=== arm_multicycle_controller_flat ===
File: src/rtl/arm_multicycle_controller_if.sv
// Control/status bundle between the multicycle controller and the ARM datapath.
// The controller side is the master. The datapath/IR side is the slave.
interface arm_multicycle_controller_if;
    logic [3:0] cond;
    logic [1:0] op;
    logic [5:0] funct;
    logic [3:0] rd;
    logic [3:0] alu_flags;
    logic       PCWrite;
    logic       AdrSrc;
    logic       MemWrite;
    logic       IRWrite;
    logic       RegWrite;
    logic       ALUSrcA;
    logic [1:0] ResultSrc;
    logic [1:0] ALUSrcB;
    logic [1:0] ALUControl;
    logic [1:0] ImmSrc;
    logic [1:0] RegSrc;
    logic [1:0] FlagWrite;
    logic [3:0] flags;

    modport master (
        input  cond, op, funct, rd, alu_flags,
        output PCWrite, AdrSrc, MemWrite, IRWrite, RegWrite, ALUSrcA,
               ResultSrc, ALUSrcB, ALUControl, ImmSrc, RegSrc, FlagWrite, flags
    );

    modport slave (
        output cond, op, funct, rd, alu_flags,
        input  PCWrite, AdrSrc, MemWrite, IRWrite, RegWrite, ALUSrcA,
               ResultSrc, ALUSrcB, ALUControl, ImmSrc, RegSrc, FlagWrite, flags
    );
endinterface

File: src/rtl/arm_multicycle_controller.sv
// Multicycle ARM sequencer: FSM over fetch/decode/execute/memory/writeback,
// NZCV flag register and condition-code evaluation gating architectural writes.
module arm_multicycle_controller (
    input  logic                          clk,
    input  logic                          reset,
    arm_multicycle_controller_if.master   bus
);

    typedef enum logic [3:0] {
        S_FETCH  = 4'd0,
        S_DECODE = 4'd1,
        S_MEMADR = 4'd2,
        S_MEMRD  = 4'd3,
        S_MEMWB  = 4'd4,
        S_MEMWR  = 4'd5,
        S_EXECR  = 4'd6,
        S_EXECI  = 4'd7,
        S_ALUWB  = 4'd8,
        S_BRANCH = 4'd9
    } state_t;

    state_t     state_r, next_state_s;
    logic [3:0] flags_r;

    logic       dp_known_s, dp_cmp_s;
    logic [1:0] dp_alu_s, dp_fw_s;

    logic       pcw_s, adr_s, mw_s, irw_s, rw_s, asa_s;
    logic [1:0] rs_s, asb_s, alc_s, fw_s;

    function automatic logic cond_check(input logic [3:0] c, input logic [3:0] f);
        logic n, z, cy, v;
        {n, z, cy, v} = f;
        case (c)
            4'b0000: cond_check = z;
            4'b0001: cond_check = ~z;
            4'b0010: cond_check = cy;
            4'b0011: cond_check = ~cy;
            4'b0100: cond_check = n;
            4'b0101: cond_check = ~n;
            4'b0110: cond_check = v;
            4'b0111: cond_check = ~v;
            4'b1000: cond_check = cy & ~z;
            4'b1001: cond_check = ~cy | z;
            4'b1010: cond_check = (n == v);
            4'b1011: cond_check = (n != v);
            4'b1100: cond_check = ~z & (n == v);
            4'b1101: cond_check = z | (n != v);
            4'b1110: cond_check = 1'b1;
            4'b1111: cond_check = 1'b0;
            default: cond_check = 1'b0;
        endcase
    endfunction

    // Data-processing command decode: ALU op, flag-write enables, CMP/NOP detection.
    always_comb begin
        dp_known_s = 1'b1;
        dp_cmp_s   = 1'b0;
        dp_alu_s   = 2'b00;
        dp_fw_s    = 2'b00;
        case (bus.funct[4:1])
            4'b0100: begin dp_alu_s = 2'b00; dp_fw_s = {bus.funct[0], bus.funct[0]}; end
            4'b0010: begin dp_alu_s = 2'b01; dp_fw_s = {bus.funct[0], bus.funct[0]}; end
            4'b0000: begin dp_alu_s = 2'b10; dp_fw_s = {bus.funct[0], 1'b0}; end
            4'b1100: begin dp_alu_s = 2'b11; dp_fw_s = {bus.funct[0], 1'b0}; end
            4'b1010: begin dp_alu_s = 2'b01; dp_fw_s = 2'b11; dp_cmp_s = 1'b1; end
            default: dp_known_s = 1'b0;
        endcase
    end

    // State register.
    always_ff @(posedge clk or posedge reset) begin
        if (reset) state_r <= S_FETCH;
        else       state_r <= next_state_s;
    end

    // Next-state logic and Moore control outputs.
    always_comb begin
        next_state_s = S_FETCH;
        pcw_s = 1'b0; adr_s = 1'b0; mw_s = 1'b0; irw_s = 1'b0; rw_s = 1'b0; asa_s = 1'b0;
        rs_s  = 2'b00; asb_s = 2'b00; alc_s = 2'b00; fw_s = 2'b00;
        case (state_r)
            S_FETCH: begin
                irw_s = 1'b1; pcw_s = 1'b1; asa_s = 1'b1; asb_s = 2'b10; rs_s = 2'b10;
                next_state_s = S_DECODE;
            end
            S_DECODE: begin
                asa_s = 1'b1; asb_s = 2'b10; rs_s = 2'b10;
                if (!cond_check(bus.cond, flags_r)) next_state_s = S_FETCH;
                else begin
                    case (bus.op)
                        2'b01:   next_state_s = S_MEMADR;
                        2'b00:   next_state_s = bus.funct[5] ? S_EXECI : S_EXECR;
                        2'b10:   next_state_s = S_BRANCH;
                        default: next_state_s = S_FETCH;
                    endcase
                end
            end
            S_MEMADR: begin
                asb_s = 2'b01;
                next_state_s = bus.funct[0] ? S_MEMRD : S_MEMWR;
            end
            S_MEMRD: begin
                adr_s = 1'b1; rs_s = 2'b00;
                next_state_s = S_MEMWB;
            end
            S_MEMWB: begin
                rs_s = 2'b01; rw_s = 1'b1;
                next_state_s = S_FETCH;
            end
            S_MEMWR: begin
                adr_s = 1'b1; mw_s = 1'b1;
                next_state_s = S_FETCH;
            end
            S_EXECR, S_EXECI: begin
                asb_s = (state_r == S_EXECI) ? 2'b01 : 2'b00;
                if (dp_known_s) begin
                    alc_s = dp_alu_s;
                    fw_s  = dp_fw_s;
                    next_state_s = dp_cmp_s ? S_FETCH : S_ALUWB;
                end else begin
                    next_state_s = S_FETCH;
                end
            end
            S_ALUWB: begin
                rs_s = 2'b00; rw_s = 1'b1;
                pcw_s = (bus.rd == 4'd15);
                next_state_s = S_FETCH;
            end
            S_BRANCH: begin
                asb_s = 2'b01; rs_s = 2'b10; pcw_s = 1'b1;
                next_state_s = S_FETCH;
            end
            default: next_state_s = S_FETCH;
        endcase
    end

    // NZCV register: each half captures the ALU flags only when its enable is set.
    always_ff @(posedge clk or posedge reset) begin
        if (reset) begin
            flags_r <= 4'b0000;
        end else begin
            if (fw_s[1]) flags_r[3:2] <= bus.alu_flags[3:2];
            if (fw_s[0]) flags_r[1:0] <= bus.alu_flags[1:0];
        end
    end

    // Drive the bus; reset kills every write strobe in the same cycle.
    always_comb begin
        bus.PCWrite    = pcw_s & ~reset;
        bus.IRWrite    = irw_s & ~reset;
        bus.MemWrite   = mw_s  & ~reset;
        bus.RegWrite   = rw_s  & ~reset;
        bus.FlagWrite  = reset ? 2'b00 : fw_s;
        bus.AdrSrc     = adr_s;
        bus.ALUSrcA    = asa_s;
        bus.ResultSrc  = rs_s;
        bus.ALUSrcB    = asb_s;
        bus.ALUControl = alc_s;
        bus.ImmSrc     = bus.op;
        bus.RegSrc     = {(bus.op == 2'b01) & ~bus.funct[0], (bus.op == 2'b10)};
        bus.flags      = flags_r;
    end

endmodule
File: src/flat_wrapper.sv
// flat-port wrapper written by rule: the top's interface ports become plain ports
module arm_multicycle_controller_flat 
  (clk, reset, bus_cond, bus_op, bus_funct, bus_rd, bus_alu_flags, bus_PCWrite, bus_AdrSrc, bus_MemWrite, bus_IRWrite, bus_RegWrite, bus_ALUSrcA, bus_ResultSrc, bus_ALUSrcB, bus_ALUControl, bus_ImmSrc, bus_RegSrc, bus_FlagWrite, bus_flags);
  arm_multicycle_controller_if bus_i ();
  input  logic clk;
  input  logic reset;
  input wire logic [$bits(bus_i.cond)-1:0] bus_cond;
  input wire logic [$bits(bus_i.op)-1:0] bus_op;
  input wire logic [$bits(bus_i.funct)-1:0] bus_funct;
  input wire logic [$bits(bus_i.rd)-1:0] bus_rd;
  input wire logic [$bits(bus_i.alu_flags)-1:0] bus_alu_flags;
  output wire logic [$bits(bus_i.PCWrite)-1:0] bus_PCWrite;
  output wire logic [$bits(bus_i.AdrSrc)-1:0] bus_AdrSrc;
  output wire logic [$bits(bus_i.MemWrite)-1:0] bus_MemWrite;
  output wire logic [$bits(bus_i.IRWrite)-1:0] bus_IRWrite;
  output wire logic [$bits(bus_i.RegWrite)-1:0] bus_RegWrite;
  output wire logic [$bits(bus_i.ALUSrcA)-1:0] bus_ALUSrcA;
  output wire logic [$bits(bus_i.ResultSrc)-1:0] bus_ResultSrc;
  output wire logic [$bits(bus_i.ALUSrcB)-1:0] bus_ALUSrcB;
  output wire logic [$bits(bus_i.ALUControl)-1:0] bus_ALUControl;
  output wire logic [$bits(bus_i.ImmSrc)-1:0] bus_ImmSrc;
  output wire logic [$bits(bus_i.RegSrc)-1:0] bus_RegSrc;
  output wire logic [$bits(bus_i.FlagWrite)-1:0] bus_FlagWrite;
  output wire logic [$bits(bus_i.flags)-1:0] bus_flags;
  assign bus_i.cond = bus_cond;
  assign bus_i.op = bus_op;
  assign bus_i.funct = bus_funct;
  assign bus_i.rd = bus_rd;
  assign bus_i.alu_flags = bus_alu_flags;
  assign bus_PCWrite = bus_i.PCWrite;
  assign bus_AdrSrc = bus_i.AdrSrc;
  assign bus_MemWrite = bus_i.MemWrite;
  assign bus_IRWrite = bus_i.IRWrite;
  assign bus_RegWrite = bus_i.RegWrite;
  assign bus_ALUSrcA = bus_i.ALUSrcA;
  assign bus_ResultSrc = bus_i.ResultSrc;
  assign bus_ALUSrcB = bus_i.ALUSrcB;
  assign bus_ALUControl = bus_i.ALUControl;
  assign bus_ImmSrc = bus_i.ImmSrc;
  assign bus_RegSrc = bus_i.RegSrc;
  assign bus_FlagWrite = bus_i.FlagWrite;
  assign bus_flags = bus_i.flags;
  arm_multicycle_controller u_core (.clk(clk), .reset(reset), .bus(bus_i));
endmodule
File: config.mk
export PLATFORM = sky130hd
export DESIGN_NAME = arm_multicycle_controller_flat
export DESIGN_NICKNAME = d
export VERILOG_FILES = /design/src/rtl/arm_multicycle_controller_if.sv /design/src/rtl/arm_multicycle_controller.sv /design/src/flat_wrapper.sv
export SDC_FILE = /design/constraint.sdc
export NUM_CORES = 1
export LEC_CHECK = 0
export ABC_CLOCK_PERIOD_IN_PS = 1650
export CORE_MARGIN = 2
export CORE_UTILIZATION = 34
export DETAILED_ROUTE_END_ITERATION = 10
export PLACE_DENSITY = 0.75
export SLEW_MARGIN = 0
export SYNTH_ARGS = -nofsm -noshare
export SYNTH_HDL_FRONTEND = slang
export SYNTH_SLANG_ARGS = --single-unit
File: constraint.sdc
create_clock -name clk -period 1.65 [get_ports clk]
set_input_delay 0.33 -clock clk [delete_from_list [all_inputs] [get_ports clk]]
set_output_delay 0.33 -clock clk [all_outputs]
set_load 0.03 [all_outputs]
=== bus_datapath_gen2_flat ===
===== config.mk =====
export PLATFORM = sky130hd
export DESIGN_NAME = bus_datapath_gen2_flat
export DESIGN_NICKNAME = d
export VERILOG_FILES = /design/src/rtl/bus_datapath_gen2_if.sv /design/src/rtl/bus_datapath_gen2.sv /design/src/flat_wrapper.sv
export SDC_FILE = /design/constraint.sdc
export NUM_CORES = 2
export LEC_CHECK = 0
export ABC_AREA = 1
export CAP_MARGIN = 20
export CELL_PAD_IN_SITES_DETAIL_PLACEMENT = 0
export CELL_PAD_IN_SITES_GLOBAL_PLACEMENT = 1
export CORE_UTILIZATION = 36
export CTS_CLUSTER_DIAMETER = 50
export DETAILED_ROUTE_END_ITERATION = 8
export DONT_BUFFER_PORTS = 1
export PLACE_DENSITY = 0.6
export RECOVER_POWER = 50
export SLEW_MARGIN = 30
export SYNTH_ARGS = -nofsm -noshare
export SYNTH_HDL_FRONTEND = slang
export SYNTH_SLANG_ARGS = --single-unit

===== constraint.sdc =====
create_clock -name i_clock -period 4.1 [get_ports i_clock]
set_clock_uncertainty 0.2 [all_clocks]
set_input_delay 0.82 -clock i_clock [delete_from_list [all_inputs] [get_ports i_clock]]
set_output_delay 0.82 -clock i_clock [all_outputs]
set_load 0.01 [all_outputs]

===== src/rtl/bus_datapath_gen2_if.sv =====
// ALU and memory request/acknowledge handshake bundle of the single-bus datapath.
// The datapath uses the master side; the ALU/memory models use the slave side.
interface bus_datapath_gen2_if #(
  parameter int DATA_W = 32
);
  logic [DATA_W-1:0]   alu_a;
  logic [DATA_W-1:0]   alu_b;
  logic [5:0]          alu_op_q;
  logic                alu_req;
  logic [2*DATA_W-1:0] alu_result;
  logic                alu_done;

  logic [DATA_W-1:0]   mem_addr;
  logic [DATA_W-1:0]   mem_wdata;
  logic [DATA_W-1:0]   mem_rdata;
  logic                mem_req;
  logic                mem_we;
  logic                mem_ack;

  modport master (
    output alu_a, alu_b, alu_op_q, alu_req,
    input  alu_result, alu_done,
    output mem_addr, mem_wdata, mem_req, mem_we,
    input  mem_rdata, mem_ack
  );

  modport slave (
    input  alu_a, alu_b, alu_op_q, alu_req,
    output alu_result, alu_done,
    input  mem_addr, mem_wdata, mem_req, mem_we,
    output mem_rdata, mem_ack
  );
endinterface


===== src/rtl/bus_datapath_gen2.sv =====
// Single-bus CPU datapath: register file, PC/IR/MAR/MDR/Y/Z/HI/LO, one-hot bus mux,
// plus independent ALU and memory handshake FSMs with memory timeout.
//
// state  | meaning
// A_IDLE | ALU free; alu_start captures Y, bus and opcode
// A_WAIT | alu_req high; alu_done writes the result into Z
// M_IDLE | memory free; mem_read/mem_write captures MAR (and MDR on write)
// M_REQ  | mem_req high; ends on mem_ack or after MEM_TIMEOUT cycles
module bus_datapath_gen2 #(
  parameter int DATA_W      = 32,
  parameter int RF_DEPTH    = 16,
  parameter int SEL_W       = 4,
  parameter int R0_ZERO     = 1,
  parameter int MEM_TIMEOUT = 15
) (
  input  logic              i_clock,
  input  logic              i_clear,
  input  logic [10:0]       i_bus_src,
  input  logic [8:0]        i_bus_load,
  input  logic [SEL_W-1:0]  i_rf_sel,
  input  logic [DATA_W-1:0] i_tb_data,
  input  logic              i_pc_inc,
  input  logic              i_alu_start,
  input  logic [5:0]        i_alu_op,
  input  logic              i_mem_read,
  input  logic              i_mem_write,
  output logic              o_alu_busy,
  output logic              o_mem_busy,
  output logic              o_mem_err,
  output logic [DATA_W-1:0] o_bus_value,
  output logic              o_bus_conflict,
  output logic [DATA_W-1:0] o_ir_value,
  bus_datapath_gen2_if.master hs
);

  localparam int CNT_W = $clog2(MEM_TIMEOUT + 1);

  typedef enum logic {A_IDLE, A_WAIT} alu_state_t;
  typedef enum logic {M_IDLE, M_REQ}  mem_state_t;

  logic [DATA_W-1:0]   r_rf [RF_DEPTH];
  logic [DATA_W-1:0]   r_pc, r_ir, r_y, r_mar, r_hi, r_lo, r_mdr;
  logic [2*DATA_W-1:0] r_z;
  logic                r_bus_conflict;

  alu_state_t          r_alu_state;
  logic [DATA_W-1:0]   r_alu_a, r_alu_b;
  logic [5:0]          r_alu_op;
  logic                r_alu_req;

  mem_state_t          r_mem_state;
  logic [DATA_W-1:0]   r_mem_addr, r_mem_wdata;
  logic                r_mem_req, r_mem_we, r_mem_err;
  logic [CNT_W-1:0]    r_mem_cnt;

  logic [DATA_W-1:0]   w_src_val [11];
  logic [DATA_W-1:0]   w_bus;
  logic [DATA_W-1:0]   w_rf_rd;
  logic [8:0]          w_load;
  logic                w_onehot, w_conflict;
  logic                w_sel_ok, w_sel_zero, w_rf_wr_ok;
  logic [CNT_W-1:0]    w_cnt_nxt;

  // RF index decode: out-of-range and (optionally) index 0 read as zero and are never written
  always_comb begin
    w_sel_ok   = (int'(i_rf_sel) < RF_DEPTH);
    w_sel_zero = (R0_ZERO != 0) && (i_rf_sel == '0);
    w_rf_wr_ok = w_sel_ok && !w_sel_zero;
    w_rf_rd    = '0;
    if (w_rf_wr_ok) w_rf_rd = r_rf[i_rf_sel];
  end

  always_comb begin
    w_src_val[0]  = i_tb_data;
    w_src_val[1]  = w_rf_rd;
    w_src_val[2]  = r_pc;
    w_src_val[3]  = r_ir;
    w_src_val[4]  = r_y;
    w_src_val[5]  = r_z[DATA_W-1:0];
    w_src_val[6]  = r_z[2*DATA_W-1:DATA_W];
    w_src_val[7]  = r_mar;
    w_src_val[8]  = r_hi;
    w_src_val[9]  = r_lo;
    w_src_val[10] = r_mdr;
  end

  // A multi-driver cycle yields a zero bus and blocks every load
  always_comb begin
    w_onehot   = (i_bus_src != '0) && ((i_bus_src & (i_bus_src - 11'd1)) == '0);
    w_conflict = (i_bus_src != '0) && !w_onehot;
    w_load     = w_conflict ? '0 : i_bus_load;
    w_bus      = '0;
    if (w_onehot) begin
      for (int i = 0; i < 11; i++) begin
        if (i_bus_src[i]) w_bus = w_bus | w_src_val[i];
      end
    end
  end

  always_ff @(posedge i_clock) begin
    if (i_clear) begin
      for (int i = 0; i < RF_DEPTH; i++) r_rf[i] <= '0;
      r_pc           <= '0;
      r_ir           <= '0;
      r_y            <= '0;
      r_mar          <= '0;
      r_hi           <= '0;
      r_lo           <= '0;
      r_bus_conflict <= 1'b0;
    end else begin
      if (w_load[0] && w_rf_wr_ok) r_rf[i_rf_sel] <= w_bus;
      if (w_load[1])     r_pc <= w_bus;
      else if (i_pc_inc) r_pc <= r_pc + DATA_W'(1);
      if (w_load[2]) r_ir  <= w_bus;
      if (w_load[3]) r_y   <= w_bus;
      if (w_load[4]) r_mar <= w_bus;
      if (w_load[5]) r_hi  <= w_bus;
      if (w_load[6]) r_lo  <= w_bus;
      if (w_conflict) r_bus_conflict <= 1'b1;
    end
  end

  // Z lives with the ALU FSM so a completing operation outranks a bus load into Z
  always_ff @(posedge i_clock) begin
    if (i_clear) begin
      r_alu_state <= A_IDLE;
      r_alu_a     <= '0;
      r_alu_b     <= '0;
      r_alu_op    <= '0;
      r_alu_req   <= 1'b0;
      r_z         <= '0;
    end else begin
      case (r_alu_state)
        A_IDLE: begin
          if (w_load[8]) r_z <= {{DATA_W{1'b0}}, w_bus};
          if (i_alu_start) begin
            r_alu_a     <= r_y;
            r_alu_b     <= w_bus;
            r_alu_op    <= i_alu_op;
            r_alu_req   <= 1'b1;
            r_alu_state <= A_WAIT;
          end
        end
        A_WAIT: begin
          if (hs.alu_done) begin
            r_z         <= hs.alu_result;
            r_alu_req   <= 1'b0;
            r_alu_state <= A_IDLE;
          end else if (w_load[8]) begin
            r_z <= {{DATA_W{1'b0}}, w_bus};
          end
        end
        default: begin
          r_alu_req   <= 1'b0;
          r_alu_state <= A_IDLE;
        end
      endcase
    end
  end

  assign w_cnt_nxt = r_mem_cnt + CNT_W'(1);

  // MDR lives with the memory FSM; bus loads into it only land while the FSM is idle
  always_ff @(posedge i_clock) begin
    if (i_clear) begin
      r_mem_state <= M_IDLE;
      r_mem_addr  <= '0;
      r_mem_wdata <= '0;
      r_mem_req   <= 1'b0;
      r_mem_we    <= 1'b0;
      r_mem_err   <= 1'b0;
      r_mem_cnt   <= '0;
      r_mdr       <= '0;
    end else begin
      case (r_mem_state)
        M_IDLE: begin
          if (w_load[7]) r_mdr <= w_bus;
          if (i_mem_read || i_mem_write) begin
            r_mem_addr  <= r_mar;
            r_mem_we    <= !i_mem_read;
            if (!i_mem_read) r_mem_wdata <= r_mdr;
            r_mem_req   <= 1'b1;
            r_mem_cnt   <= '0;
            r_mem_state <= M_REQ;
          end
        end
        M_REQ: begin
          if (hs.mem_ack) begin
            if (!r_mem_we) r_mdr <= hs.mem_rdata;
            r_mem_req   <= 1'b0;
            r_mem_we    <= 1'b0;
            r_mem_cnt   <= '0;
            r_mem_state <= M_IDLE;
          end else if (w_cnt_nxt == CNT_W'(MEM_TIMEOUT)) begin
            r_mem_req   <= 1'b0;
            r_mem_we    <= 1'b0;
            r_mem_cnt   <= '0;
            r_mem_err   <= 1'b1;
            r_mem_state <= M_IDLE;
          end else begin
            r_mem_cnt <= w_cnt_nxt;
          end
        end
        default: begin
          r_mem_req   <= 1'b0;
          r_mem_we    <= 1'b0;
          r_mem_state <= M_IDLE;
        end
      endcase
    end
  end

  assign hs.alu_a     = r_alu_a;
  assign hs.alu_b     = r_alu_b;
  assign hs.alu_op_q  = r_alu_op;
  assign hs.alu_req   = r_alu_req;
  assign hs.mem_addr  = r_mem_addr;
  assign hs.mem_wdata = r_mem_wdata;
  assign hs.mem_req   = r_mem_req;
  assign hs.mem_we    = r_mem_we;

  assign o_alu_busy     = (r_alu_state != A_IDLE);
  assign o_mem_busy     = (r_mem_state != M_IDLE);
  assign o_mem_err      = r_mem_err;
  assign o_bus_value    = w_bus;
  assign o_bus_conflict = r_bus_conflict;
  assign o_ir_value     = r_ir;

endmodule


===== src/flat_wrapper.sv =====
// flat-port wrapper written by rule: the top's interface ports become plain ports
module bus_datapath_gen2_flat 
#(
  parameter int DATA_W      = 32,
  parameter int RF_DEPTH    = 16,
  parameter int SEL_W       = 4,
  parameter int R0_ZERO     = 1,
  parameter int MEM_TIMEOUT = 15
)
  (i_clock, i_clear, i_bus_src, i_bus_load, i_rf_sel, i_tb_data, i_pc_inc, i_alu_start, i_alu_op, i_mem_read, i_mem_write, o_alu_busy, o_mem_busy, o_mem_err, o_bus_value, o_bus_conflict, o_ir_value, hs_alu_a, hs_alu_b, hs_alu_op_q, hs_alu_req, hs_alu_result, hs_alu_done, hs_mem_addr, hs_mem_wdata, hs_mem_req, hs_mem_we, hs_mem_rdata, hs_mem_ack);
  bus_datapath_gen2_if #(.DATA_W(DATA_W)) hs_i ();
  input  logic i_clock;
  input  logic i_clear;
  input  logic [10:0] i_bus_src;
  input  logic [8:0] i_bus_load;
  input  logic [SEL_W-1:0] i_rf_sel;
  input  logic [DATA_W-1:0] i_tb_data;
  input  logic i_pc_inc;
  input  logic i_alu_start;
  input  logic [5:0] i_alu_op;
  input  logic i_mem_read;
  input  logic i_mem_write;
  output logic o_alu_busy;
  output logic o_mem_busy;
  output logic o_mem_err;
  output logic [DATA_W-1:0] o_bus_value;
  output logic o_bus_conflict;
  output logic [DATA_W-1:0] o_ir_value;
  output wire logic [$bits(hs_i.alu_a)-1:0] hs_alu_a;
  output wire logic [$bits(hs_i.alu_b)-1:0] hs_alu_b;
  output wire logic [$bits(hs_i.alu_op_q)-1:0] hs_alu_op_q;
  output wire logic [$bits(hs_i.alu_req)-1:0] hs_alu_req;
  input wire logic [$bits(hs_i.alu_result)-1:0] hs_alu_result;
  input wire logic [$bits(hs_i.alu_done)-1:0] hs_alu_done;
  output wire logic [$bits(hs_i.mem_addr)-1:0] hs_mem_addr;
  output wire logic [$bits(hs_i.mem_wdata)-1:0] hs_mem_wdata;
  output wire logic [$bits(hs_i.mem_req)-1:0] hs_mem_req;
  output wire logic [$bits(hs_i.mem_we)-1:0] hs_mem_we;
  input wire logic [$bits(hs_i.mem_rdata)-1:0] hs_mem_rdata;
  input wire logic [$bits(hs_i.mem_ack)-1:0] hs_mem_ack;
  assign hs_alu_a = hs_i.alu_a;
  assign hs_alu_b = hs_i.alu_b;
  assign hs_alu_op_q = hs_i.alu_op_q;
  assign hs_alu_req = hs_i.alu_req;
  assign hs_i.alu_result = hs_alu_result;
  assign hs_i.alu_done = hs_alu_done;
  assign hs_mem_addr = hs_i.mem_addr;
  assign hs_mem_wdata = hs_i.mem_wdata;
  assign hs_mem_req = hs_i.mem_req;
  assign hs_mem_we = hs_i.mem_we;
  assign hs_i.mem_rdata = hs_mem_rdata;
  assign hs_i.mem_ack = hs_mem_ack;
  bus_datapath_gen2 #(.DATA_W(DATA_W), .RF_DEPTH(RF_DEPTH), .SEL_W(SEL_W), .R0_ZERO(R0_ZERO), .MEM_TIMEOUT(MEM_TIMEOUT)) u_core (.i_clock(i_clock), .i_clear(i_clear), .i_bus_src(i_bus_src), .i_bus_load(i_bus_load), .i_rf_sel(i_rf_sel), .i_tb_data(i_tb_data), .i_pc_inc(i_pc_inc), .i_alu_start(i_alu_start), .i_alu_op(i_alu_op), .i_mem_read(i_mem_read), .i_mem_write(i_mem_write), .o_alu_busy(o_alu_busy), .o_mem_busy(o_mem_busy), .o_mem_err(o_mem_err), .o_bus_value(o_bus_value), .o_bus_conflict(o_bus_conflict), .o_ir_value(o_ir_value), .hs(hs_i));
endmodule

arm_multicycle_controller_flat/pdn.png
Pins as bars on the die edge. Tap cells in gray.
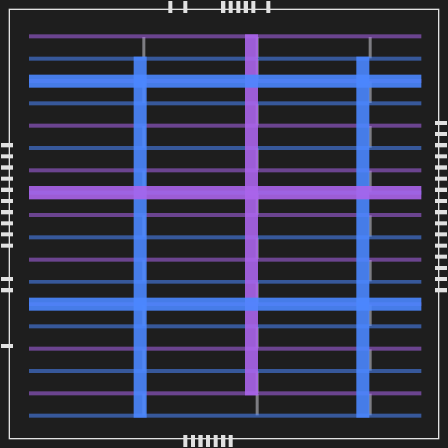
VDD: in purple. VSS: in blue.
28 tap cells. The core has 17 rows. 18 met1 rails follow the rows. 44 signal pins sit on the boundary. 3 straps on met4.
core box area: 2210 µm²
Die Height: 52.2 µm
die width: 52.2 µm
Worst VDD drop: 0.000787 V

==> flow_summary.toml, arm_multicycle_controller_flat <==
# generated from flow reports
[status]
status = "finished, violations left"
violations = "setup timing"

[logic_synthesis]
ys_chip_area_um2 = 790
top_cell_area_share = 0.254
ys_seq_frac = 0.254
topCellsByArea = "dfrtp_1 (25%), nor2b_1 (6.3%), mux2_2 (5.7%)"

[final_timing]
fin_ws_ps = -186
setup_viol = 11

[route]
drc = 0
vias_per_cell = 5.12

[worst_setup_path]
critical-path-max-stage-delay_ps = 430
crit_path_end_kind = "output port"

[layout]
ff_latch_area_um2 = 203
diodes = 0
buffers = 73
sh_comb_area = 0.434

[placed_design]
io_buffers = 43

[power_and_ir_drop]
total_power_uw = 1760

[clock_tree]
cts_hold_buf = 0

[floorplanning]
rows = 17
-- arm_multicycle_controller_flat: cells by family after synthesis --
| group | after synthesis | share of synthesized area |
|---|---|---|
| compound gates | 18 | 0.176 |
| simple gates | 45 | 0.341 |
| flops | 8 | 0.254 |
| buf+inv | 11 | 0.0792 |
| xor+xnor | 5 | 0.0555 |
| mux | 7 | 0.0951 |
-- arm_multicycle_controller_flat: worst max-delay path by stage --
stage | cells after the start | slack, ps | to
finish | 4 | -190 | bus_PCWrite
global route | 5 | -270 | bus_FlagWrite[1]
CTS | 4 | -210 | bus_PCWrite
detailed placement | 7 | -460 | u_core.state_r[2]
global placement | 6 | -320 | u_core.state_r[1]
floorplan | 2 | -310 | bus_RegWrite
-- arm_multicycle_controller_flat: report_power, final --
group	switching (µW)	total, µW	internal, µW
clock network	61.1	144	82.9
registers	68.8	315	246
logic	647	1300	650
-- arm_multicycle_controller_flat: per-layer routing --
metal	global-route usage	up-vias	part of all wire
met5	0	-	0
met4	0.0385	0	0.0014
met3	0.0486	2	0.042
met2	0.447	31	0.57
met1	0.216	460	0.38
li1	-	484	-
bus_datapath_gen2_flat/final_clocks.png
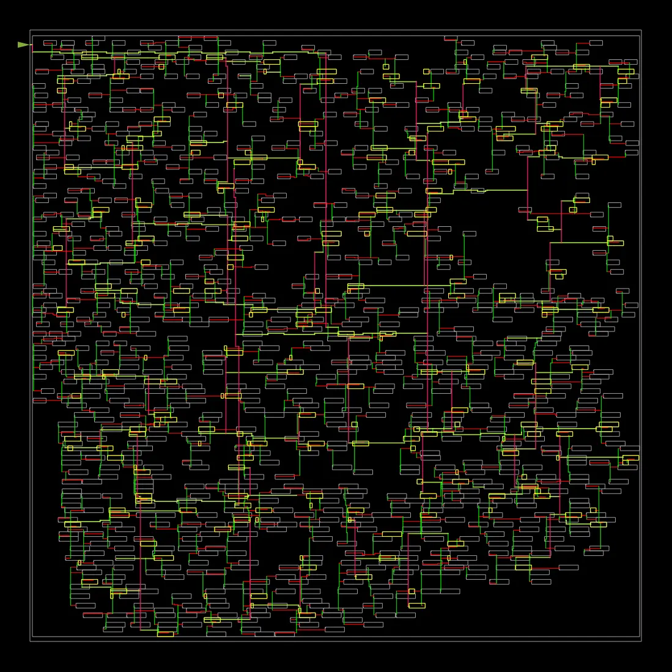
clock tree sinks: 945
Clk. pwr: 12,300 µW
TritonCTS buffer count: 136
Skew-Pair Late Insertion Delay: 760 ps

==> flow_summary.toml, bus_datapath_gen2_flat <==
# generated from flow reports
[clock_tree]
clockBufferDepth = 3
post-cts-setup-buffers = 0
h-tree-depth = 4
cts_resized = 1
root_buffer = "clkbuf_16"

[status]
status = "finished, violations left"
violations = "capacitance limit, slew limit"

[grt]
antenna_found_initial = 18
grtUsageMet3 = 0.0812

[final_timing]
hold_violations = 0
slew_violations = 462

[logic_synthesis]
ys_seq_frac = 0.555
ys_top_logic_family = "simple AND/OR/NAND/NOR gates"
synth_top_cell_by_count = "nand2_1"

[worst_setup_path]
critical-path-max-stage-delay_ps = 600

[route]
dr_wl_met3_um = 18200
top_layer_used = "met5"

[layout]
largest_register = "u_core.r_rf"
instances_no_fill = 7197

[run]
maxCapViolations = 8

[floorplanning]
die_h_um = 349
-- bus_datapath_gen2_flat: report_power, final --
| part | switching, µW | internal [µW] |
|---|---|---|
| Sequential | 207 | 10300 |
| Combinational | 1240 | 464 |
| Clock | 4630 | 7680 |
-- bus_datapath_gen2_flat: worst register-to-register path, stage by stage (launching register included) --
cell and delay (ps):
dfxtp_1 510, nor2_2 180, clkbuf_1 960, clkinv_1 190, clkbuf_1 630, nor2_1 460
nor2_1 90
-- bus_datapath_gen2_flat: final timing paths --
| path | from | end | slack, ps |
|---|---|---|---|
| max | i_rf_sel[0] | o_bus_value[16] | 90 |
| min | hs_alu_result[53] | u_core.r_z[53] | 30 |
| max reg2reg | u_core.o_mem_busy | u_core.hs.mem_addr[5] | 750 |
| min reg2reg | u_core.r_y[28] | u_core.r_y[28] | 270 |
-- bus_datapath_gen2_flat: cell type report --
| class | instances | area, µm² |
|---|---|---|
| fill | 12100 | 68600 |
| antenna | 7 | 17.5 |
| sequential | 945 | 24000 |
| multi-input combinational | 3994 | 16900 |
| tap | 1600 | 2000 |
| clock inverter | 61 | 781 |
| timing repair buffer | 215 | 1710 |
| clock buffer | 183 | 3950 |
| inverter | 192 | 738 |

=== egcd_seq ===
egcd_seq/gate_families.png
Bar = 50 µm.
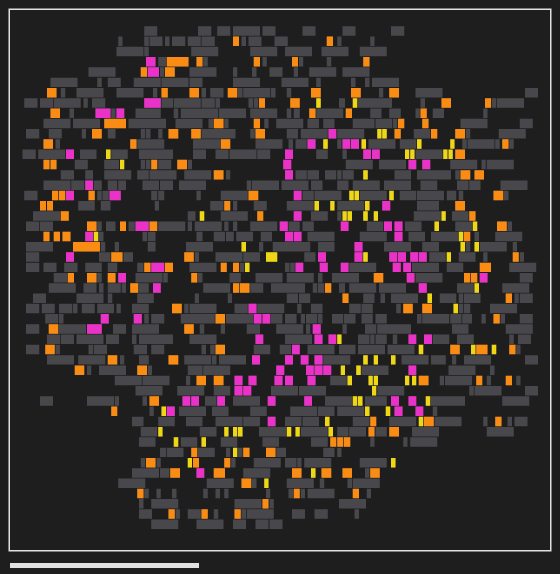

--- src/rtl/egcd_pkg.sv ---
// Shared constants, coefficient type and FSM encoding for the extended-Euclid unit.
package egcd_pkg;

  localparam int unsigned W  = 8;
  localparam int unsigned CW = 9;
  localparam int unsigned SW = CW + 1;

  typedef logic signed [SW-1:0] coef_t;
  typedef logic [2:0] state_t;

  localparam state_t StIdle  = 3'd0;
  localparam state_t StCheck = 3'd1;
  localparam state_t StDiv   = 3'd2;
  localparam state_t StUpd   = 3'd3;
  localparam state_t StDone  = 3'd4;

endpackage

--- src/rtl/udiv_restoring.sv ---
// W-bit unsigned restoring divider, one quotient bit per cycle.
// The first bit is resolved on the go edge so ready pulses W cycles after launch.
module udiv_restoring
  import egcd_pkg::*;
(
  input  logic         clk,
  input  logic         rst_n,
  input  logic         go,
  input  logic [W-1:0] dividend,
  input  logic [W-1:0] divisor,
  output logic [W-1:0] quo,
  output logic [W-1:0] rem,
  output logic         ready
);

  logic [W-1:0] rem_q, rem_d, quo_q, quo_d, dvs_q, dvs_d;
  logic [3:0]   cnt_q, cnt_d;
  logic         active_q, active_d, ready_q, ready_d;

  logic [W-1:0] in_rem, in_quo, in_dvs, sub, step_rem, step_quo;
  logic [W:0]   shifted;
  logic         fits;

  always_comb begin
    in_rem  = go ? '0 : rem_q;
    in_quo  = go ? dividend : quo_q;
    in_dvs  = go ? divisor : dvs_q;
    shifted = {in_rem, in_quo[W-1]};
    fits    = shifted >= {1'b0, in_dvs};
    // When fits, the true difference is below the divisor, so W bits suffice.
    sub      = shifted[W-1:0] - in_dvs;
    step_rem = fits ? sub : shifted[W-1:0];
    step_quo = {in_quo[W-2:0], fits};

    rem_d    = rem_q;
    quo_d    = quo_q;
    dvs_d    = dvs_q;
    cnt_d    = cnt_q;
    active_d = active_q;
    ready_d  = 1'b0;
    if (go) begin
      rem_d    = step_rem;
      quo_d    = step_quo;
      dvs_d    = divisor;
      cnt_d    = 4'(W - 1);
      active_d = 1'b1;
    end else if (active_q) begin
      rem_d    = step_rem;
      quo_d    = step_quo;
      cnt_d    = cnt_q - 4'd1;
      ready_d  = (cnt_q == 4'd1);
      active_d = (cnt_q != 4'd1);
    end
  end

  always_ff @(posedge clk) begin
    if (!rst_n) begin
      rem_q    <= '0;
      quo_q    <= '0;
      dvs_q    <= '0;
      cnt_q    <= '0;
      active_q <= 1'b0;
      ready_q  <= 1'b0;
    end else begin
      rem_q    <= rem_d;
      quo_q    <= quo_d;
      dvs_q    <= dvs_d;
      cnt_q    <= cnt_d;
      active_q <= active_d;
      ready_q  <= ready_d;
    end
  end

  assign quo   = quo_q;
  assign rem   = rem_q;
  assign ready = ready_q;

endmodule

--- src/rtl/egcd_seq.sv ---
// Sequential extended Euclid: gcd plus Bezout coefficients with start/busy/done.
// Define EGCD_MODINV_EN to add the inv/inv_valid modular-inverse outputs.
module egcd_seq
  import egcd_pkg::*;
(
  input  logic          clk,
  input  logic          rst_n,
  input  logic          start,
  input  logic [W-1:0]  u,
  input  logic [W-1:0]  v,
  output logic          busy,
  output logic          done,
  output logic [W-1:0]  g,
  output logic [CW-1:0] x,
  output logic [CW-1:0] y
`ifdef EGCD_MODINV_EN
  ,
  output logic [W-1:0]  inv,
  output logic          inv_valid
`endif
);

  state_t        state_q, state_d;
  logic [W-1:0]  r0_q, r0_d, r1_q, r1_d;
  coef_t         s0_q, s0_d, s1_q, s1_d, t0_q, t0_d, t1_q, t1_d;
  logic [W-1:0]  g_q, g_d;
  logic [CW-1:0] x_q, x_d, y_q, y_d;
  logic          done_q, done_d;

  logic          div_go, div_ready;
  logic [W-1:0]  div_quo, div_rem;
  logic [SW-1:0] q_ext, qs, qt;

`ifdef EGCD_MODINV_EN
  logic [W-1:0]  v_q, v_d, inv_q, inv_d, inv_sum;
  logic          inv_valid_q, inv_valid_d;
`endif

  udiv_restoring u_div (
    .clk      (clk),
    .rst_n    (rst_n),
    .go       (div_go),
    .dividend (r0_q),
    .divisor  (r1_q),
    .quo      (div_quo),
    .rem      (div_rem),
    .ready    (div_ready)
  );

  // Low SW bits of the product only depend on the low SW bits of the operands.
  assign q_ext = {{(SW - W){1'b0}}, div_quo};
  assign qs    = q_ext * s1_q;
  assign qt    = q_ext * t1_q;

  always_comb begin
    state_d = state_q;
    r0_d    = r0_q;
    r1_d    = r1_q;
    s0_d    = s0_q;
    s1_d    = s1_q;
    t0_d    = t0_q;
    t1_d    = t1_q;
    g_d     = g_q;
    x_d     = x_q;
    y_d     = y_q;
    done_d  = 1'b0;
    div_go  = 1'b0;
`ifdef EGCD_MODINV_EN
    v_d         = v_q;
    inv_d       = inv_q;
    inv_valid_d = inv_valid_q;
    inv_sum     = s0_q[W-1:0] + v_q;
`endif
    case (state_q)
      StIdle: begin
        if (start) begin
          r0_d    = u;
          r1_d    = v;
          s0_d    = coef_t'(1);
          s1_d    = '0;
          t0_d    = '0;
          t1_d    = coef_t'(1);
`ifdef EGCD_MODINV_EN
          v_d     = v;
`endif
          state_d = StCheck;
        end
      end
      StCheck: begin
        if (r1_q == '0) begin
          state_d = StDone;
        end else begin
          div_go  = 1'b1;
          state_d = StDiv;
        end
      end
      StDiv: begin
        if (div_ready) state_d = StUpd;
      end
      StUpd: begin
        r0_d    = r1_q;
        r1_d    = div_rem;
        s0_d    = s1_q;
        s1_d    = s0_q - coef_t'(qs);
        t0_d    = t1_q;
        t1_d    = t0_q - coef_t'(qt);
        state_d = StCheck;
      end
      StDone: begin
        g_d     = r0_q;
        x_d     = s0_q[CW-1:0];
        y_d     = t0_q[CW-1:0];
        done_d  = 1'b1;
`ifdef EGCD_MODINV_EN
        if (r0_q == W'(1) && v_q > W'(1)) begin
          inv_d       = s0_q[SW-1] ? inv_sum : s0_q[W-1:0];
          inv_valid_d = 1'b1;
        end else begin
          inv_d       = '0;
          inv_valid_d = (r0_q == W'(1)) && (v_q == W'(1));
        end
`endif
        state_d = StIdle;
      end
      default: state_d = StIdle;
    endcase
  end

  always_ff @(posedge clk) begin
    if (!rst_n) begin
      state_q <= StIdle;
      r0_q    <= '0;
      r1_q    <= '0;
      s0_q    <= '0;
      s1_q    <= '0;
      t0_q    <= '0;
      t1_q    <= '0;
      g_q     <= '0;
      x_q     <= '0;
      y_q     <= '0;
      done_q  <= 1'b0;
    end else begin
      state_q <= state_d;
      r0_q    <= r0_d;
      r1_q    <= r1_d;
      s0_q    <= s0_d;
      s1_q    <= s1_d;
      t0_q    <= t0_d;
      t1_q    <= t1_d;
      g_q     <= g_d;
      x_q     <= x_d;
      y_q     <= y_d;
      done_q  <= done_d;
    end
  end

`ifdef EGCD_MODINV_EN
  always_ff @(posedge clk) begin
    if (!rst_n) begin
      v_q         <= '0;
      inv_q       <= '0;
      inv_valid_q <= 1'b0;
    end else begin
      v_q         <= v_d;
      inv_q       <= inv_d;
      inv_valid_q <= inv_valid_d;
    end
  end

  assign inv       = inv_q;
  assign inv_valid = inv_valid_q;
`endif

  // done is registered while the FSM is already back in IDLE, so it extends busy.
  assign busy = (state_q != StIdle) || done_q;
  assign done = done_q;
  assign g    = g_q;
  assign x    = x_q;
  assign y    = y_q;

endmodule
--- config.mk ---
export PLATFORM = sky130hd
export DESIGN_NAME = egcd_seq
export DESIGN_NICKNAME = d
export VERILOG_FILES = /design/src/rtl/egcd_pkg.sv /design/src/rtl/udiv_restoring.sv /design/src/rtl/egcd_seq.sv
export SDC_FILE = /design/constraint.sdc
export NUM_CORES = 1
export LEC_CHECK = 0
export ABC_CLOCK_PERIOD_IN_PS = 6550
export CELL_PAD_IN_SITES_DETAIL_PLACEMENT = 0
export CELL_PAD_IN_SITES_GLOBAL_PLACEMENT = 2
export CORE_MARGIN = 3
export CORE_UTILIZATION = 40
export DETAILED_ROUTE_END_ITERATION = 10
export GPL_TIMING_DRIVEN = 0
export PLACE_DENSITY = 0.92
export REMOVE_ABC_BUFFERS = 1
export SLEW_MARGIN = 40
export SYNTH_ARGS = -nofsm -noshare
export SYNTH_HDL_FRONTEND = slang
export SYNTH_SLANG_ARGS = --single-unit
export TNS_END_PERCENT = 10
--- constraint.sdc ---
create_clock -name clk -period 6.55 [get_ports clk]
set_input_delay 0.9825 -clock clk [delete_from_list [all_inputs] [get_ports clk]]
set_output_delay 0.9825 -clock clk [all_outputs]
set_load 0.01 [all_outputs]
=== av2_obu_dispatch ===
--- src/rtl/av2_obu_pkg.sv ---
// Shared OBU type codes, sink indices and dispatch FSM encoding for the
// AV2 OBU dispatch slice.
package av2_obu_pkg;

  localparam logic [3:0] OBU_SEQ_HDR    = 4'd1;
  localparam logic [3:0] OBU_TD         = 4'd2;
  localparam logic [3:0] OBU_FRAME_HDR  = 4'd3;
  localparam logic [3:0] OBU_TILE_GROUP = 4'd4;
  localparam logic [3:0] OBU_FRAME      = 4'd6;

  localparam logic [1:0] SINK_SEQ   = 2'd0;
  localparam logic [1:0] SINK_FRAME = 2'd1;
  localparam logic [1:0] SINK_TILE  = 2'd2;

  typedef enum logic [1:0] {
    ST_IDLE,
    ST_FWD,
    ST_DROP
  } state_e;

  typedef struct packed {
    logic       ok;
    logic [1:0] sink;
  } route_t;

  // ok is set only for types that carry payload to a decoder; TD is handled apart.
  function automatic route_t route_of(input logic [3:0] t);
    route_t r;
    r.ok   = 1'b0;
    r.sink = SINK_SEQ;
    case (t)
      OBU_SEQ_HDR:    begin r.ok = 1'b1; r.sink = SINK_SEQ;   end
      OBU_FRAME_HDR,
      OBU_FRAME:      begin r.ok = 1'b1; r.sink = SINK_FRAME; end
      OBU_TILE_GROUP: begin r.ok = 1'b1; r.sink = SINK_TILE;  end
      default:        begin r.ok = 1'b0; r.sink = SINK_SEQ;   end
    endcase
    return r;
  endfunction

endpackage

--- src/rtl/av2_obu_keep_gen.sv ---
// Byte-enable generator: remaining byte count -> tkeep, all ones when the
// count covers a full beat.
module av2_obu_keep_gen #(
  parameter int BYTES = 16,
  parameter int REM_W = $clog2(BYTES) + 1
) (
  input  logic [REM_W-1:0] rem_i,
  output logic [BYTES-1:0] tkeep_o
);

  always_comb begin
    tkeep_o = '0;
    for (int unsigned i = 0; i < BYTES; i++) begin
      tkeep_o[i] = (32'(rem_i) >= BYTES) || (i < 32'(rem_i));
    end
  end

endmodule

--- src/rtl/av2_obu_dispatch.sv ---
// Routes each OBU payload from the parser to the sequence-header, frame or
// tile-group decoder, or drops it, with length checking and status counters.
module av2_obu_dispatch
  import av2_obu_pkg::*;
#(
  parameter int DATA_WIDTH = 128,
  parameter int CNT_W      = 16
) (
  input  logic                    clk,
  input  logic                    rst_n,
  input  logic [3:0]              obu_type,
  input  logic [31:0]             obu_size,
  input  logic                    obu_valid,
  output logic                    obu_ready,
  input  logic [DATA_WIDTH-1:0]   pl_tdata,
  input  logic                    pl_tvalid,
  output logic                    pl_tready,
  input  logic                    pl_tlast,
  output logic [DATA_WIDTH-1:0]   m_tdata,
  output logic [DATA_WIDTH/8-1:0] m_tkeep,
  output logic                    m_tlast,
  output logic [2:0]              m_tvalid,
  input  logic [2:0]              m_tready,
  output logic                    td_pulse,
  output logic [CNT_W-1:0]        obu_cnt,
  output logic [CNT_W-1:0]        drop_cnt,
  output logic                    err_short,
  output logic                    err_long,
  input  logic                    err_clr,
  output logic                    busy
);

  localparam int BYTES = DATA_WIDTH / 8;
  localparam int REM_W = $clog2(BYTES) + 1;

  state_e             state_q, state_d;
  logic [1:0]         sel_q, sel_d;
  logic [31:0]        rem_q, rem_d;
  logic [CNT_W-1:0]   obu_cnt_q, drop_cnt_q;
  logic               err_short_q, err_long_q;
  logic               td_q;
  logic               live_q;
  logic               set_short, set_long;
  logic               hdr_acc, last_beat, fwd;
  logic [REM_W-1:0]   keep_rem;
  logic [BYTES-1:0]   keep;
  route_t             rt;

  assign rt        = route_of(obu_type);
  assign hdr_acc   = obu_valid & obu_ready;
  assign last_beat = (rem_q <= 32'(BYTES));
  assign fwd       = (state_q == ST_FWD);

  always_comb begin
    state_d   = state_q;
    sel_d     = sel_q;
    rem_d     = rem_q;
    obu_ready = 1'b0;
    pl_tready = 1'b0;
    m_tvalid  = '0;
    set_short = 1'b0;
    set_long  = 1'b0;
    case (state_q)
      ST_IDLE: begin
        // live_q keeps the header port closed until the first edge after reset.
        obu_ready = live_q;
        if (obu_valid && live_q) begin
          sel_d = rt.sink;
          rem_d = obu_size;
          if (obu_size != '0) state_d = rt.ok ? ST_FWD : ST_DROP;
        end
      end
      ST_FWD, ST_DROP: begin
        if (state_q == ST_FWD) begin
          m_tvalid[sel_q] = pl_tvalid;
          pl_tready       = m_tready[sel_q];
        end else begin
          pl_tready = 1'b1;
        end
        if (pl_tvalid && pl_tready) begin
          rem_d = rem_q - 32'(BYTES);
          if (last_beat) begin
            set_long = ~pl_tlast;
            state_d  = ST_IDLE;
            rem_d    = '0;
          end else if (pl_tlast) begin
            set_short = 1'b1;
            state_d   = ST_IDLE;
            rem_d     = '0;
          end
        end
      end
      default: state_d = ST_IDLE;
    endcase
  end

  assign keep_rem = last_beat ? rem_q[REM_W-1:0] : REM_W'(BYTES);

  av2_obu_keep_gen #(
    .BYTES(BYTES),
    .REM_W(REM_W)
  ) u_keep (
    .rem_i  (keep_rem),
    .tkeep_o(keep)
  );

  assign m_tdata   = fwd ? pl_tdata : '0;
  assign m_tkeep   = fwd ? keep : '0;
  assign m_tlast   = fwd & (last_beat | pl_tlast);
  assign td_pulse  = td_q;
  assign obu_cnt   = obu_cnt_q;
  assign drop_cnt  = drop_cnt_q;
  assign err_short = err_short_q;
  assign err_long  = err_long_q;
  assign busy      = (state_q != ST_IDLE);

  always_ff @(posedge clk or negedge rst_n) begin
    if (!rst_n) begin
      state_q     <= ST_IDLE;
      sel_q       <= '0;
      rem_q       <= '0;
      obu_cnt_q   <= '0;
      drop_cnt_q  <= '0;
      err_short_q <= 1'b0;
      err_long_q  <= 1'b0;
      td_q        <= 1'b0;
      live_q      <= 1'b0;
    end else begin
      state_q <= state_d;
      sel_q   <= sel_d;
      rem_q   <= rem_d;
      live_q  <= 1'b1;
      td_q    <= hdr_acc && (obu_type == OBU_TD);
      if (hdr_acc) obu_cnt_q <= obu_cnt_q + 1'b1;
      if (hdr_acc && !rt.ok && (obu_type != OBU_TD)) drop_cnt_q <= drop_cnt_q + 1'b1;
      // A set event in the same cycle as err_clr wins.
      if (set_short)    err_short_q <= 1'b1;
      else if (err_clr) err_short_q <= 1'b0;
      if (set_long)     err_long_q  <= 1'b1;
      else if (err_clr) err_long_q  <= 1'b0;
    end
  end

endmodule

--- config.mk ---
export PLATFORM = sky130hd
export DESIGN_NAME = av2_obu_dispatch
export DESIGN_NICKNAME = d
export VERILOG_FILES = /design/src/rtl/av2_obu_pkg.sv /design/src/rtl/av2_obu_keep_gen.sv /design/src/rtl/av2_obu_dispatch.sv
export SDC_FILE = /design/constraint.sdc
export NUM_CORES = 1
export LEC_CHECK = 0
export CAP_MARGIN = 0
export CORE_AREA = 2 2 140 142
export CTS_BUF_LIST = sky130_fd_sc_hd__clkbuf_16
export DETAILED_ROUTE_END_ITERATION = 10
export DIE_AREA = 0 0 142 144
export GPL_ROUTABILITY_DRIVEN = 1
export PLACE_DENSITY = 0.76
export REMOVE_ABC_BUFFERS = 1
export SYNTH_ARGS = -nofsm -noshare
export SYNTH_HDL_FRONTEND = slang
export SYNTH_SLANG_ARGS = --single-unit
--- constraint.sdc ---
create_clock -name clk -period 4.5 [get_ports clk]
set_input_delay 0.9 -clock clk [delete_from_list [all_inputs] [get_ports clk]]
set_output_delay 0.9 -clock clk [all_outputs]
set_load 0.01 [all_outputs]
=== enc_packer ===
<file path="src/rtl/enc_pkg.sv">
// Shared encoder constants, packer phase enum and symbol type.
package enc_pkg;

    localparam int EGF_ORDER   = 8;
    localparam int ENC_SYM_NUM = 16;
    localparam int RS_COD_LEN  = 255;

    // First beat of a codeword carries the leftover symbols, the rest are full beats.
    localparam int ENC_HALF = RS_COD_LEN % ENC_SYM_NUM;
    localparam int ENC_FULL = RS_COD_LEN / ENC_SYM_NUM;

    typedef enum logic {
        PK_HDR  = 1'b0,
        PK_BODY = 1'b1
    } PK_PHASE;

    typedef logic [EGF_ORDER-1:0] enc_sym_t;

endpackage

</file>
<file path="src/rtl/enc_packer_shift.sv">
// Combinational merge of the held residue with one input beat; both are kept
// left-aligned (earliest symbol in the top lane) so the merge is a single shift.
module enc_packer_shift #(
    parameter int SYM_W   = 8,
    parameter int SYM_NUM = 16,
    parameter int HALF    = 15,
    localparam int BW     = SYM_NUM * SYM_W,
    localparam int RW     = $clog2(SYM_NUM)
) (
    input  logic [BW-1:0] res_data,
    input  logic [RW-1:0] res_cnt,
    input  logic [BW-1:0] in_data,
    input  logic          in_half,
    output logic          emit,
    output logic [BW-1:0] emit_data,
    output logic [BW-1:0] res_data_nxt,
    output logic [RW-1:0] res_cnt_nxt
);

    logic [BW-1:0]   in_al;
    logic [RW:0]     in_cnt;
    logic [RW:0]     sym_total;
    logic [2*BW-1:0] merged;

    always_comb begin
        // Half-beat symbols sit in the low lanes; lift them to the top so garbage lanes fall off.
        in_al     = in_half ? (in_data << ((SYM_NUM - HALF) * SYM_W)) : in_data;
        in_cnt    = in_half ? (RW+1)'(HALF) : (RW+1)'(SYM_NUM);
        sym_total = {1'b0, res_cnt} + in_cnt;
        merged    = {res_data, {BW{1'b0}}}
                  | ({{BW{1'b0}}, in_al} << ((SYM_NUM - int'(res_cnt)) * SYM_W));
        emit      = (sym_total >= (RW+1)'(SYM_NUM));
        emit_data = merged[2*BW-1:BW];
        if (emit) begin
            res_data_nxt = merged[BW-1:0];
            res_cnt_nxt  = RW'(sym_total - (RW+1)'(SYM_NUM));
        end else begin
            res_data_nxt = merged[2*BW-1:BW];
            res_cnt_nxt  = RW'(sym_total);
        end
    end

endmodule

</file>
<file path="src/rtl/enc_packer.sv">
// Packs codeword-aligned beats (one half beat, then full beats) into a gapless symbol stream.
// Optional residue flush and out_cnt are enabled by defining ENC_PACKER_FLUSH_EN.
module enc_packer
    import enc_pkg::*;
#(
    parameter int EGF_W   = EGF_ORDER,
    parameter int SYM_NUM = ENC_SYM_NUM,
    parameter int COD_LEN = RS_COD_LEN
) (
    input  logic                     clk,
    input  logic                     rst,
    input  logic                     in_valid,
    output logic                     in_ready,
    input  logic                     in_half,
    input  logic [SYM_NUM*EGF_W-1:0] in_data,
    output logic                     out_valid,
    input  logic                     out_ready,
    output logic [SYM_NUM*EGF_W-1:0] out_data,
    output logic                     out_err
`ifdef ENC_PACKER_FLUSH_EN
    ,
    input  logic                          in_flush,
    output logic [$clog2(SYM_NUM+1)-1:0]  out_cnt
`endif
);

    localparam int HALF = COD_LEN % SYM_NUM;
    localparam int FULL = COD_LEN / SYM_NUM;
    localparam int BW   = SYM_NUM * EGF_W;
    localparam int RW   = $clog2(SYM_NUM);
    localparam int CW   = (FULL > 1) ? $clog2(FULL) : 1;

    PK_PHASE       state_q, state_d;
    logic [CW-1:0] cnt_q, cnt_d;
    logic [BW-1:0] res_q, res_d;
    logic [RW-1:0] res_cnt_q, res_cnt_d;
    logic          out_valid_q, out_valid_d;
    logic [BW-1:0] out_data_q, out_data_d;
    logic          err_q, err_d;

    logic          accept;
    logic          violation;
    logic          flush_go;
    logic          sh_emit;
    logic [BW-1:0] sh_data;
    logic [BW-1:0] sh_res;
    logic [RW-1:0] sh_res_cnt;

    assign in_ready  = !out_valid_q || out_ready;
    assign accept    = in_valid && in_ready;
    assign out_valid = out_valid_q;
    assign out_data  = out_data_q;
    assign out_err   = err_q;

    enc_packer_shift #(
        .SYM_W   (EGF_W),
        .SYM_NUM (SYM_NUM),
        .HALF    (HALF)
    ) u_shift (
        .res_data     (res_q),
        .res_cnt      (res_cnt_q),
        .in_data      (in_data),
        .in_half      (in_half),
        .emit         (sh_emit),
        .emit_data    (sh_data),
        .res_data_nxt (sh_res),
        .res_cnt_nxt  (sh_res_cnt)
    );

    always_ff @(posedge clk) begin
        if (rst) begin
            state_q <= PK_HDR;
            cnt_q   <= '0;
        end else begin
            state_q <= state_d;
            cnt_q   <= cnt_d;
        end
    end

    // A half beat always resyncs to the body; a stray full beat in PK_HDR leaves us waiting for a header.
    always_comb begin
        state_d = state_q;
        cnt_d   = cnt_q;
        if (accept) begin
            if (in_half) begin
                state_d = PK_BODY;
                cnt_d   = '0;
            end else if (state_q == PK_BODY) begin
                if (cnt_q == CW'(FULL - 1)) begin
                    state_d = PK_HDR;
                    cnt_d   = '0;
                end else begin
                    cnt_d = cnt_q + CW'(1);
                end
            end
        end
    end

    always_comb begin
        violation = accept && (in_half != (state_q == PK_HDR));
    end

`ifdef ENC_PACKER_FLUSH_EN
    localparam int OCW = $clog2(SYM_NUM + 1);

    logic           flush_pend_q, flush_pend_d;
    logic           flush_req;
    logic [OCW-1:0] out_cnt_q, out_cnt_d;

    assign out_cnt = out_cnt_q;

    // A flush arriving with a beat is deferred one cycle so the beat lands first.
    always_comb begin
        flush_req = in_flush || flush_pend_q;
        flush_go  = flush_req && !accept && in_ready
                    && (res_cnt_q != '0) && (state_q == PK_HDR);
        if (accept) begin
            flush_pend_d = flush_req;
        end else if (in_ready) begin
            flush_pend_d = 1'b0;
        end else begin
            flush_pend_d = flush_pend_q;
        end
    end

    always_ff @(posedge clk) begin
        if (rst) begin
            flush_pend_q <= 1'b0;
            out_cnt_q    <= '0;
        end else begin
            flush_pend_q <= flush_pend_d;
            out_cnt_q    <= out_cnt_d;
        end
    end
`else
    assign flush_go = 1'b0;
`endif

    always_comb begin
        res_d       = res_q;
        res_cnt_d   = res_cnt_q;
        out_valid_d = out_valid_q && !out_ready;
        out_data_d  = out_data_q;
        err_d       = err_q || violation;
`ifdef ENC_PACKER_FLUSH_EN
        out_cnt_d   = out_cnt_q;
`endif
        if (accept) begin
            res_d     = sh_res;
            res_cnt_d = sh_res_cnt;
            if (sh_emit) begin
                out_valid_d = 1'b1;
                out_data_d  = sh_data;
`ifdef ENC_PACKER_FLUSH_EN
                out_cnt_d   = OCW'(SYM_NUM);
`endif
            end
        end else if (flush_go) begin
            out_valid_d = 1'b1;
            out_data_d  = res_q;
            res_d       = '0;
            res_cnt_d   = '0;
`ifdef ENC_PACKER_FLUSH_EN
            out_cnt_d   = OCW'(res_cnt_q);
`endif
        end
    end

    always_ff @(posedge clk) begin
        if (rst) begin
            res_q       <= '0;
            res_cnt_q   <= '0;
            out_valid_q <= 1'b0;
            out_data_q  <= '0;
            err_q       <= 1'b0;
        end else begin
            res_q       <= res_d;
            res_cnt_q   <= res_cnt_d;
            out_valid_q <= out_valid_d;
            out_data_q  <= out_data_d;
            err_q       <= err_d;
        end
    end

endmodule
</file>
<file path="config.mk">
export PLATFORM = sky130hd
export DESIGN_NAME = enc_packer
export DESIGN_NICKNAME = d
export VERILOG_FILES = /design/src/rtl/enc_pkg.sv /design/src/rtl/enc_packer_shift.sv /design/src/rtl/enc_packer.sv
export SDC_FILE = /design/constraint.sdc
export NUM_CORES = 1
export LEC_CHECK = 0
export ABC_AREA = 0
export CORE_AREA = 3 3 248 250
export DETAILED_ROUTE_END_ITERATION = 7
export DIE_AREA = 0 0 251 253
export GPL_TIMING_DRIVEN = 0
export PLACE_DENSITY = 0.68
export SETUP_SLACK_MARGIN = 0.5
export SYNTH_ARGS = -nofsm -noshare
export SYNTH_HDL_FRONTEND = slang
export SYNTH_HIERARCHICAL = 1
export SYNTH_SLANG_ARGS = --single-unit
</file>
<file path="constraint.sdc">
create_clock -name clk -period 9.9 [get_ports clk]
set_input_delay 1.98 -clock clk [delete_from_list [all_inputs] [get_ports clk]]
set_output_delay 1.98 -clock clk [all_outputs]
set_load 0.03 [all_outputs]
</file>
=== serial_memory_loader ===
<file path="src/rtl/serial_memory_loader.sv">
// Byte-stream command engine: parses P/G/W/R packets from a UART receiver, drives the
// processor's external memory port and run control, and returns ack/NAK or read data.
module serial_memory_loader #(
  parameter logic [2:0] WRITE_WORD_MODE  = 3'd3,
  parameter logic [2:0] READ_WORD_MODE   = 3'd3,
  parameter int         MEM_READ_LATENCY = 1,
  parameter int         TIMEOUT_CYCLES   = 1000000,
  parameter logic       RUN_AT_RESET     = 1'b0
) (
  input  logic        clk,
  input  logic        rst,
  input  logic [7:0]  rx_data,
  input  logic        rx_valid,
  output logic [7:0]  tx_data,
  output logic        tx_valid,
  input  logic        tx_ready,
  input  logic [31:0] mem_rdata,
  output logic        proc_run,
  output logic        ext_mem_control,
  output logic [31:0] ext_address,
  output logic [31:0] ext_data,
  output logic [2:0]  ext_read_mode,
  output logic [2:0]  ext_write_mode,
  output logic        busy
);

  localparam int            TW        = $clog2(TIMEOUT_CYCLES + 1);
  localparam logic [TW-1:0] IDLE_LAST = TW'(TIMEOUT_CYCLES - 1);
  localparam logic [2:0]    LAT_LAST  = 3'(MEM_READ_LATENCY - 1);

  localparam logic [7:0] OP_PAUSE = 8'h50;
  localparam logic [7:0] OP_RUN   = 8'h47;
  localparam logic [7:0] OP_WRITE = 8'h57;
  localparam logic [7:0] OP_READ  = 8'h52;
  localparam logic [7:0] ACK      = 8'h06;
  localparam logic [7:0] NAK      = 8'h15;

  typedef enum logic [2:0] {IDLE, ADDR, DATA, WRITE, READ_WAIT, SEND, RESP} state_t;

  state_t        state;
  logic          isWrite;
  logic [1:0]    byteCnt;
  logic [31:0]   addrShift;
  logic [31:0]   dataShift;
  logic [31:0]   rdataShift;
  logic [2:0]    latCnt;
  logic [TW-1:0] idleCnt;

  assign busy = (state != IDLE);

  always_ff @(posedge clk or negedge rst) begin
    if (!rst) begin
      state           <= IDLE;
      isWrite         <= 1'b0;
      byteCnt         <= 2'd0;
      addrShift       <= 32'd0;
      dataShift       <= 32'd0;
      rdataShift      <= 32'd0;
      latCnt          <= 3'd0;
      idleCnt         <= '0;
      proc_run        <= RUN_AT_RESET;
      ext_mem_control <= 1'b0;
      ext_address     <= 32'd0;
      ext_data        <= 32'd0;
      ext_read_mode   <= 3'd0;
      ext_write_mode  <= 3'd0;
      tx_valid        <= 1'b0;
      tx_data         <= 8'd0;
    end else begin
      case (state)
        IDLE: if (rx_valid) begin
          case (rx_data)
            OP_PAUSE: begin proc_run <= 1'b0; state <= RESP; tx_valid <= 1'b1; tx_data <= ACK; end
            OP_RUN:   begin proc_run <= 1'b1; state <= RESP; tx_valid <= 1'b1; tx_data <= ACK; end
            OP_WRITE, OP_READ: begin
              isWrite <= (rx_data == OP_WRITE);
              byteCnt <= 2'd0;
              idleCnt <= '0;
              state   <= ADDR;
            end
            default:  begin state <= RESP; tx_valid <= 1'b1; tx_data <= NAK; end
          endcase
        end

        ADDR: if (rx_valid) begin
          idleCnt   <= '0;
          byteCnt   <= byteCnt + 2'd1;
          addrShift <= {addrShift[23:0], rx_data};
          if (byteCnt == 2'd3) begin
            if (isWrite) state <= DATA;
            else if (proc_run) begin
              state <= RESP; tx_valid <= 1'b1; tx_data <= NAK;
            end else begin
              ext_address     <= {addrShift[23:0], rx_data};
              ext_mem_control <= 1'b1;
              ext_read_mode   <= READ_WORD_MODE;
              latCnt          <= 3'd0;
              state           <= READ_WAIT;
            end
          end
        end else if (idleCnt == IDLE_LAST) state <= IDLE;
        else idleCnt <= idleCnt + TW'(1);

        DATA: if (rx_valid) begin
          idleCnt   <= '0;
          byteCnt   <= byteCnt + 2'd1;
          dataShift <= {dataShift[23:0], rx_data};
          if (byteCnt == 2'd3) begin
            if (proc_run) begin
              state <= RESP; tx_valid <= 1'b1; tx_data <= NAK;
            end else begin
              ext_address     <= addrShift;
              ext_data        <= {dataShift[23:0], rx_data};
              ext_mem_control <= 1'b1;
              ext_write_mode  <= WRITE_WORD_MODE;
              state           <= WRITE;
            end
          end
        end else if (idleCnt == IDLE_LAST) state <= IDLE;
        else idleCnt <= idleCnt + TW'(1);

        // Single-cycle store strobe
        WRITE: begin
          ext_mem_control <= 1'b0;
          ext_write_mode  <= 3'd0;
          state           <= RESP;
          tx_valid        <= 1'b1;
          tx_data         <= ACK;
        end

        READ_WAIT: if (latCnt == LAT_LAST) begin
          rdataShift      <= mem_rdata;
          tx_data         <= mem_rdata[31:24];
          tx_valid        <= 1'b1;
          byteCnt         <= 2'd3;
          ext_mem_control <= 1'b0;
          ext_read_mode   <= 3'd0;
          state           <= SEND;
        end else latCnt <= latCnt + 3'd1;

        // rdataShift keeps the byte on air in its top lane; shifting exposes the next one
        SEND: if (tx_ready) begin
          if (byteCnt == 2'd0) begin
            tx_valid <= 1'b0;
            state    <= IDLE;
          end else begin
            byteCnt    <= byteCnt - 2'd1;
            tx_data    <= rdataShift[23:16];
            rdataShift <= {rdataShift[23:0], 8'h00};
          end
        end

        RESP: if (tx_ready) begin
          tx_valid <= 1'b0;
          state    <= IDLE;
        end

        default: state <= IDLE;
      endcase
    end
  end

endmodule

</file>
<file path="config.mk">
export PLATFORM = sky130hd
export DESIGN_NAME = serial_memory_loader
export DESIGN_NICKNAME = d
export VERILOG_FILES = /design/src/rtl/serial_memory_loader.sv
export SDC_FILE = /design/constraint.sdc
export NUM_CORES = 1
export LEC_CHECK = 0
export ABC_AREA = 1
export ABC_CLOCK_PERIOD_IN_PS = 3600
export CAP_MARGIN = 20
export CELL_PAD_IN_SITES_DETAIL_PLACEMENT = 1
export CELL_PAD_IN_SITES_GLOBAL_PLACEMENT = 2
export CORE_MARGIN = 3
export CORE_UTILIZATION = 30
export CTS_CLUSTER_SIZE = 25
export DETAILED_ROUTE_END_ITERATION = 7
export GPL_ROUTABILITY_DRIVEN = 0
export HOLD_SLACK_MARGIN = 0.1
export PLACE_DENSITY = 0.78
export SLEW_MARGIN = 20
export SYNTH_ARGS = -nofsm -noshare
export SYNTH_HDL_FRONTEND = slang
export SYNTH_SLANG_ARGS = --single-unit
export TNS_END_PERCENT = 10
</file>
<file path="constraint.sdc">
create_clock -name clk -period 3.6 [get_ports clk]
set_clock_uncertainty 0.05 [all_clocks]
set_input_delay 1.08 -clock clk [delete_from_list [all_inputs] [get_ports clk]]
set_output_delay 1.08 -clock clk [all_outputs]
set_load 0.05 [all_outputs]
</file>
serial_memory_loader/gate_families.png
Bar = 50 µm.
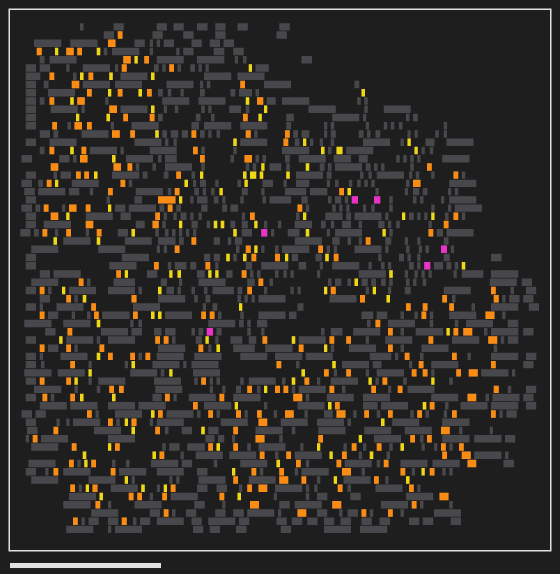
AND and OR gates: in magenta, cells 6. inverters: in yellow, cells 126. inverting AOI/OAI gates: in orange, cells 236, where all over the die.
Layout Cells excl Fill: 1,599
Top cell excl fill/tap: nand2_1
Comb area share: 0.312

==> flow_summary.toml, serial_memory_loader <==
# generated from flow reports
[layout]
largest_class = "registers"

[logic_synthesis]
async_reset_ff_frac = 1.00
ys_chip_area_um2 = 8900
synth_cells = 1095

[grt]
antenna_found_initial = 0
grtUsageMet2 = 0.259

[floorplanning]
nWellTaps = 384
die_x_um = 178

[worst_setup_path]
timing.rr.end = "state[0]"
cp-endpoint = "busy"
cp_max_fo = 8
path_class = "register to output port"
worstPathArrival_ps = 2190

[power_and_ir_drop]
seq_cell_power_uw = 3260
pwr-share-seq = 0.335

[route]
vias_per_cell = 4.58
drtIter0Drc = 399
wl_um = 24200

[hold_path]
whs_path_depth = 2

[run]
maxCapViolations = 0

[clock_tree]
cts.sinks = 186
cts_hold_buf = 0

[status]
status = "finished clean"

[placed_design]
placed_area_um2 = 10500

[final_timing]
rsz0062_at_grt = "false"
==> serial_memory_loader: cells in the final DEF (no fill, tap or decap), drive strengths merged <==
| master | Yosys | final |
|---|---|---|
| o22ai | 2 | 2 |
| or2 | 4 | 4 |
| xnor2 | 3 | 3 |
| nand4 | 16 | 16 |
| xor2 | 2 | 2 |
| nand3 | 50 | 50 |
| inv | 126 | 132 |
| o21a | 1 | 1 |
| mux2 | 1 | 1 |
| clkbuf | 24 | 19 |
| buf | 31 | 19 |
| o21bai | 1 | 1 |
| clkinv | 0 | 8 |
| o211ai | 15 | 15 |
| mux2i | 1 | 1 |
| and2 | 2 | 2 |
| ha | 3 | 3 |
| nor3 | 7 | 7 |
| nor2 | 69 | 69 |
| a21oi | 17 | 17 |
| o21ai | 201 | 201 |
| dfrtp | 186 | 186 |
| clkdlybuf4s50 | 0 | 122 |
| conb | 1 | 2 |
| nand2 | 332 | 332 |
==> serial_memory_loader: worst reg2reg max path: cells and delay by family (launching register included) <==
kind                   cells  cell delay, ps
AND-OR/OR-AND              2             610
AND/OR/NAND/NOR            4             640
flip-flops                 1             500
buffers and inverters      3             400
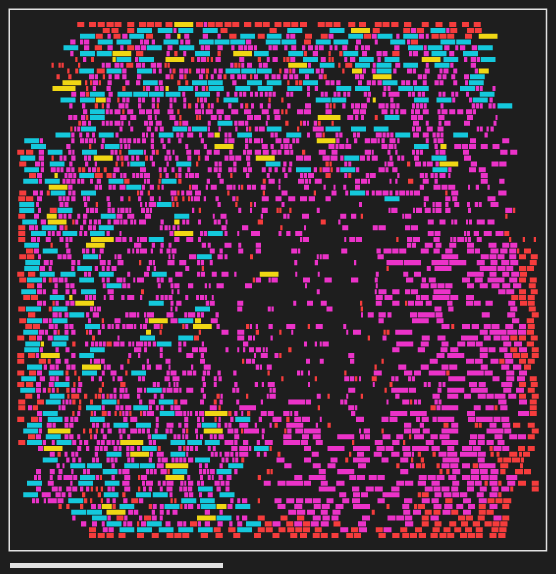
enc_packer/cell_classes.png
Bar = 100 µm.
other buffers and delay cells: in red, cells 591. all other logic: in magenta, cells 2,099. flip-flops: in cyan, cells 267. clock drivers and dummy loads: in yellow, cells 56.
Seq/total area: 0.200
core box area: 59,200 µm²
row count: 89

==> flow_summary.toml, enc_packer <==
# generated from flow reports
[grt]
gr-max-usage-layer = "met2"
grtUsageMet3 = 0.169
grtUsageMet2 = 0.641
antenna_found_initial = 12

[worst_setup_path]
crit_top_cell = "buf_6"
cp_max_fo = 13
worstPathArrival_ps = 8790
cp_top_family = "buffers and inverters"

[status]
violations = "capacitance limit, slew limit"
status = "finished, violations left"

[run]
maxCapViolations = 7
warning_count = 27

[power_and_ir_drop]
comb_power_uw = 3340

[final_timing]
hold_violations = 0
fmax_ghz = 0.121
finalCritPeriodShare = 0.836
fin_tns_setup_ps = 0
slew_violations = 40

[layout]
nNetsFinal = 3132

[route]
vias_per_cell = 7.08
wl_um = 146000

[placed_design]
place_congestion = 1.12

[logic_synthesis]
ys_seq_frac = 0.243

[clock_tree]
clockBufferDepth = 3
enc_packer: metrics by stage:
step / instances / util / instance area (µm²)
finish: 3793 / 0.452 / 26800
global route: 3787 / 0.451 / 26700
CTS: 3784 / 0.451 / 26700
detailed placement: 3728 / 0.432 / 25600
global placement: 3727 / 0.431 / 25500
floorplan: 2699 / - / 22000
enc_packer: kinds of logic (layout without fill, tap and decap cells):
kind of cell / Yosys count / in the layout / synth area share
and+or+nand+nor: 564 / 564 / 0.131
DFF: 267 / 267 / 0.243
muxes: 425 / 425 / 0.233
buffers and inverters: 354 / 668 / 0.0734
xor gates and xnor gates: 5 / 5 / 0.00261
AOI/OAI and AO/OA: 1075 / 1075 / 0.312
other: 0 / 7 / 0
adders and majority gates: 9 / 9 / 0.00545
enc_packer: sequential cells by signal (all words and copies together), names as in the netlist:
register / count
cnt_q: 4
res_cnt_q: 4
out_data: 128
state_q: 1
res_q: 128
out_err: 1
out_valid: 1
enc_packer: worst paths after layout:
path	endpoint	start	cells after the start
max	out_data[60]	in_half	19
min	out_data[121]	out_data[121]	2
max reg2reg	res_q[120]	res_cnt_q[0]	16
min reg2reg	out_data[121]	out_data[121]	2
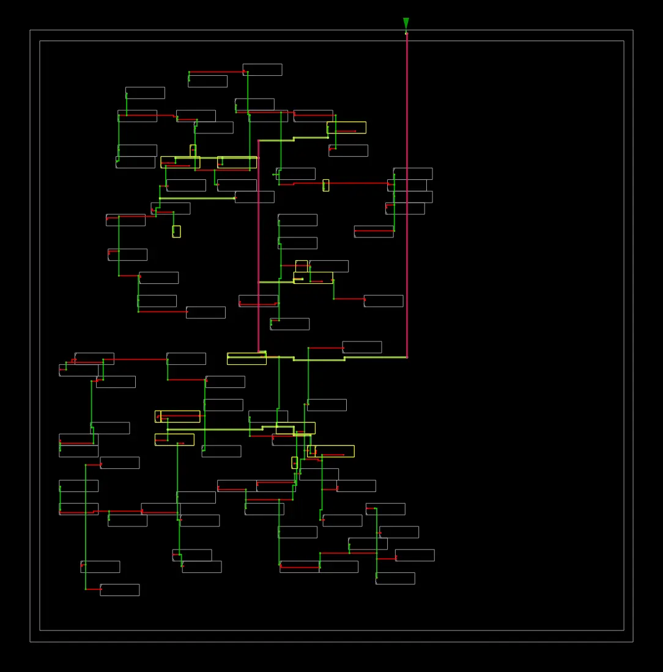
av2_obu_dispatch/final_clocks.png
Flops: 72
final-layout clock buffer total: 9

==> flow_summary.toml, av2_obu_dispatch <==
# generated from flow reports
[power_and_ir_drop]
worst_ir_drop_vdd_v = 0.000189

[route]
drc = 0
num_vias = 6013

[final_timing]
rsz0062_at_grt = "false"
slew_violations = 0
relSlewSlack = 0.250

[status]
status = "finished clean"

[layout]
fin_util = 0.482
ff_latch_area_um2 = 1800
final_cell_mix = "clkdlybuf4s50_1 (357), and2_1 (134), dfrtp_1 (72)"
n_all_inverters = 20
logic_area_um2 = 3120

[hold_path]
hold_path_class = "register to register"

[clock_tree]
root_buffer = "clkbuf_16"
post-cts-setup-buffers = 0

[logic_synthesis]
ys_chip_area_um2 = 5130
topCellsByArea = "dfrtp_1 (35%), and2_1 (16%), xnor2_1 (3.9%)"
ys_types = 63

[worst_setup_path]
slowest_stage = "clkdlybuf4s50_1"
path_cells = "nor4_2, nand3_2, nor4_2, buf_4, and2_1, a21boi_0, clkdlybuf4s50_1"
cp_max_fo = 10

[floorplanning]
core_area_um2 = 19100
dieArea_um2 = 20400

[placed_design]
place_congestion = 0.896

[run]
warning_count = 29
[av2_obu_dispatch: cells by family (layout without fill, tap and decap cells)]
family / after synthesis / in the layout / synth area share
buf+inv: 55 / 400 / 0.0437
simple gates: 310 / 310 / 0.355
flops: 72 / 72 / 0.351
compound gates: 118 / 118 / 0.171
mux: 4 / 4 / 0.00829
fa+ha+maj: 7 / 7 / 0.0171
other cells: 1 / 8 / 0.000731
xor+xnor: 31 / 31 / 0.0529
[av2_obu_dispatch: worst min-delay path by stage]
stage / startpoint / to / slack, ps / depth (start not counted)
after detailed placement: drop_cnt[15] / drop_cnt[15] / 460 / 1
after global routing: drop_cnt[15] / drop_cnt[15] / 480 / 1
after CTS: drop_cnt[15] / drop_cnt[15] / 480 / 1
final: drop_cnt[15] / drop_cnt[15] / 470 / 1
after floorplan: rem_q[23] / rem_q[23] / 480 / 2
after global placement: drop_cnt[15] / drop_cnt[15] / 460 / 1
[av2_obu_dispatch: power breakdown]
part / leakage, µW / switching (µW) / internal (µW)
Combinational: 0.00257 / 1090 / 979
Clock: 0.000136 / 280 / 363
Sequential: 0.000945 / 220 / 805
egcd_seq/pdn.png
Pins as bars on the die edge. Tap cells in gray.
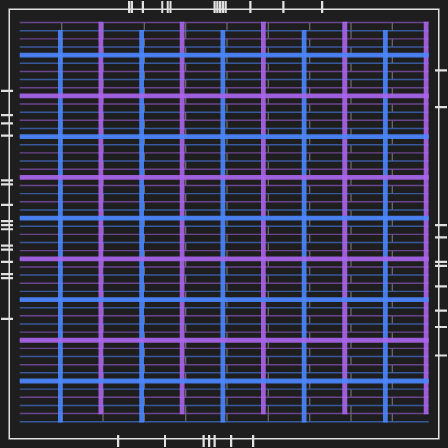
VSS: in blue. VDD: in purple.
229 tap cells. The core has 49 rows. 9 straps on met5.
Worst VDD drop: 0.000174 V
core box area: 18,200 µm²
Die Height: 143 µm
die width: 143 µm

egcd_seq/final_clocks.png
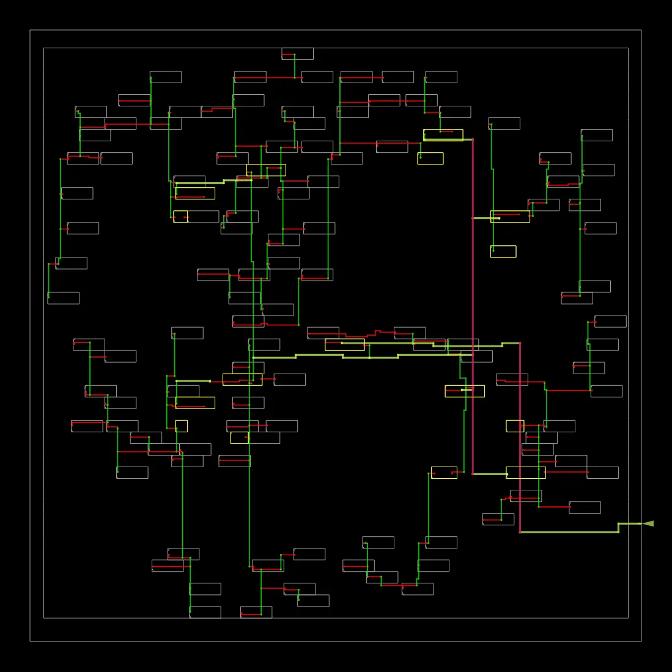
TritonCTS buffer count: 9
Skew-Pair Late Insertion Delay: 370 ps
final-layout clock buffer total: 9
Clk. pwr: 573 µW
Clock Skew: 11.5 ps

Notes on egcd_seq/gate_families.png above:
inverting AOI/OAI gates: in orange, cells 141, where all over the die. inverters: in yellow, cells 78. AND and OR gates: in magenta, cells 92.

==> flow_summary.toml, egcd_seq <==
# generated from flow reports
[logic_synthesis]
top_cell_area_share = 0.299
ys_types = 42
ys.flops = 112
top_area_cell = "dfxtp_1"
async_reset_ff_frac = 0
synth_top_cell_by_count = "dfxtp_1"
ys_cells = 862

[worst_setup_path]
crit_path_end_kind = "register"
cp-start-kind = "register"
cp-endpoint = "t1_q[8]"

[floorplanning]
rows = 49

[layout]
diodes = 0
layout-drive-gt1-share = 0.0374
seq-cell-share = 0.264
area_delta_synth_final_pct = 13.4
nFillCells = 1808
ff_latch_area_um2 = 2240

[power_and_ir_drop]
power_density_nw_per_um2 = 216
comb_power_uw = 468

[grt]
antenna_found_initial = 0
grt_pass1_vias = 5614

[route]
top_layer_used = "met4"
drt-met1-wl_um = 8000
drc = 0

[run]
maxCapViolations = 0
warning_count = 30

[clock_tree]
post-cts-setup-buffers = 0
cts_resized = 0

[final_timing]
fmax_ghz = 0.240

[status]
status = "finished clean"
egcd_seq: layout by cell type (no fill, tap or decap), drive strengths merged, types with 6 or more instances in the layout:
cell	n
a211oi	30
a21oi	47
a22oi	29
a31oi	6
and2	79
clkbuf	9
clkdlybuf4s50	46
dfxtp	112
fa	47
ha	56
inv	81
mux2i	33
nand2	95
nor2	80
nor3	8
o21a	7
o21ai	24
xnor2	37
xor2	10
egcd_seq: metal layers:
| metal | global-route usage | vias to the layer above |
|---|---|---|
| met5 | 0 | - |
| met2 | 0.296 | 59 |
| met3 | 0.0278 | 7 |
| met4 | 0.0390 | 0 |
| met1 | 0.230 | 2713 |
| li1 | - | 2886 |
egcd_seq: stage by stage:
stage / worst slack, ps / cell area, µm² / hold WS [ps] / power [µW] / cells
after detailed placement: 2330 / 8190 / 447 / 1280 / 1095
after CTS: 2300 / 8510 / 458 / 1860 / 1111
after global routing: 2130 / 8510 / 473 / 1960 / 1111
final: 2380 / 8510 / 455 / 1840 / 1111
after global placement: 1510 / 8070 / 442 / 1270 / 1091
after floorplan: 2790 / 7320 / 432 / 1140 / 816

=== prng_uniform_range ===
--- src/rtl/prng_range_pkg.sv ---
// Shared types and helpers for the uniform-range sampler behind the
// xoroshiro64* PRNG stage.
package prng_range_pkg;

    // Sequencing of the PRNG: load seed, burn warm-up words, then run.
    typedef enum logic [1:0] {
        SEED = 2'd0,
        WARM = 2'd1,
        RUN  = 2'd2
    } state_t;

    localparam int REJECT_CNT_W = 16;

    // Wide enough to hold any bit count or shift for widths up to 32.
    localparam int BITS_W = 6;

    // Right-shift applied to the top WIDTH bits of a raw word so that the
    // candidate spans exactly the smallest power-of-two range covering the
    // limit. A zero limit selects the full 2^WIDTH range (no shift).
    function automatic logic [BITS_W-1:0] calc_shift(
        input logic              limit_zero,
        input logic [BITS_W-1:0] bits,
        input int unsigned       width
    );
        if (limit_zero) begin
            return '0;
        end
        return BITS_W'(width) - bits;
    endfunction

endpackage

--- src/rtl/ceil_log2.sv ---
// Combinational ceil(log2(value)) priority encoder.
// value 1 -> 0, value >= 2 -> ceil(log2(value)); value 0 wraps to WIDTH,
// which is exactly the bit count of the full 2^WIDTH range.
module ceil_log2
    import prng_range_pkg::*;
#(
    parameter int WIDTH = 16
) (
    input  logic [WIDTH-1:0]  value,
    output logic [BITS_W-1:0] bits
);

    logic [WIDTH-1:0] value_m1;

    // Bit count of (value - 1): position of its highest set bit plus one.
    always_comb begin
        value_m1 = value - WIDTH'(1);
        bits     = '0;
        for (int i = 0; i < WIDTH; i++) begin
            if (value_m1[i]) begin
                bits = BITS_W'(i + 1);
            end
        end
    end

endmodule

--- src/rtl/prng_uniform_range.sv ---
// Mask-and-reject sampler: turns 32-bit PRNG words into unbiased uniform
// integers in [0, limit) and presents them on a valid/ready output.
module prng_uniform_range
    import prng_range_pkg::*;
#(
    parameter int          WIDTH   = 16,
    parameter logic [31:0] SEED_S0 = 32'h0000_0001,
    parameter logic [31:0] SEED_S1 = 32'h9E37_79B9,
    parameter int          WARMUP  = 4
) (
    input  logic                    i_clk,
    input  logic                    i_rst,
    input  logic                    i_limitWr,
    input  logic [WIDTH-1:0]        i_limit,
    output logic                    o_prngCg,
    output logic                    o_seedValid,
    output logic [31:0]             o_seedS0,
    output logic [31:0]             o_seedS1,
    input  logic [31:0]             i_prngResult,
    output logic                    o_valid,
    input  logic                    i_ready,
    output logic [WIDTH-1:0]        o_data,
    output logic [REJECT_CNT_W-1:0] o_rejectCount
);

    state_t             state;
    logic [7:0]         warm_cnt;
    logic [WIDTH-1:0]   limit_q;
    logic [BITS_W-1:0]  shift_q;
    logic               fresh_q;

    logic [BITS_W-1:0]  new_bits;
    logic [31:0]        cand32;
    logic               accept;
    logic               can_load;
    logic               prng_cg;

    ceil_log2 #(
        .WIDTH (WIDTH)
    ) u_ceil_log2 (
        .value (i_limit),
        .bits  (new_bits)
    );

    assign o_seedS0 = SEED_S0;
    assign o_seedS1 = SEED_S1;

    // Advance the PRNG while seeding/warming, and in RUN only when the
    // output slot is free or being emptied this cycle.
    always_comb begin
        prng_cg = 1'b0;
        case (state)
            SEED:    prng_cg = 1'b1;
            WARM:    prng_cg = 1'b1;
            RUN:     prng_cg = !o_valid || i_ready;
            default: prng_cg = 1'b0;
        endcase
    end

    assign o_prngCg    = !i_rst && prng_cg;
    assign o_seedValid = !i_rst && (state == SEED);

    // Candidate from the top WIDTH bits only (the high bits of xoroshiro64*
    // are the strongest); kept 32 bits wide so the compare sees every bit.
    assign cand32   = (i_prngResult >> (32 - WIDTH)) >> shift_q;
    assign accept   = (limit_q == '0) || (cand32 < 32'(limit_q));
    assign can_load = !o_valid || i_ready;

    // Seed / warm-up / run sequencing.
    always_ff @(posedge i_clk) begin
        if (i_rst) begin
            state    <= SEED;
            warm_cnt <= '0;
        end else begin
            case (state)
                SEED: begin
                    state    <= WARM;
                    warm_cnt <= '0;
                end
                WARM: begin
                    if (warm_cnt == 8'(WARMUP - 1)) begin
                        state <= RUN;
                    end else begin
                        warm_cnt <= warm_cnt + 8'd1;
                    end
                end
                RUN:     state <= RUN;
                default: state <= SEED;
            endcase
        end
    end

    // Limit registers, fresh-word tracking, sample output and reject count.
    always_ff @(posedge i_clk) begin
        if (i_rst) begin
            limit_q       <= '0;
            shift_q       <= '0;
            fresh_q       <= 1'b0;
            o_valid       <= 1'b0;
            o_data        <= '0;
            o_rejectCount <= '0;
        end else begin
            // A word is new only in the cycle after a RUN-state draw.
            fresh_q <= prng_cg && (state == RUN);

            if (i_limitWr) begin
                // Any word in this cycle was drawn under the old limit; drop it.
                limit_q       <= i_limit;
                shift_q       <= calc_shift(i_limit == '0, new_bits, WIDTH);
                o_valid       <= 1'b0;
                o_rejectCount <= '0;
            end else begin
                if (fresh_q && accept && can_load) begin
                    o_data  <= cand32[WIDTH-1:0];
                    o_valid <= 1'b1;
                end else if (o_valid && i_ready) begin
                    o_valid <= 1'b0;
                end

                if (fresh_q && !accept && (o_rejectCount != '1)) begin
                    o_rejectCount <= o_rejectCount + 1'b1;
                end
            end
        end
    end

endmodule

--- config.mk ---
export PLATFORM = sky130hd
export DESIGN_NAME = prng_uniform_range
export DESIGN_NICKNAME = d
export VERILOG_FILES = /design/src/rtl/prng_range_pkg.sv /design/src/rtl/ceil_log2.sv /design/src/rtl/prng_uniform_range.sv
export SDC_FILE = /design/constraint.sdc
export NUM_CORES = 1
export LEC_CHECK = 0
export ABC_AREA = 1
export CORE_ASPECT_RATIO = 2
export CORE_MARGIN = 5
export CORE_UTILIZATION = 44
export DETAILED_ROUTE_END_ITERATION = 7
export PLACE_DENSITY = 0.89
export SYNTH_ARGS = -nofsm -noshare
export SYNTH_HDL_FRONTEND = slang
export SYNTH_HIERARCHICAL = 1
export SYNTH_SLANG_ARGS = --single-unit
--- constraint.sdc ---
create_clock -name i_clk -period 3 [get_ports i_clk]
set_clock_uncertainty 0.15 [all_clocks]
set_input_delay 0.75 -clock i_clk [delete_from_list [all_inputs] [get_ports i_clk]]
set_output_delay 0.75 -clock i_clk [all_outputs]
set_load 0.01 [all_outputs]
=== mem_access_sequencer ===
--- config.mk ---
export PLATFORM = sky130hd
export DESIGN_NAME = mem_access_sequencer
export DESIGN_NICKNAME = d
export VERILOG_FILES = /design/src/rtl/mem_access_sequencer.sv
export SDC_FILE = /design/constraint.sdc
export NUM_CORES = 1
export LEC_CHECK = 0
export ABC_AREA = 1
export CORE_MARGIN = 8
export CORE_UTILIZATION = 42
export CTS_CLUSTER_SIZE = 30
export DETAILED_ROUTE_END_ITERATION = 16
export PLACE_DENSITY = 0.78
export RECOVER_POWER = 25
export SYNTH_ARGS = -nofsm -noshare
export SYNTH_HDL_FRONTEND = slang
export SYNTH_SLANG_ARGS = --single-unit
export TNS_END_PERCENT = 100
--- constraint.sdc ---
create_clock -name clk -period 2.6 [get_ports clk]
set_input_delay 0.52 -clock clk [delete_from_list [all_inputs] [get_ports clk]]
set_output_delay 0.52 -clock clk [all_outputs]
set_load 0.02 [all_outputs]
--- src/rtl/mem_access_sequencer.sv ---
// Timed access sequencer for the shared-bus pseudo-SRAM (async mode) and NOR flash.
// One access at a time; CE/strobe windows are counted out by a single reloadable down-counter.
module mem_access_sequencer #(
    parameter int unsigned ADDRESS_SIZE = 24,
    parameter int unsigned DATA_SIZE    = 16,
    parameter int unsigned SETUP_CYC    = 1,
    parameter int unsigned RAM_WAIT     = 4,
    parameter int unsigned ROM_WAIT     = 7,
    parameter int unsigned HOLD_CYC     = 1,
    parameter int unsigned RP_CYC       = 16,
    parameter int unsigned STS_TIMEOUT  = 255
) (
    input  logic                    clk,
    input  logic                    rst,
    input  logic                    req_valid,
    output logic                    req_ready,
    input  logic [ADDRESS_SIZE-1:0] req_addr,
    input  logic [DATA_SIZE-1:0]    req_wdata,
    input  logic [1:0]              req_be,
    input  logic                    req_chip,
    input  logic                    req_we,
    output logic                    rsp_valid,
    output logic [DATA_SIZE-1:0]    rsp_rdata,
    output logic                    rsp_err,
    output logic [ADDRESS_SIZE-1:0] mem_addr,
    input  logic [DATA_SIZE-1:0]    mem_dq_i,
    output logic [DATA_SIZE-1:0]    mem_dq_o,
    output logic                    mem_dq_oe,
    output logic                    mem_lb_n,
    output logic                    mem_ub_n,
    output logic                    mem_oe_n,
    output logic                    mem_we_n,
    output logic                    mt_ce_n,
    output logic                    mt_adv_n,
    output logic                    mt_clk,
    output logic                    mt_cre,
    input  logic                    mt_wait,
    output logic                    st_ce_n,
    output logic                    st_rp_n,
    input  logic                    st_sts
);

    function automatic int unsigned max2(input int unsigned a, input int unsigned b);
        return (a > b) ? a : b;
    endfunction

    localparam int unsigned CntMax = max2(max2(max2(SETUP_CYC, RAM_WAIT), max2(ROM_WAIT, HOLD_CYC)),
                                          max2(RP_CYC, STS_TIMEOUT));
    localparam int unsigned CntW   = $clog2(CntMax + 1);
    localparam int unsigned Half   = DATA_SIZE / 2;

    typedef enum logic [2:0] {
        StRpWait, StIdle, StSetup, StAccess, StHold, StPoll, StResp
    } state_e;

    state_e                  state_q, state_d;
    logic [CntW-1:0]         cnt_q, cnt_d;
    logic [ADDRESS_SIZE-1:0] addr_q;
    logic [DATA_SIZE-1:0]    wdata_q;
    logic [1:0]              be_q;
    logic                    chip_q, we_q;
    logic [DATA_SIZE-1:0]    rdata_q, rdata_d;
    logic                    err_q, err_d;
    logic                    cnt_zero, accept, active;
    logic [DATA_SIZE-1:0]    lane_mask;
    logic                    unused_wait;

    assign unused_wait = mt_wait;
    assign cnt_zero    = (cnt_q == '0);
    assign accept      = (state_q == StIdle) && req_valid;
    assign lane_mask   = {{Half{be_q[1]}}, {Half{be_q[0]}}};

    always_comb begin
        state_d = state_q;
        cnt_d   = cnt_q;
        rdata_d = rdata_q;
        err_d   = err_q;
        case (state_q)
            StRpWait: begin
                if (cnt_zero) state_d = StIdle;
                else          cnt_d = cnt_q - CntW'(1);
            end
            StIdle: begin
                cnt_d = '0;
                if (req_valid) begin
                    rdata_d = '0;
                    if (req_be == 2'b00) begin
                        // Empty lane mask: complete immediately with error, bus untouched.
                        state_d = StResp;
                        err_d   = 1'b1;
                    end else begin
                        state_d = StSetup;
                        cnt_d   = CntW'(SETUP_CYC - 1);
                        err_d   = 1'b0;
                    end
                end
            end
            StSetup: begin
                if (cnt_zero) begin
                    state_d = StAccess;
                    cnt_d   = chip_q ? CntW'(ROM_WAIT - 1) : CntW'(RAM_WAIT - 1);
                end else begin
                    cnt_d = cnt_q - CntW'(1);
                end
            end
            StAccess: begin
                if (cnt_zero) begin
                    state_d = StHold;
                    cnt_d   = CntW'(HOLD_CYC - 1);
                    if (!we_q) rdata_d = mem_dq_i & lane_mask;
                end else begin
                    cnt_d = cnt_q - CntW'(1);
                end
            end
            StHold: begin
                if (cnt_zero) begin
                    if (chip_q && we_q) begin
                        state_d = StPoll;
                        cnt_d   = CntW'(STS_TIMEOUT - 1);
                    end else begin
                        state_d = StResp;
                        cnt_d   = '0;
                    end
                end else begin
                    cnt_d = cnt_q - CntW'(1);
                end
            end
            StPoll: begin
                if (st_sts) begin
                    state_d = StResp;
                    cnt_d   = '0;
                end else if (cnt_zero) begin
                    state_d = StResp;
                    cnt_d   = '0;
                    err_d   = 1'b1;
                end else begin
                    cnt_d = cnt_q - CntW'(1);
                end
            end
            StResp: begin
                state_d = StIdle;
                cnt_d   = '0;
            end
            default: begin
                state_d = StRpWait;
                cnt_d   = CntW'(RP_CYC - 1);
            end
        endcase
    end

    always_ff @(posedge clk) begin
        if (rst) begin
            state_q <= StRpWait;
            cnt_q   <= CntW'(RP_CYC - 1);
            addr_q  <= '0;
            wdata_q <= '0;
            be_q    <= '0;
            chip_q  <= 1'b0;
            we_q    <= 1'b0;
            rdata_q <= '0;
            err_q   <= 1'b0;
        end else begin
            state_q <= state_d;
            cnt_q   <= cnt_d;
            rdata_q <= rdata_d;
            err_q   <= err_d;
            if (accept) begin
                addr_q  <= req_addr;
                wdata_q <= req_wdata;
                be_q    <= req_be;
                chip_q  <= req_chip;
                we_q    <= req_we;
            end
        end
    end

    // Bus is owned only from SETUP through HOLD; everything idles at its inactive level otherwise.
    assign active    = (state_q == StSetup) || (state_q == StAccess) || (state_q == StHold);
    assign req_ready = (state_q == StIdle);
    assign rsp_valid = (state_q == StResp);
    assign rsp_rdata = rsp_valid ? rdata_q : '0;
    assign rsp_err   = rsp_valid & err_q;
    assign mem_addr  = active ? addr_q : '0;
    assign mem_dq_oe = active & we_q;
    assign mem_dq_o  = mem_dq_oe ? wdata_q : '0;
    assign mem_lb_n  = ~(active & be_q[0]);
    assign mem_ub_n  = ~(active & be_q[1]);
    assign mem_oe_n  = ~((state_q == StAccess) & ~we_q);
    assign mem_we_n  = ~((state_q == StAccess) & we_q);
    assign mt_ce_n   = ~(active & ~chip_q);
    assign st_ce_n   = ~(active & chip_q);
    assign mt_adv_n  = ~((state_q == StSetup) & ~chip_q);
    assign mt_clk    = 1'b0;
    assign mt_cre    = 1'b0;
    assign st_rp_n   = (state_q != StRpWait);

endmodule

prng_uniform_range/final_clocks.png
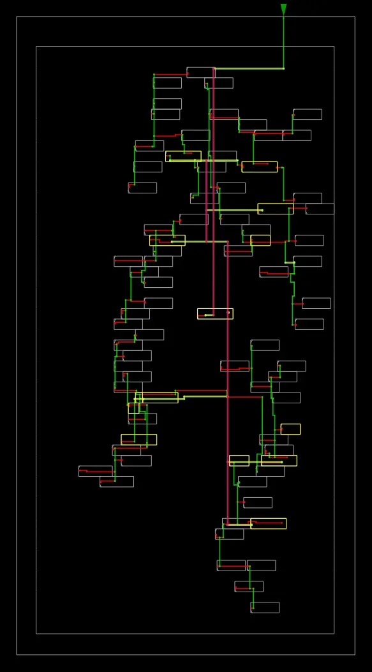
TritonCTS buffer count: 9
Skew-Pair Late Insertion Delay: 340 ps
Flops: 66
final-layout clock buffer total: 12
clock tree sinks: 66

prng_uniform_range/clock_map.png
Bar = 20 µm.
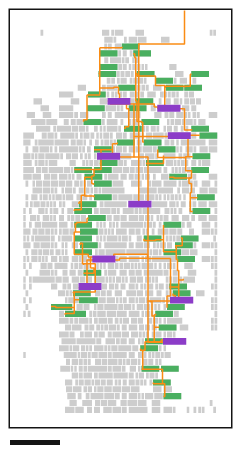
clock wires: in orange, length 930 µm. cells driving clock nets: in purple, count 9. flip-flops: in green, count 66.
There are 10 routed clock nets.

==> flow_summary.toml, prng_uniform_range <==
# generated from flow reports
[logic_synthesis]
ys_sh_xor = 0.0471
topCellsByArea = "dfxtp_1 (25%), nand2_1 (11%), buf_4 (9.6%)"
ys_types = 46
common_cells = "nand2_1 (158), inv_1 (117), buf_4 (68)"
fa_ha_area_frac = 0.0565
ys.flops = 66
ys_chip_area_um2 = 5320

[route]
drtIter0Drc = 401
drt_first_pass_iters = 5

[status]
violations = "setup timing"
status = "finished, violations left"

[power_and_ir_drop]
p_comb_frac = 0.463
netSwitchingFraction = 0.373
power_leader = "combinational cells"

[clock_tree]
root_buffer = "clkbuf_16"

[floorplanning]
rows = 56
io-pin-count = 151
dieArea_um2 = 14500
core_area_um2 = 11800

[final_timing]
worst_pin_slew_ps = 498
fin_ws_ps = -213
setup_viol = 33
fmax_ghz = 0.311
slew_violations = 0

[layout]
logic_area_um2 = 3780
seq-cell-share = 0.171

[placed_design]
place_congestion = 0.979
placed_area_um2 = 6590

[worst_setup_path]
reg2reg_from = "shift_q[3]"
[prng_uniform_range: registers in the layout, summed over array words and instances, names as in the netlist]
| signal | count |
|---|---|
| o_data | 16 |
| fresh_q | 1 |
| limit_q | 16 |
| shift_q | 6 |
| warm_cnt | 8 |
| o_valid | 1 |
| o_rejectCount | 16 |
| state | 2 |
[prng_uniform_range: routing by layer]
metal,wire (µm),GRT usage,up-vias
li1,-,-,2845
met1,6140,0.228,2891
met2,10000,0.449,392
met3,1300,0.0367,122
met4,1430,0.143,0
met5,0,0,-
[prng_uniform_range: worst max-delay path, stage by stage (launching register included)]
cell and delay [ps]:
dfxtp_1 530, inv_1 260, nor2_1 270, inv_1 200
o21ai_1 230, buf_4 170, ha_1 220, nand2_1 60
inv_1 30, nand2_1 60, nand2_1 70, nand2_1 90
nand2_2 60, nand2_2 90, nand2_4 90, nand2_8 120
buf_12 130, nand4_1 120, nand2_1 100, nor2_1 40
mem_access_sequencer/pdn.png
Pins as bars on the die edge. Tap cells in gray.
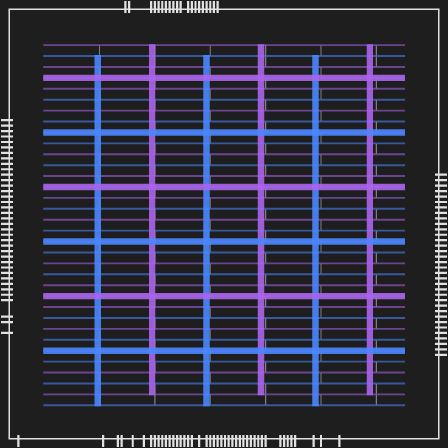
VSS: in blue. VDD: in purple.
34 met1 rails follow the rows. The core has 33 rows.
Worst VDD drop: 0.000399 V
die width: 107 µm
Die Height: 107 µm

==> flow_summary.toml, mem_access_sequencer <==
# generated from flow reports
[layout]
clock_buffers = 10
finalInstanceArea_um2 = 5010
logic_area_um2 = 1570

[floorplanning]
rows = 33
core_area_um2 = 8090

[power_and_ir_drop]
p_comb_frac = 0.362
netSwitchingFraction = 0.373
clockPowerShare = 0.235
total_power_uw = 3750
power_density_nw_per_um2 = 748

[logic_synthesis]
fa_ha_area_frac = 0.00725
ys_types = 29
synth-compound-area-share = 0.208

[final_timing]
finalCritPeriodShare = 0.960
relSlewSlack = 0.474
setup_viol = 0

[worst_setup_path]
slowest_stage = "clkdlybuf4s50_1"
cp_max_fo = 17
path_cells = "inv_1, nor3_2, inv_2, nor2_1, clkdlybuf4s50_1"
cp-start-kind = "register"
required_ps = 2080

[placed_design]
hpwlAfterDp_um = 6930
dp_cells = 709

[route]
wl_per_cell_um = 13.1
top_layer_used = "met4"
vias_per_cell = 4.69

[status]
status = "finished clean"
-- mem_access_sequencer: what timing repair did --
action / 4_1_cts / 5_1_grt
hold buffers: 0 / 0
setup endpoints to repair: 61 / 18
endpoints found under the hold margin: 0 / 0
gates resized: 46 / 18
-- mem_access_sequencer: Yosys cell counts (all sizes together) --
cell    number  area, µm²
nor2        92        389
inv         85        319
dfxtp       72       1440
nand2       61        244
a21oi       55        275
o21ai       55        275
clkbuf      14       52.6
buf         13       81.3
nor3        12       71.3
a31oi        9       56.3
a211oi       8        100
nand3        6       47.6
xnor2        3       26.3
xor2         3       26.3
ha           2       25.0
conb         1       3.75
o211ai       1       12.5
or2          1       6.26
-- mem_access_sequencer: power by group through the flow --
stage                     clock (µW)  combinational (µW)  sequential (µW)
after floorplan                    0                 992             1500
after global placement             0                1340             1520
after detailed placement           0                1380             1530
after CTS                        898                1380             1510
after global routing             939                1540             1540
final                            881                1360             1510
-- mem_access_sequencer: path summary, 6_finish.rpt --
kind	start	to	slack, ps	cells after the start
max reg2reg	cnt_q[0]	rdata_q[10]	590	10
min reg2reg	addr_q[11]	addr_q[11]	450	2
min	addr_q[11]	addr_q[11]	450	2
max	state_q[1]	rsp_rdata[6]	100	5

==> screenshots <==
Cells colored by class.
Bar = 20 µm.
(a)
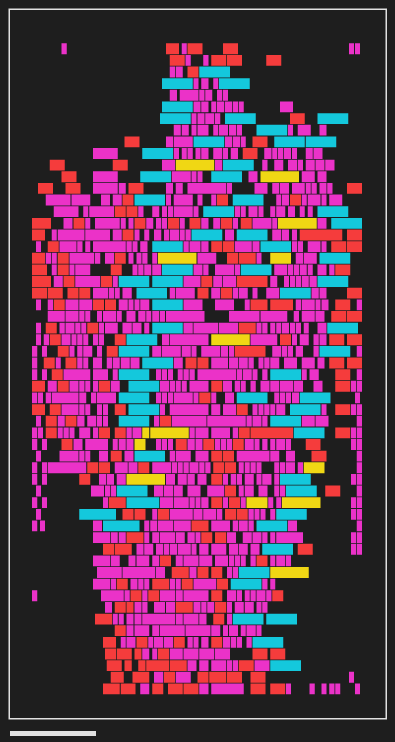
(b)
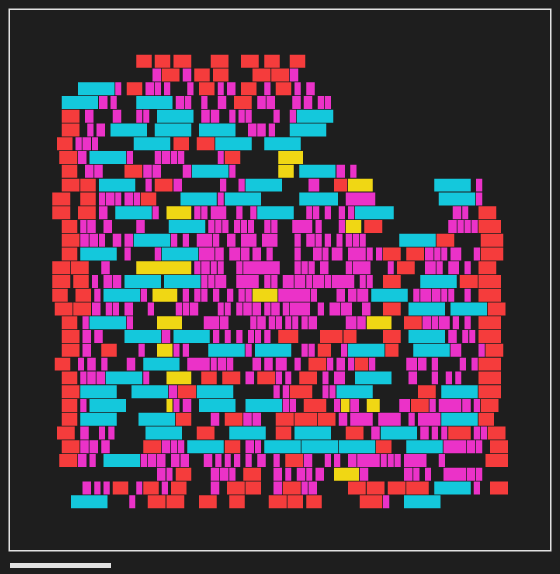
The one with the most cells is (a).
The one with the largest die is (a).
prng_uniform_range -> (a)
mem_access_sequencer -> (b)


=== rll_key_loader ===
rll_key_loader/clock_map.png
Bar = 20 µm.
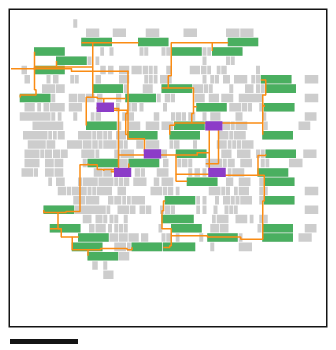

<file path="src/rtl/rll_key_loader.sv">
// rll_key_loader: serial-to-parallel key delivery for RLL-locked netlists.
// Receives KEY_W key bits LSB first followed by one even-parity bit, and
// commits the key to key_out on a single clock edge only when parity checks.
// Until a checked key is committed, key_out carries the DECOY value.
// Optional feature: define KEY_LOCKOUT_EN to enable a lockout after MAX_FAIL
// consecutive parity failures (released only by rst_n).
module rll_key_loader #(
  parameter int               KEY_W    = 16,
  parameter logic [KEY_W-1:0] DECOY    = '0,
  parameter int               MAX_FAIL = 3
) (
  input  logic             clk,
  input  logic             rst_n,
  input  logic             load_start,
  input  logic             s_valid,
  input  logic             s_data,
  output logic             s_ready,
  input  logic             clear,
  output logic [KEY_W-1:0] key_out,
  output logic             key_valid,
  output logic             busy,
  output logic             err,
  output logic             locked_out
);

  localparam int CNT_W = $clog2(KEY_W + 2);
  localparam int IDX_W = (KEY_W > 1) ? $clog2(KEY_W) : 1;

  typedef enum logic [1:0] {
    IDLE  = 2'd0,
    LOAD  = 2'd1,
    CHECK = 2'd2
  } state_t;

  state_t           state;
  state_t           state_next;
  logic [KEY_W-1:0] shadow;
  logic [CNT_W-1:0] cnt;
  logic             par_bit;
  logic             accept;
  logic             start_ok;
  logic             restart;
  logic             parity_ok;
  logic             lock_active;

  // Even parity: the key bits plus the parity bit must hold an even count of ones
  assign parity_ok = ((^shadow) == par_bit);

`ifdef KEY_LOCKOUT_EN
  localparam int FAIL_W = (MAX_FAIL > 0) ? $clog2(MAX_FAIL + 1) : 1;

  logic [FAIL_W-1:0] fail_cnt;
  logic              locked;

  assign lock_active = locked;
  assign locked_out  = locked;

  // Count consecutive parity failures; lock once MAX_FAIL is reached (only rst_n releases)
  always_ff @(posedge clk or negedge rst_n) begin
    if (!rst_n) begin
      fail_cnt <= '0;
      locked   <= 1'b0;
    end else if (state == CHECK && !clear) begin
      if (parity_ok) begin
        fail_cnt <= '0;
      end else if (fail_cnt != FAIL_W'(MAX_FAIL)) begin
        fail_cnt <= fail_cnt + FAIL_W'(1);
        if (fail_cnt == FAIL_W'(MAX_FAIL - 1)) begin
          locked <= 1'b1;
        end
      end
    end
  end
`else
  logic unused_cfg;

  assign lock_active = 1'b0;
  assign locked_out  = 1'b0;
  assign unused_cfg  = (MAX_FAIL != 0);
`endif

  // State register
  always_ff @(posedge clk or negedge rst_n) begin
    if (!rst_n) begin
      state <= IDLE;
    end else begin
      state <= state_next;
    end
  end

  // Next-state and handshake decode; clear overrides everything and aborts any load
  always_comb begin
    state_next = state;
    s_ready    = 1'b0;
    busy       = 1'b0;
    accept     = 1'b0;
    start_ok   = 1'b0;
    restart    = 1'b0;
    case (state)
      IDLE: begin
        if (load_start && !lock_active) begin
          start_ok   = 1'b1;
          state_next = LOAD;
        end
      end
      LOAD: begin
        s_ready = 1'b1;
        busy    = 1'b1;
        if (load_start) begin
          restart = 1'b1;
        end else if (s_valid) begin
          accept = 1'b1;
          if (cnt == CNT_W'(KEY_W)) begin
            state_next = CHECK;
          end
        end
      end
      CHECK: begin
        busy       = 1'b1;
        state_next = IDLE;
      end
      default: begin
        state_next = IDLE;
      end
    endcase
    if (clear) begin
      state_next = IDLE;
      accept     = 1'b0;
      start_ok   = 1'b0;
      restart    = 1'b0;
    end
  end

  // Shadow fill, bit counting and the single-edge commit of the checked key
  always_ff @(posedge clk or negedge rst_n) begin
    if (!rst_n) begin
      shadow    <= '0;
      cnt       <= '0;
      par_bit   <= 1'b0;
      key_out   <= DECOY;
      key_valid <= 1'b0;
      err       <= 1'b0;
    end else if (clear) begin
      shadow    <= '0;
      cnt       <= '0;
      key_out   <= DECOY;
      key_valid <= 1'b0;
      err       <= 1'b0;
    end else begin
      if (start_ok || restart) begin
        shadow <= '0;
        cnt    <= '0;
        err    <= 1'b0;
      end else if (accept) begin
        if (cnt < CNT_W'(KEY_W)) begin
          shadow[cnt[IDX_W-1:0]] <= s_data;
        end else begin
          par_bit <= s_data;
        end
        cnt <= cnt + CNT_W'(1);
      end
      if (state == CHECK) begin
        if (parity_ok) begin
          key_out   <= shadow;
          key_valid <= 1'b1;
        end else begin
          key_out   <= DECOY;
          key_valid <= 1'b0;
          err       <= 1'b1;
        end
      end
    end
  end

endmodule
</file>
<file path="config.mk">
export PLATFORM = sky130hd
export DESIGN_NAME = rll_key_loader
export DESIGN_NICKNAME = d
export VERILOG_FILES = /design/src/rtl/rll_key_loader.sv
export SDC_FILE = /design/constraint.sdc
export NUM_CORES = 1
export LEC_CHECK = 0
export ABC_AREA = 1
export CORE_MARGIN = 2
export CORE_UTILIZATION = 30
export CTS_CLUSTER_SIZE = 30
export DETAILED_ROUTE_END_ITERATION = 8
export SETUP_SLACK_MARGIN = 0.5
export SYNTH_ARGS = -nofsm -noshare
export SYNTH_HDL_FRONTEND = slang
export SYNTH_SLANG_ARGS = --single-unit
</file>
<file path="constraint.sdc">
create_clock -name clk -period 2.1 [get_ports clk]
set_input_delay 0.525 -clock clk [delete_from_list [all_inputs] [get_ports clk]]
set_output_delay 0.525 -clock clk [all_outputs]
set_load 0.05 [all_outputs]
</file>
=== mem_req_ctrl ===
## src/rtl/vliw_mem_pkg.sv

```systemverilog
// Shared widths and payload types for the VLIW main-memory request path.
package vliw_mem_pkg;

   localparam int ADDR_W    = 8;
   localparam int DATA_W    = 8;
   localparam int TAG_W     = 2;
   localparam int NUM_SLOTS = 2;

   // One slot's request as seen by the arbiter.
   typedef struct packed {
      logic              we;
      logic [ADDR_W-1:0] addr;
      logic [DATA_W-1:0] wdata;
      logic [TAG_W-1:0]  tag;
   } mem_req_t;

   // One completed load, as stored in the response FIFO.
   typedef struct packed {
      logic [DATA_W-1:0] data;
      logic [TAG_W-1:0]  tag;
      logic              slot;
   } mem_rsp_t;

endpackage

```

## src/rtl/mem_rsp_fifo.sv

```systemverilog
// Synchronous FIFO holding completed load responses until the consumer takes them.
// Entries reset to zero so the head reads as all-zero straight out of reset.
module mem_rsp_fifo
   import vliw_mem_pkg::*;
#(
   parameter int DEPTH = 2
) (
   input  logic                         clk,
   input  logic                         rst_n,
   input  logic                         push,
   input  mem_rsp_t                     push_data,
   input  logic                         pop,
   output mem_rsp_t                     head,
   output logic [$clog2(DEPTH+1)-1:0]   count
);

   localparam int AW = $clog2(DEPTH);
   localparam int CW = $clog2(DEPTH + 1);

   mem_rsp_t      mem_q [DEPTH];
   logic [AW-1:0] wr_ptr_q, rd_ptr_q;
   logic [CW-1:0] count_q, count_d;
   logic          do_push, do_pop;

   // Qualify push/pop against occupancy; push into a full FIFO is allowed only with a pop.
   always_comb begin
      do_pop  = pop && (count_q != '0);
      do_push = push && ((count_q != CW'(DEPTH)) || do_pop);
      count_d = count_q;
      case ({do_push, do_pop})
         2'b10:   count_d = count_q + CW'(1);
         2'b01:   count_d = count_q - CW'(1);
         default: count_d = count_q;
      endcase
   end

   // Storage, pointers and occupancy; pointers wrap naturally (power-of-two depth).
   always_ff @(posedge clk or negedge rst_n) begin
      if (!rst_n) begin
         for (int i = 0; i < DEPTH; i++) mem_q[i] <= '0;
         wr_ptr_q <= '0;
         rd_ptr_q <= '0;
         count_q  <= '0;
      end else begin
         if (do_push) begin
            mem_q[wr_ptr_q] <= push_data;
            wr_ptr_q        <= wr_ptr_q + AW'(1);
         end
         if (do_pop) rd_ptr_q <= rd_ptr_q + AW'(1);
         count_q <= count_d;
      end
   end

   assign head  = mem_q[rd_ptr_q];
   assign count = count_q;

endmodule

```

## src/rtl/mem_req_ctrl.sv

```systemverilog
// Requester-side controller for the single-port main memory: round-robin
// arbitration of two slots, registered memory pins, load sideband pipe aligned
// with the one-cycle registered read, and a credit-checked response FIFO.
//
// Handshake: a request transfers on a rising edge where req_valid[i] and
// req_ready[i] are both high; a response transfers where rsp_valid and
// rsp_ready are both high. Payloads are only sampled on the transfer edge.
module mem_req_ctrl
   import vliw_mem_pkg::*;
#(
   parameter int RSP_DEPTH = 2
) (
   input  logic                        clk,
   input  logic                        rst_n,
   input  logic [NUM_SLOTS-1:0]        req_valid,
   output logic [NUM_SLOTS-1:0]        req_ready,
   input  logic [NUM_SLOTS-1:0]        req_we,
   input  logic [NUM_SLOTS*ADDR_W-1:0] req_addr,
   input  logic [NUM_SLOTS*DATA_W-1:0] req_wdata,
   input  logic [NUM_SLOTS*TAG_W-1:0]  req_tag,
   output logic                        rsp_valid,
   input  logic                        rsp_ready,
   output logic [DATA_W-1:0]           rsp_data,
   output logic [TAG_W-1:0]            rsp_tag,
   output logic                        rsp_slot,
   output logic [ADDR_W-1:0]           mem_addr,
   output logic [DATA_W-1:0]           mem_data_in,
   output logic                        mem_write_en,
   input  logic [DATA_W-1:0]           mem_data_out,
   output logic                        dbg_rr
);

   localparam int CW  = $clog2(RSP_DEPTH + 1);
   localparam int CRW = CW + 1;

   mem_req_t               req [NUM_SLOTS];
   mem_req_t               sel;
   logic [NUM_SLOTS-1:0]   elig, grant;
   logic                   winner, accept, credit_ok;
   logic                   rr_q, rr_d;
   logic [ADDR_W-1:0]      addr_q, addr_d;
   logic [DATA_W-1:0]      wdata_q, wdata_d;
   logic                   we_q, we_d;
   logic                   s1_v_q, s1_v_d, s1_slot_q, s2_v_q, s2_slot_q;
   logic [TAG_W-1:0]       s1_tag_q, s2_tag_q;
   logic [CW-1:0]          fifo_count;
   mem_rsp_t               push_data, head;
   logic                   pop;

   // Unpack the flat per-slot buses into request structs.
   always_comb begin
      for (int i = 0; i < NUM_SLOTS; i++) begin
         req[i].we    = req_we[i];
         req[i].addr  = req_addr[i*ADDR_W +: ADDR_W];
         req[i].wdata = req_wdata[i*DATA_W +: DATA_W];
         req[i].tag   = req_tag[i*TAG_W +: TAG_W];
      end
   end

   // Load credits: everything in the pipe plus everything queued must fit the FIFO.
   assign credit_ok = (CRW'(s1_v_q) + CRW'(s2_v_q) + CRW'(fifo_count)) < CRW'(RSP_DEPTH);

   // Round-robin arbiter: rr is the preferred slot when both are eligible.
   always_comb begin
      for (int i = 0; i < NUM_SLOTS; i++) elig[i] = req_valid[i] && (req_we[i] || credit_ok);
      if (elig == 2'b11) winner = rr_q;
      else               winner = elig[1];
      grant[0] = rst_n && (elig != '0) && !winner;
      grant[1] = rst_n && (elig != '0) && winner;
      accept   = grant != '0;
      sel      = req[winner];
   end

   assign req_ready = grant;

   // Next-state for pointer, memory pins and pipe entry.
   always_comb begin
      rr_d    = accept ? ~winner : rr_q;
      addr_d  = accept ? sel.addr : addr_q;
      wdata_d = accept ? sel.wdata : wdata_q;
      we_d    = accept && sel.we;
      s1_v_d  = accept && !sel.we;
   end

   // Registered state: arbiter pointer, memory pins, two-stage load sideband.
   always_ff @(posedge clk or negedge rst_n) begin
      if (!rst_n) begin
         rr_q      <= 1'b0;
         addr_q    <= '0;
         wdata_q   <= '0;
         we_q      <= 1'b0;
         s1_v_q    <= 1'b0;
         s1_tag_q  <= '0;
         s1_slot_q <= 1'b0;
         s2_v_q    <= 1'b0;
         s2_tag_q  <= '0;
         s2_slot_q <= 1'b0;
      end else begin
         rr_q      <= rr_d;
         addr_q    <= addr_d;
         wdata_q   <= wdata_d;
         we_q      <= we_d;
         s1_v_q    <= s1_v_d;
         s1_tag_q  <= sel.tag;
         s1_slot_q <= winner;
         s2_v_q    <= s1_v_q;
         s2_tag_q  <= s1_tag_q;
         s2_slot_q <= s1_slot_q;
      end
   end

   // The read stage lines up with the memory's registered read data.
   always_comb begin
      push_data.data = mem_data_out;
      push_data.tag  = s2_tag_q;
      push_data.slot = s2_slot_q;
   end

   assign pop = rsp_valid && rsp_ready;

   mem_rsp_fifo #(.DEPTH(RSP_DEPTH)) u_rsp_fifo (
      .clk       (clk),
      .rst_n     (rst_n),
      .push      (s2_v_q),
      .push_data (push_data),
      .pop       (pop),
      .head      (head),
      .count     (fifo_count)
   );

   assign rsp_valid    = fifo_count != '0;
   assign rsp_data     = head.data;
   assign rsp_tag      = head.tag;
   assign rsp_slot     = head.slot;
   assign mem_addr     = addr_q;
   assign mem_data_in  = wdata_q;
   assign mem_write_en = we_q;
   assign dbg_rr       = rr_q;

endmodule

```

## config.mk

```make
export PLATFORM = sky130hd
export DESIGN_NAME = mem_req_ctrl
export DESIGN_NICKNAME = d
export VERILOG_FILES = /design/src/rtl/vliw_mem_pkg.sv /design/src/rtl/mem_rsp_fifo.sv /design/src/rtl/mem_req_ctrl.sv
export SDC_FILE = /design/constraint.sdc
export NUM_CORES = 1
export LEC_CHECK = 0
export ABC_AREA = 0
export CORE_ASPECT_RATIO = 1.5
export CORE_MARGIN = 5
export CORE_UTILIZATION = 35
export DETAILED_ROUTE_END_ITERATION = 8
export GPL_TIMING_DRIVEN = 0
export HOLD_SLACK_MARGIN = 0.06
export SLEW_MARGIN = 20
export SYNTH_ARGS = -nofsm -noshare
export SYNTH_HDL_FRONTEND = slang
export SYNTH_HIERARCHICAL = 1
export SYNTH_SLANG_ARGS = --single-unit
export TNS_END_PERCENT = 30
```

## constraint.sdc

```tcl
create_clock -name clk -period 2.45 [get_ports clk]
set_input_delay 0.49 -clock clk [delete_from_list [all_inputs] [get_ports clk]]
set_output_delay 0.49 -clock clk [all_outputs]
set_load 0.05 [all_outputs]
```


==> layout pictures side by side <==
Gate-type map.
Bar = 20 µm.
picture 1
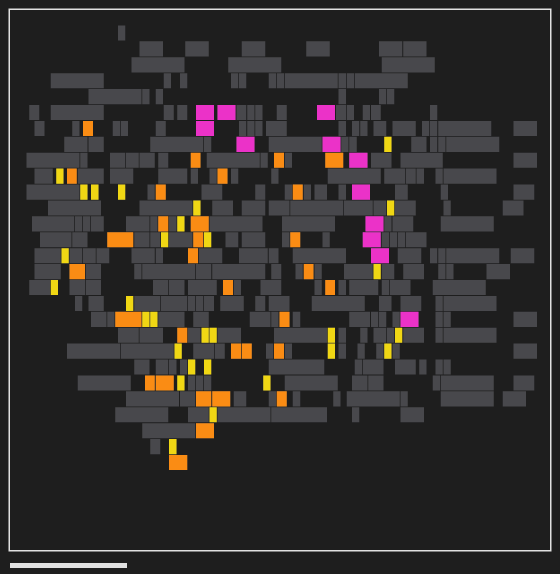
picture 2
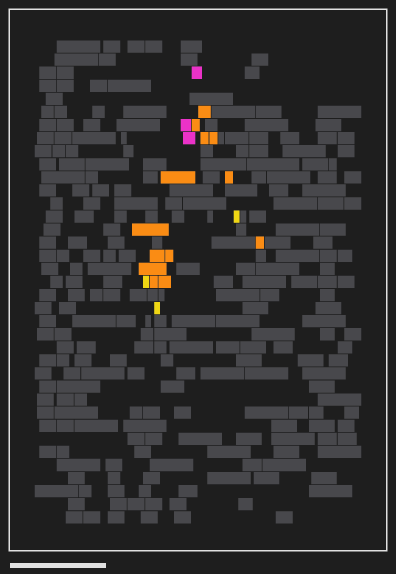
mem_req_ctrl -> picture 2
rll_key_loader -> picture 1
The one with the most cells is picture 1.

rll_key_loader/cell_classes.png
Bar = 20 µm.
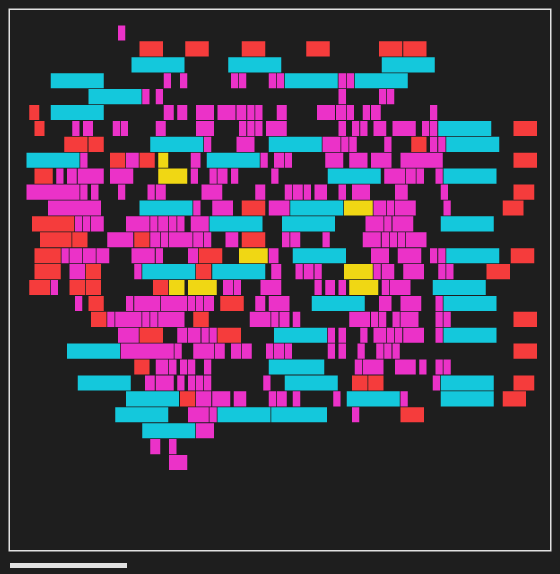
clock drivers and dummy loads: in yellow, cells 8. flip-flops: in cyan, cells 42. other buffers and delay cells: in red, cells 50. all other logic: in magenta, cells 249.
Final Cell Area: 3200 µm²
row count: 32
Seq/total area: 0.329
fin util: 0.419
core box area: 7650 µm²

rll_key_loader/final_clocks.png
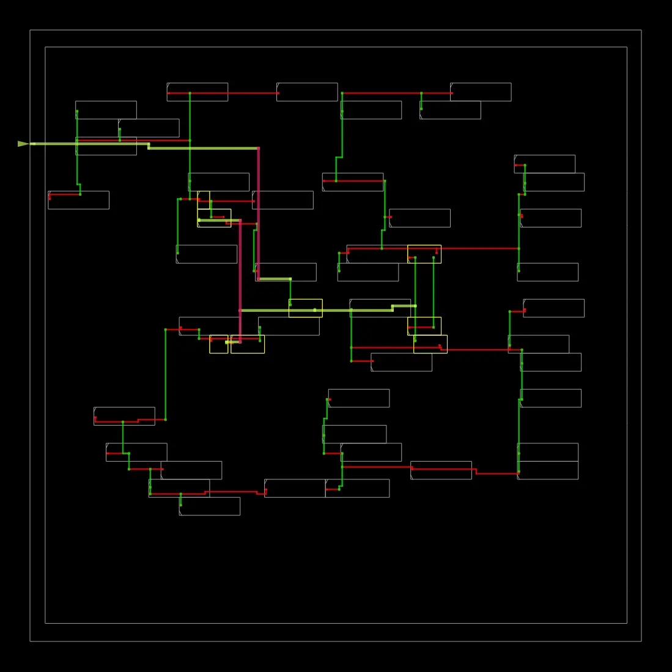
clock tree sinks: 42
Clk. pwr: 555 µW
Clock Skew: 7.07 ps

Notes on rll_key_loader/clock_map.png above:
flip-flops: in green, count 42. clock wires: in orange, length 555 µm. cells driving clock nets: in purple, count 5.
There are 6 routed clock nets.
Skew-Pair Late Insertion Delay: 290 ps
clock share of power: 0.234

==> flow_summary.toml, rll_key_loader <==
# generated from flow reports
[final_timing]
relSlewSlack = 0.627

[status]
status = "finished clean"

[power_and_ir_drop]
pwr-share-seq = 0.372
p_switching_uw = 874
power_density_nw_per_um2 = 739

[clock_tree]
clockBufferDepth = 2

[layout]
buffers = 50
sh_comb_area = 0.414

[grt]
antenna_found_initial = 0
grtUsageMet2 = 0.212
track_usage = 0.124

[logic_synthesis]
top_area_cell = "dfrtp_1"
ys_top_logic_family = "simple AND/OR/NAND/NOR gates"

[floorplanning]
die_x_um = 92.3

[placed_design]
hpwlAfterDp_um = 3720
rll_key_loader: worst paths after layout:
kind                       cells after the start         end        from  slack (ps)
max reg2reg                                    9   shadow[6]    state[1]         480
min                                            1  key_out[4]       rst_n         210
max in group asynchronous                      2  shadow[10]       rst_n        1310
min reg2reg                                    2  key_out[8]  key_out[8]         480
max                                            3        busy    state[1]         430
min in group clk                               2  key_out[8]  key_out[8]         480
rll_key_loader: stage by stage:
step / area (µm²) / power [µW] / TNS [ps]
floorplan: 2360 / 1390 / 0
global placement: 2760 / 1590 / -38.0
detailed placement: 2760 / 1600 / -181
CTS: 3040 / 2300 / 0
global route: 3200 / 2490 / 0
finish: 3200 / 2370 / 0
rll_key_loader: power groups by stage:
stage	Sequential [µW]	Combinational, µW	Clock [µW]
2_1_floorplan	933	461	0
4_1_cts	880	847	572
5_1_grt	887	999	601
3_5_place_dp	902	697	0
3_3_place_gp	900	691	0
6_report	880	930	555
rll_key_loader: worst max-delay path: stages, from the launching register on:
cell and delay [ps]:
dfrtp_1 400, inv_2 100, ha_4 210, buf_12 140
rll_key_loader: state kept, by name (all words and copies together), names as in the netlist:
register,cells
key_out,16
shadow,16
cnt,5
state,2
err,1
key_valid,1
par_bit,1
mem_req_ctrl/clock_map.png
Bar = 20 µm.
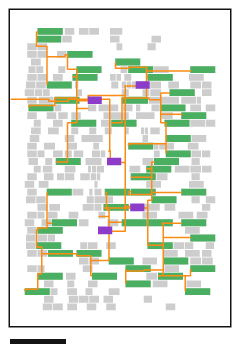
flip-flops: in green, count 52. clock wires: in orange, length 646 µm. cells driving clock nets: in purple, count 5.
Position of the flops: all over the die.

==> flow_summary.toml, mem_req_ctrl <==
# generated from flow reports
[status]
status = "finished clean"

[layout]
diodes = 0
largest_class = "registers"
n_all_inverters = 3
seq_cells = 52

[power_and_ir_drop]
internal_power_uw = 2620
leakage_uw = 0.00150
power_leader = "combinational cells"

[logic_synthesis]
fa_ha_area_frac = 0.00512
top_area_cell = "dfrtp_1"

[grt]
antenna_found_initial = 0
grtUsageMet2 = 0.223

[worst_setup_path]
path_cells = "ha_4, a211oi_4, nor2_2, nor3b_4, buf_6, buf_8"

[final_timing]
fin_skew_ps = 6.39

[clock_tree]
cts.sinks = 52
cts_resized = 27
==> mem_req_ctrl: cells by family after synthesis <==
logic type	after synthesis
adders and majority gates	1
buffers and inverters	11
xor gates and xnor gates	1
and+or+nand+nor	37
muxes	35
DFF	52
AOI/OAI and AO/OA	33
==> mem_req_ctrl: synthesized netlist by cell type, drive strengths merged <==
library cell,number
a211o,1
a211oi,2
a21o,1
a21oi,3
a221o,17
and2,1
buf,7
clkbuf,1
dfrtp,52
ha,1
inv,3
mux2,35
nand2,4
nand2b,1
nor2,5
nor2b,2
nor3,1
nor3b,21
o211ai,1
o21a,1
o21ai,5
o2bb2ai,1
o31ai,1
or2,1
or2b,1
xnor2,1
==> mem_req_ctrl: final timing paths <==
kind                       startpoint                   end  slack (ps)  cells after the start
max in group asynchronous       rst_n   u_rsp_fifo/count[0]        1940                      1
max reg2reg                    s1_v_q           mem_addr[2]         140                      9
min in group clk            s1_slot_q             s2_slot_q         350                      0
min reg2reg                 s1_slot_q             s2_slot_q         350                      0
max                            s1_v_q          req_ready[1]          60                      6
min                             rst_n  u_rsp_fifo/mem_q[20]         120                      1


## Gallery

Gate-type map.
shot_01.png
Bar = 100 µm.
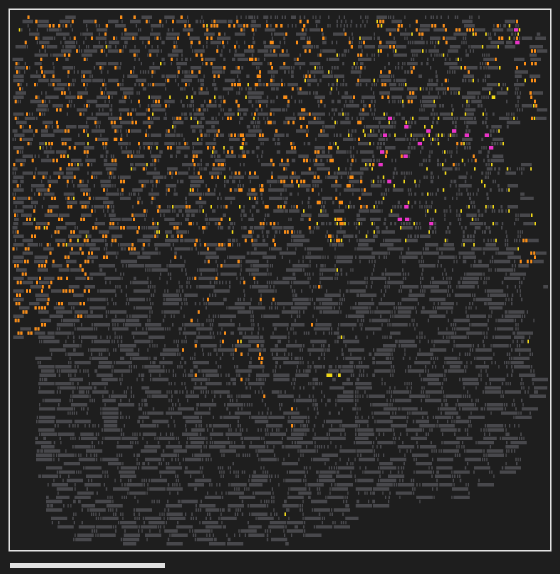
shot_02.png
Bar = 100 µm.
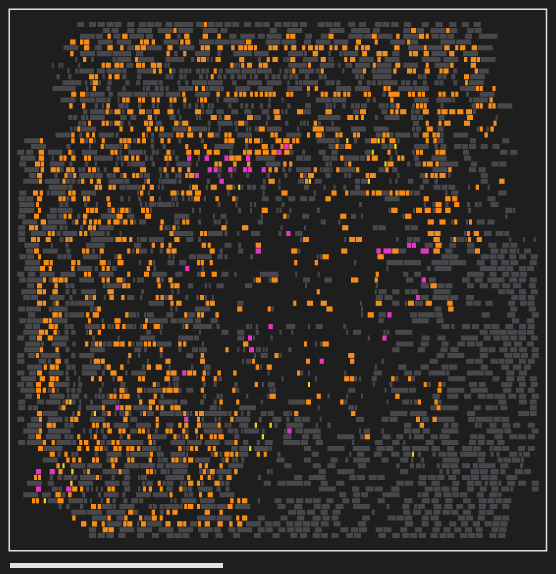
shot_03.png
Bar = 20 µm.
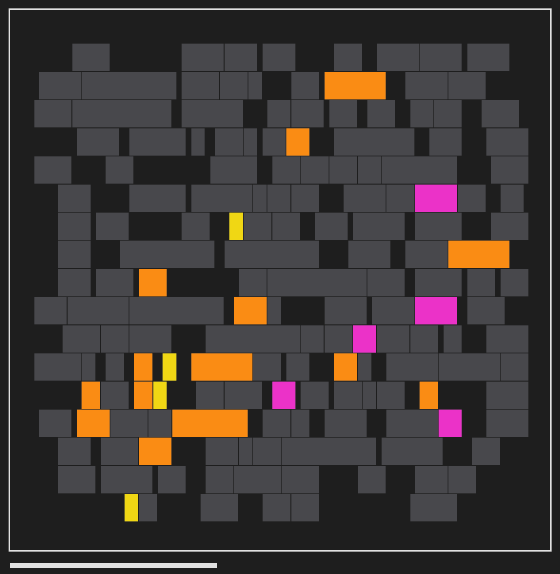
shot_04.png
Bar = 20 µm.
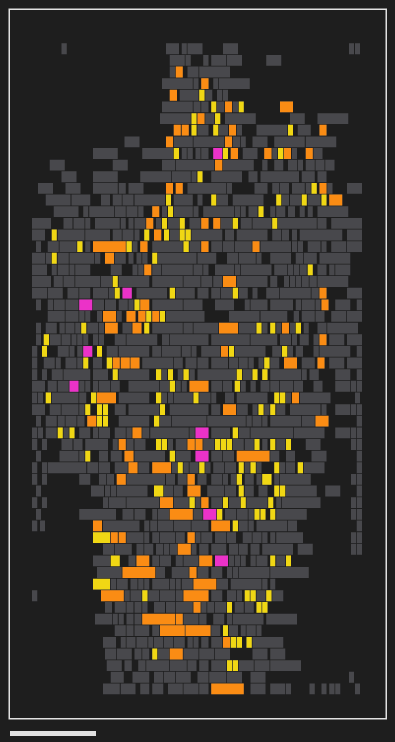
shot_05.png
Bar = 20 µm.
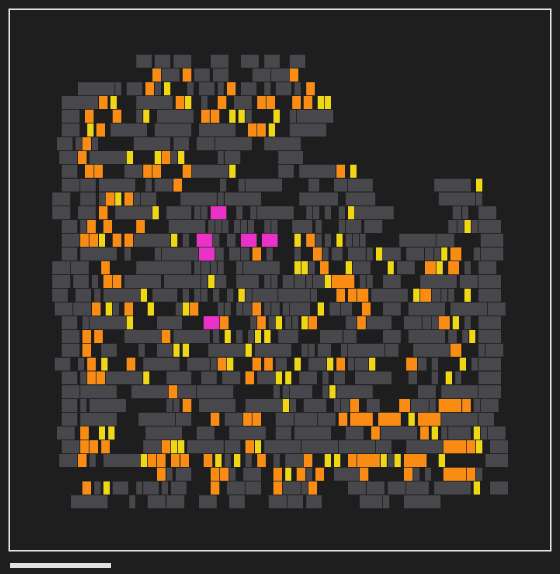
shot_06.png
Bar = 50 µm.
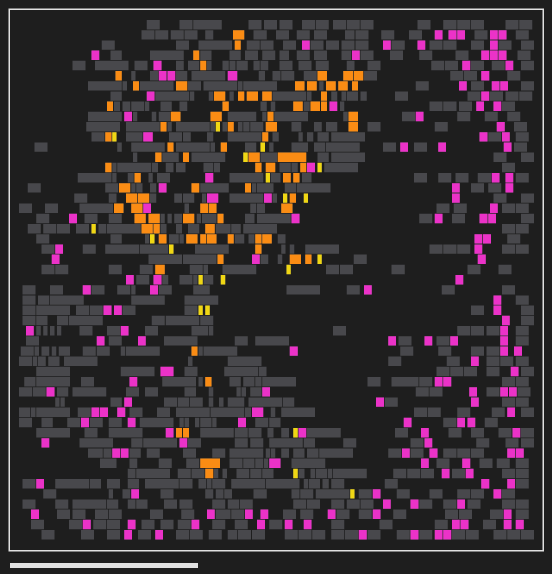
| picture | from |
|---|---|
| shot_03.png | arm_multicycle_controller_flat |
| shot_02.png | enc_packer |
| shot_05.png | mem_access_sequencer |
| shot_06.png | av2_obu_dispatch |
| shot_04.png | prng_uniform_range |
| shot_01.png | bus_datapath_gen2_flat |

Key to shot_02.png:
inverters: in yellow, cells 21. AND and OR gates: in magenta, cells 38. inverting AOI/OAI gates: in orange, cells 959, where all over the die.


==> notes/layouts.md <==
Pictures saved along the way, in no particular order.

Clock distribution.
Plate I
Bar = 20 µm.
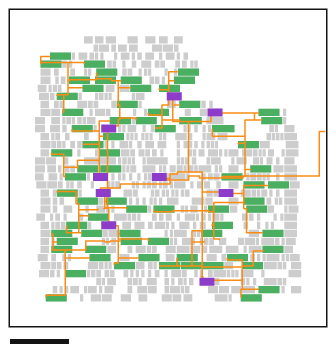
Plate II
Bar = 20 µm.
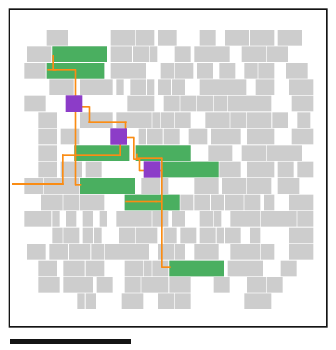
Plate III
Bar = 50 µm.
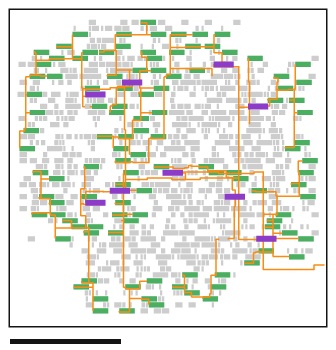
Plate IV
Bar = 50 µm.
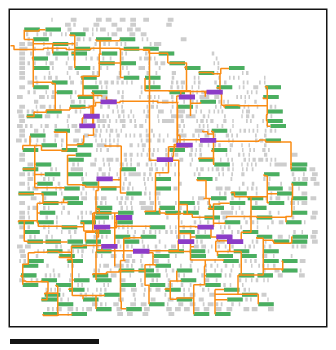
Plate V
Bar = 100 µm.
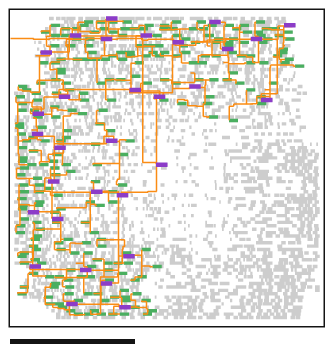
Plate VI
Bar = 50 µm.
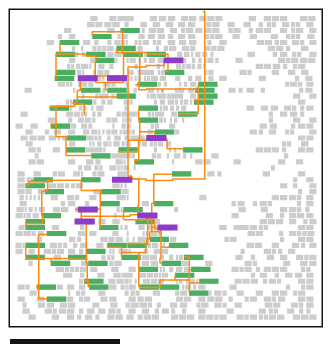
- av2_obu_dispatch = Plate VI
- serial_memory_loader = Plate IV
- enc_packer = Plate V
- mem_access_sequencer = Plate I
- arm_multicycle_controller_flat = Plate II
- egcd_seq = Plate III

Key to Plate III:
clock wires: in orange, length 1,550 µm. flip-flops: in green, count 112. cells driving clock nets: in purple, count 9.
Position of the flops: all over the die.

Power and IR drop assume default switching activity.
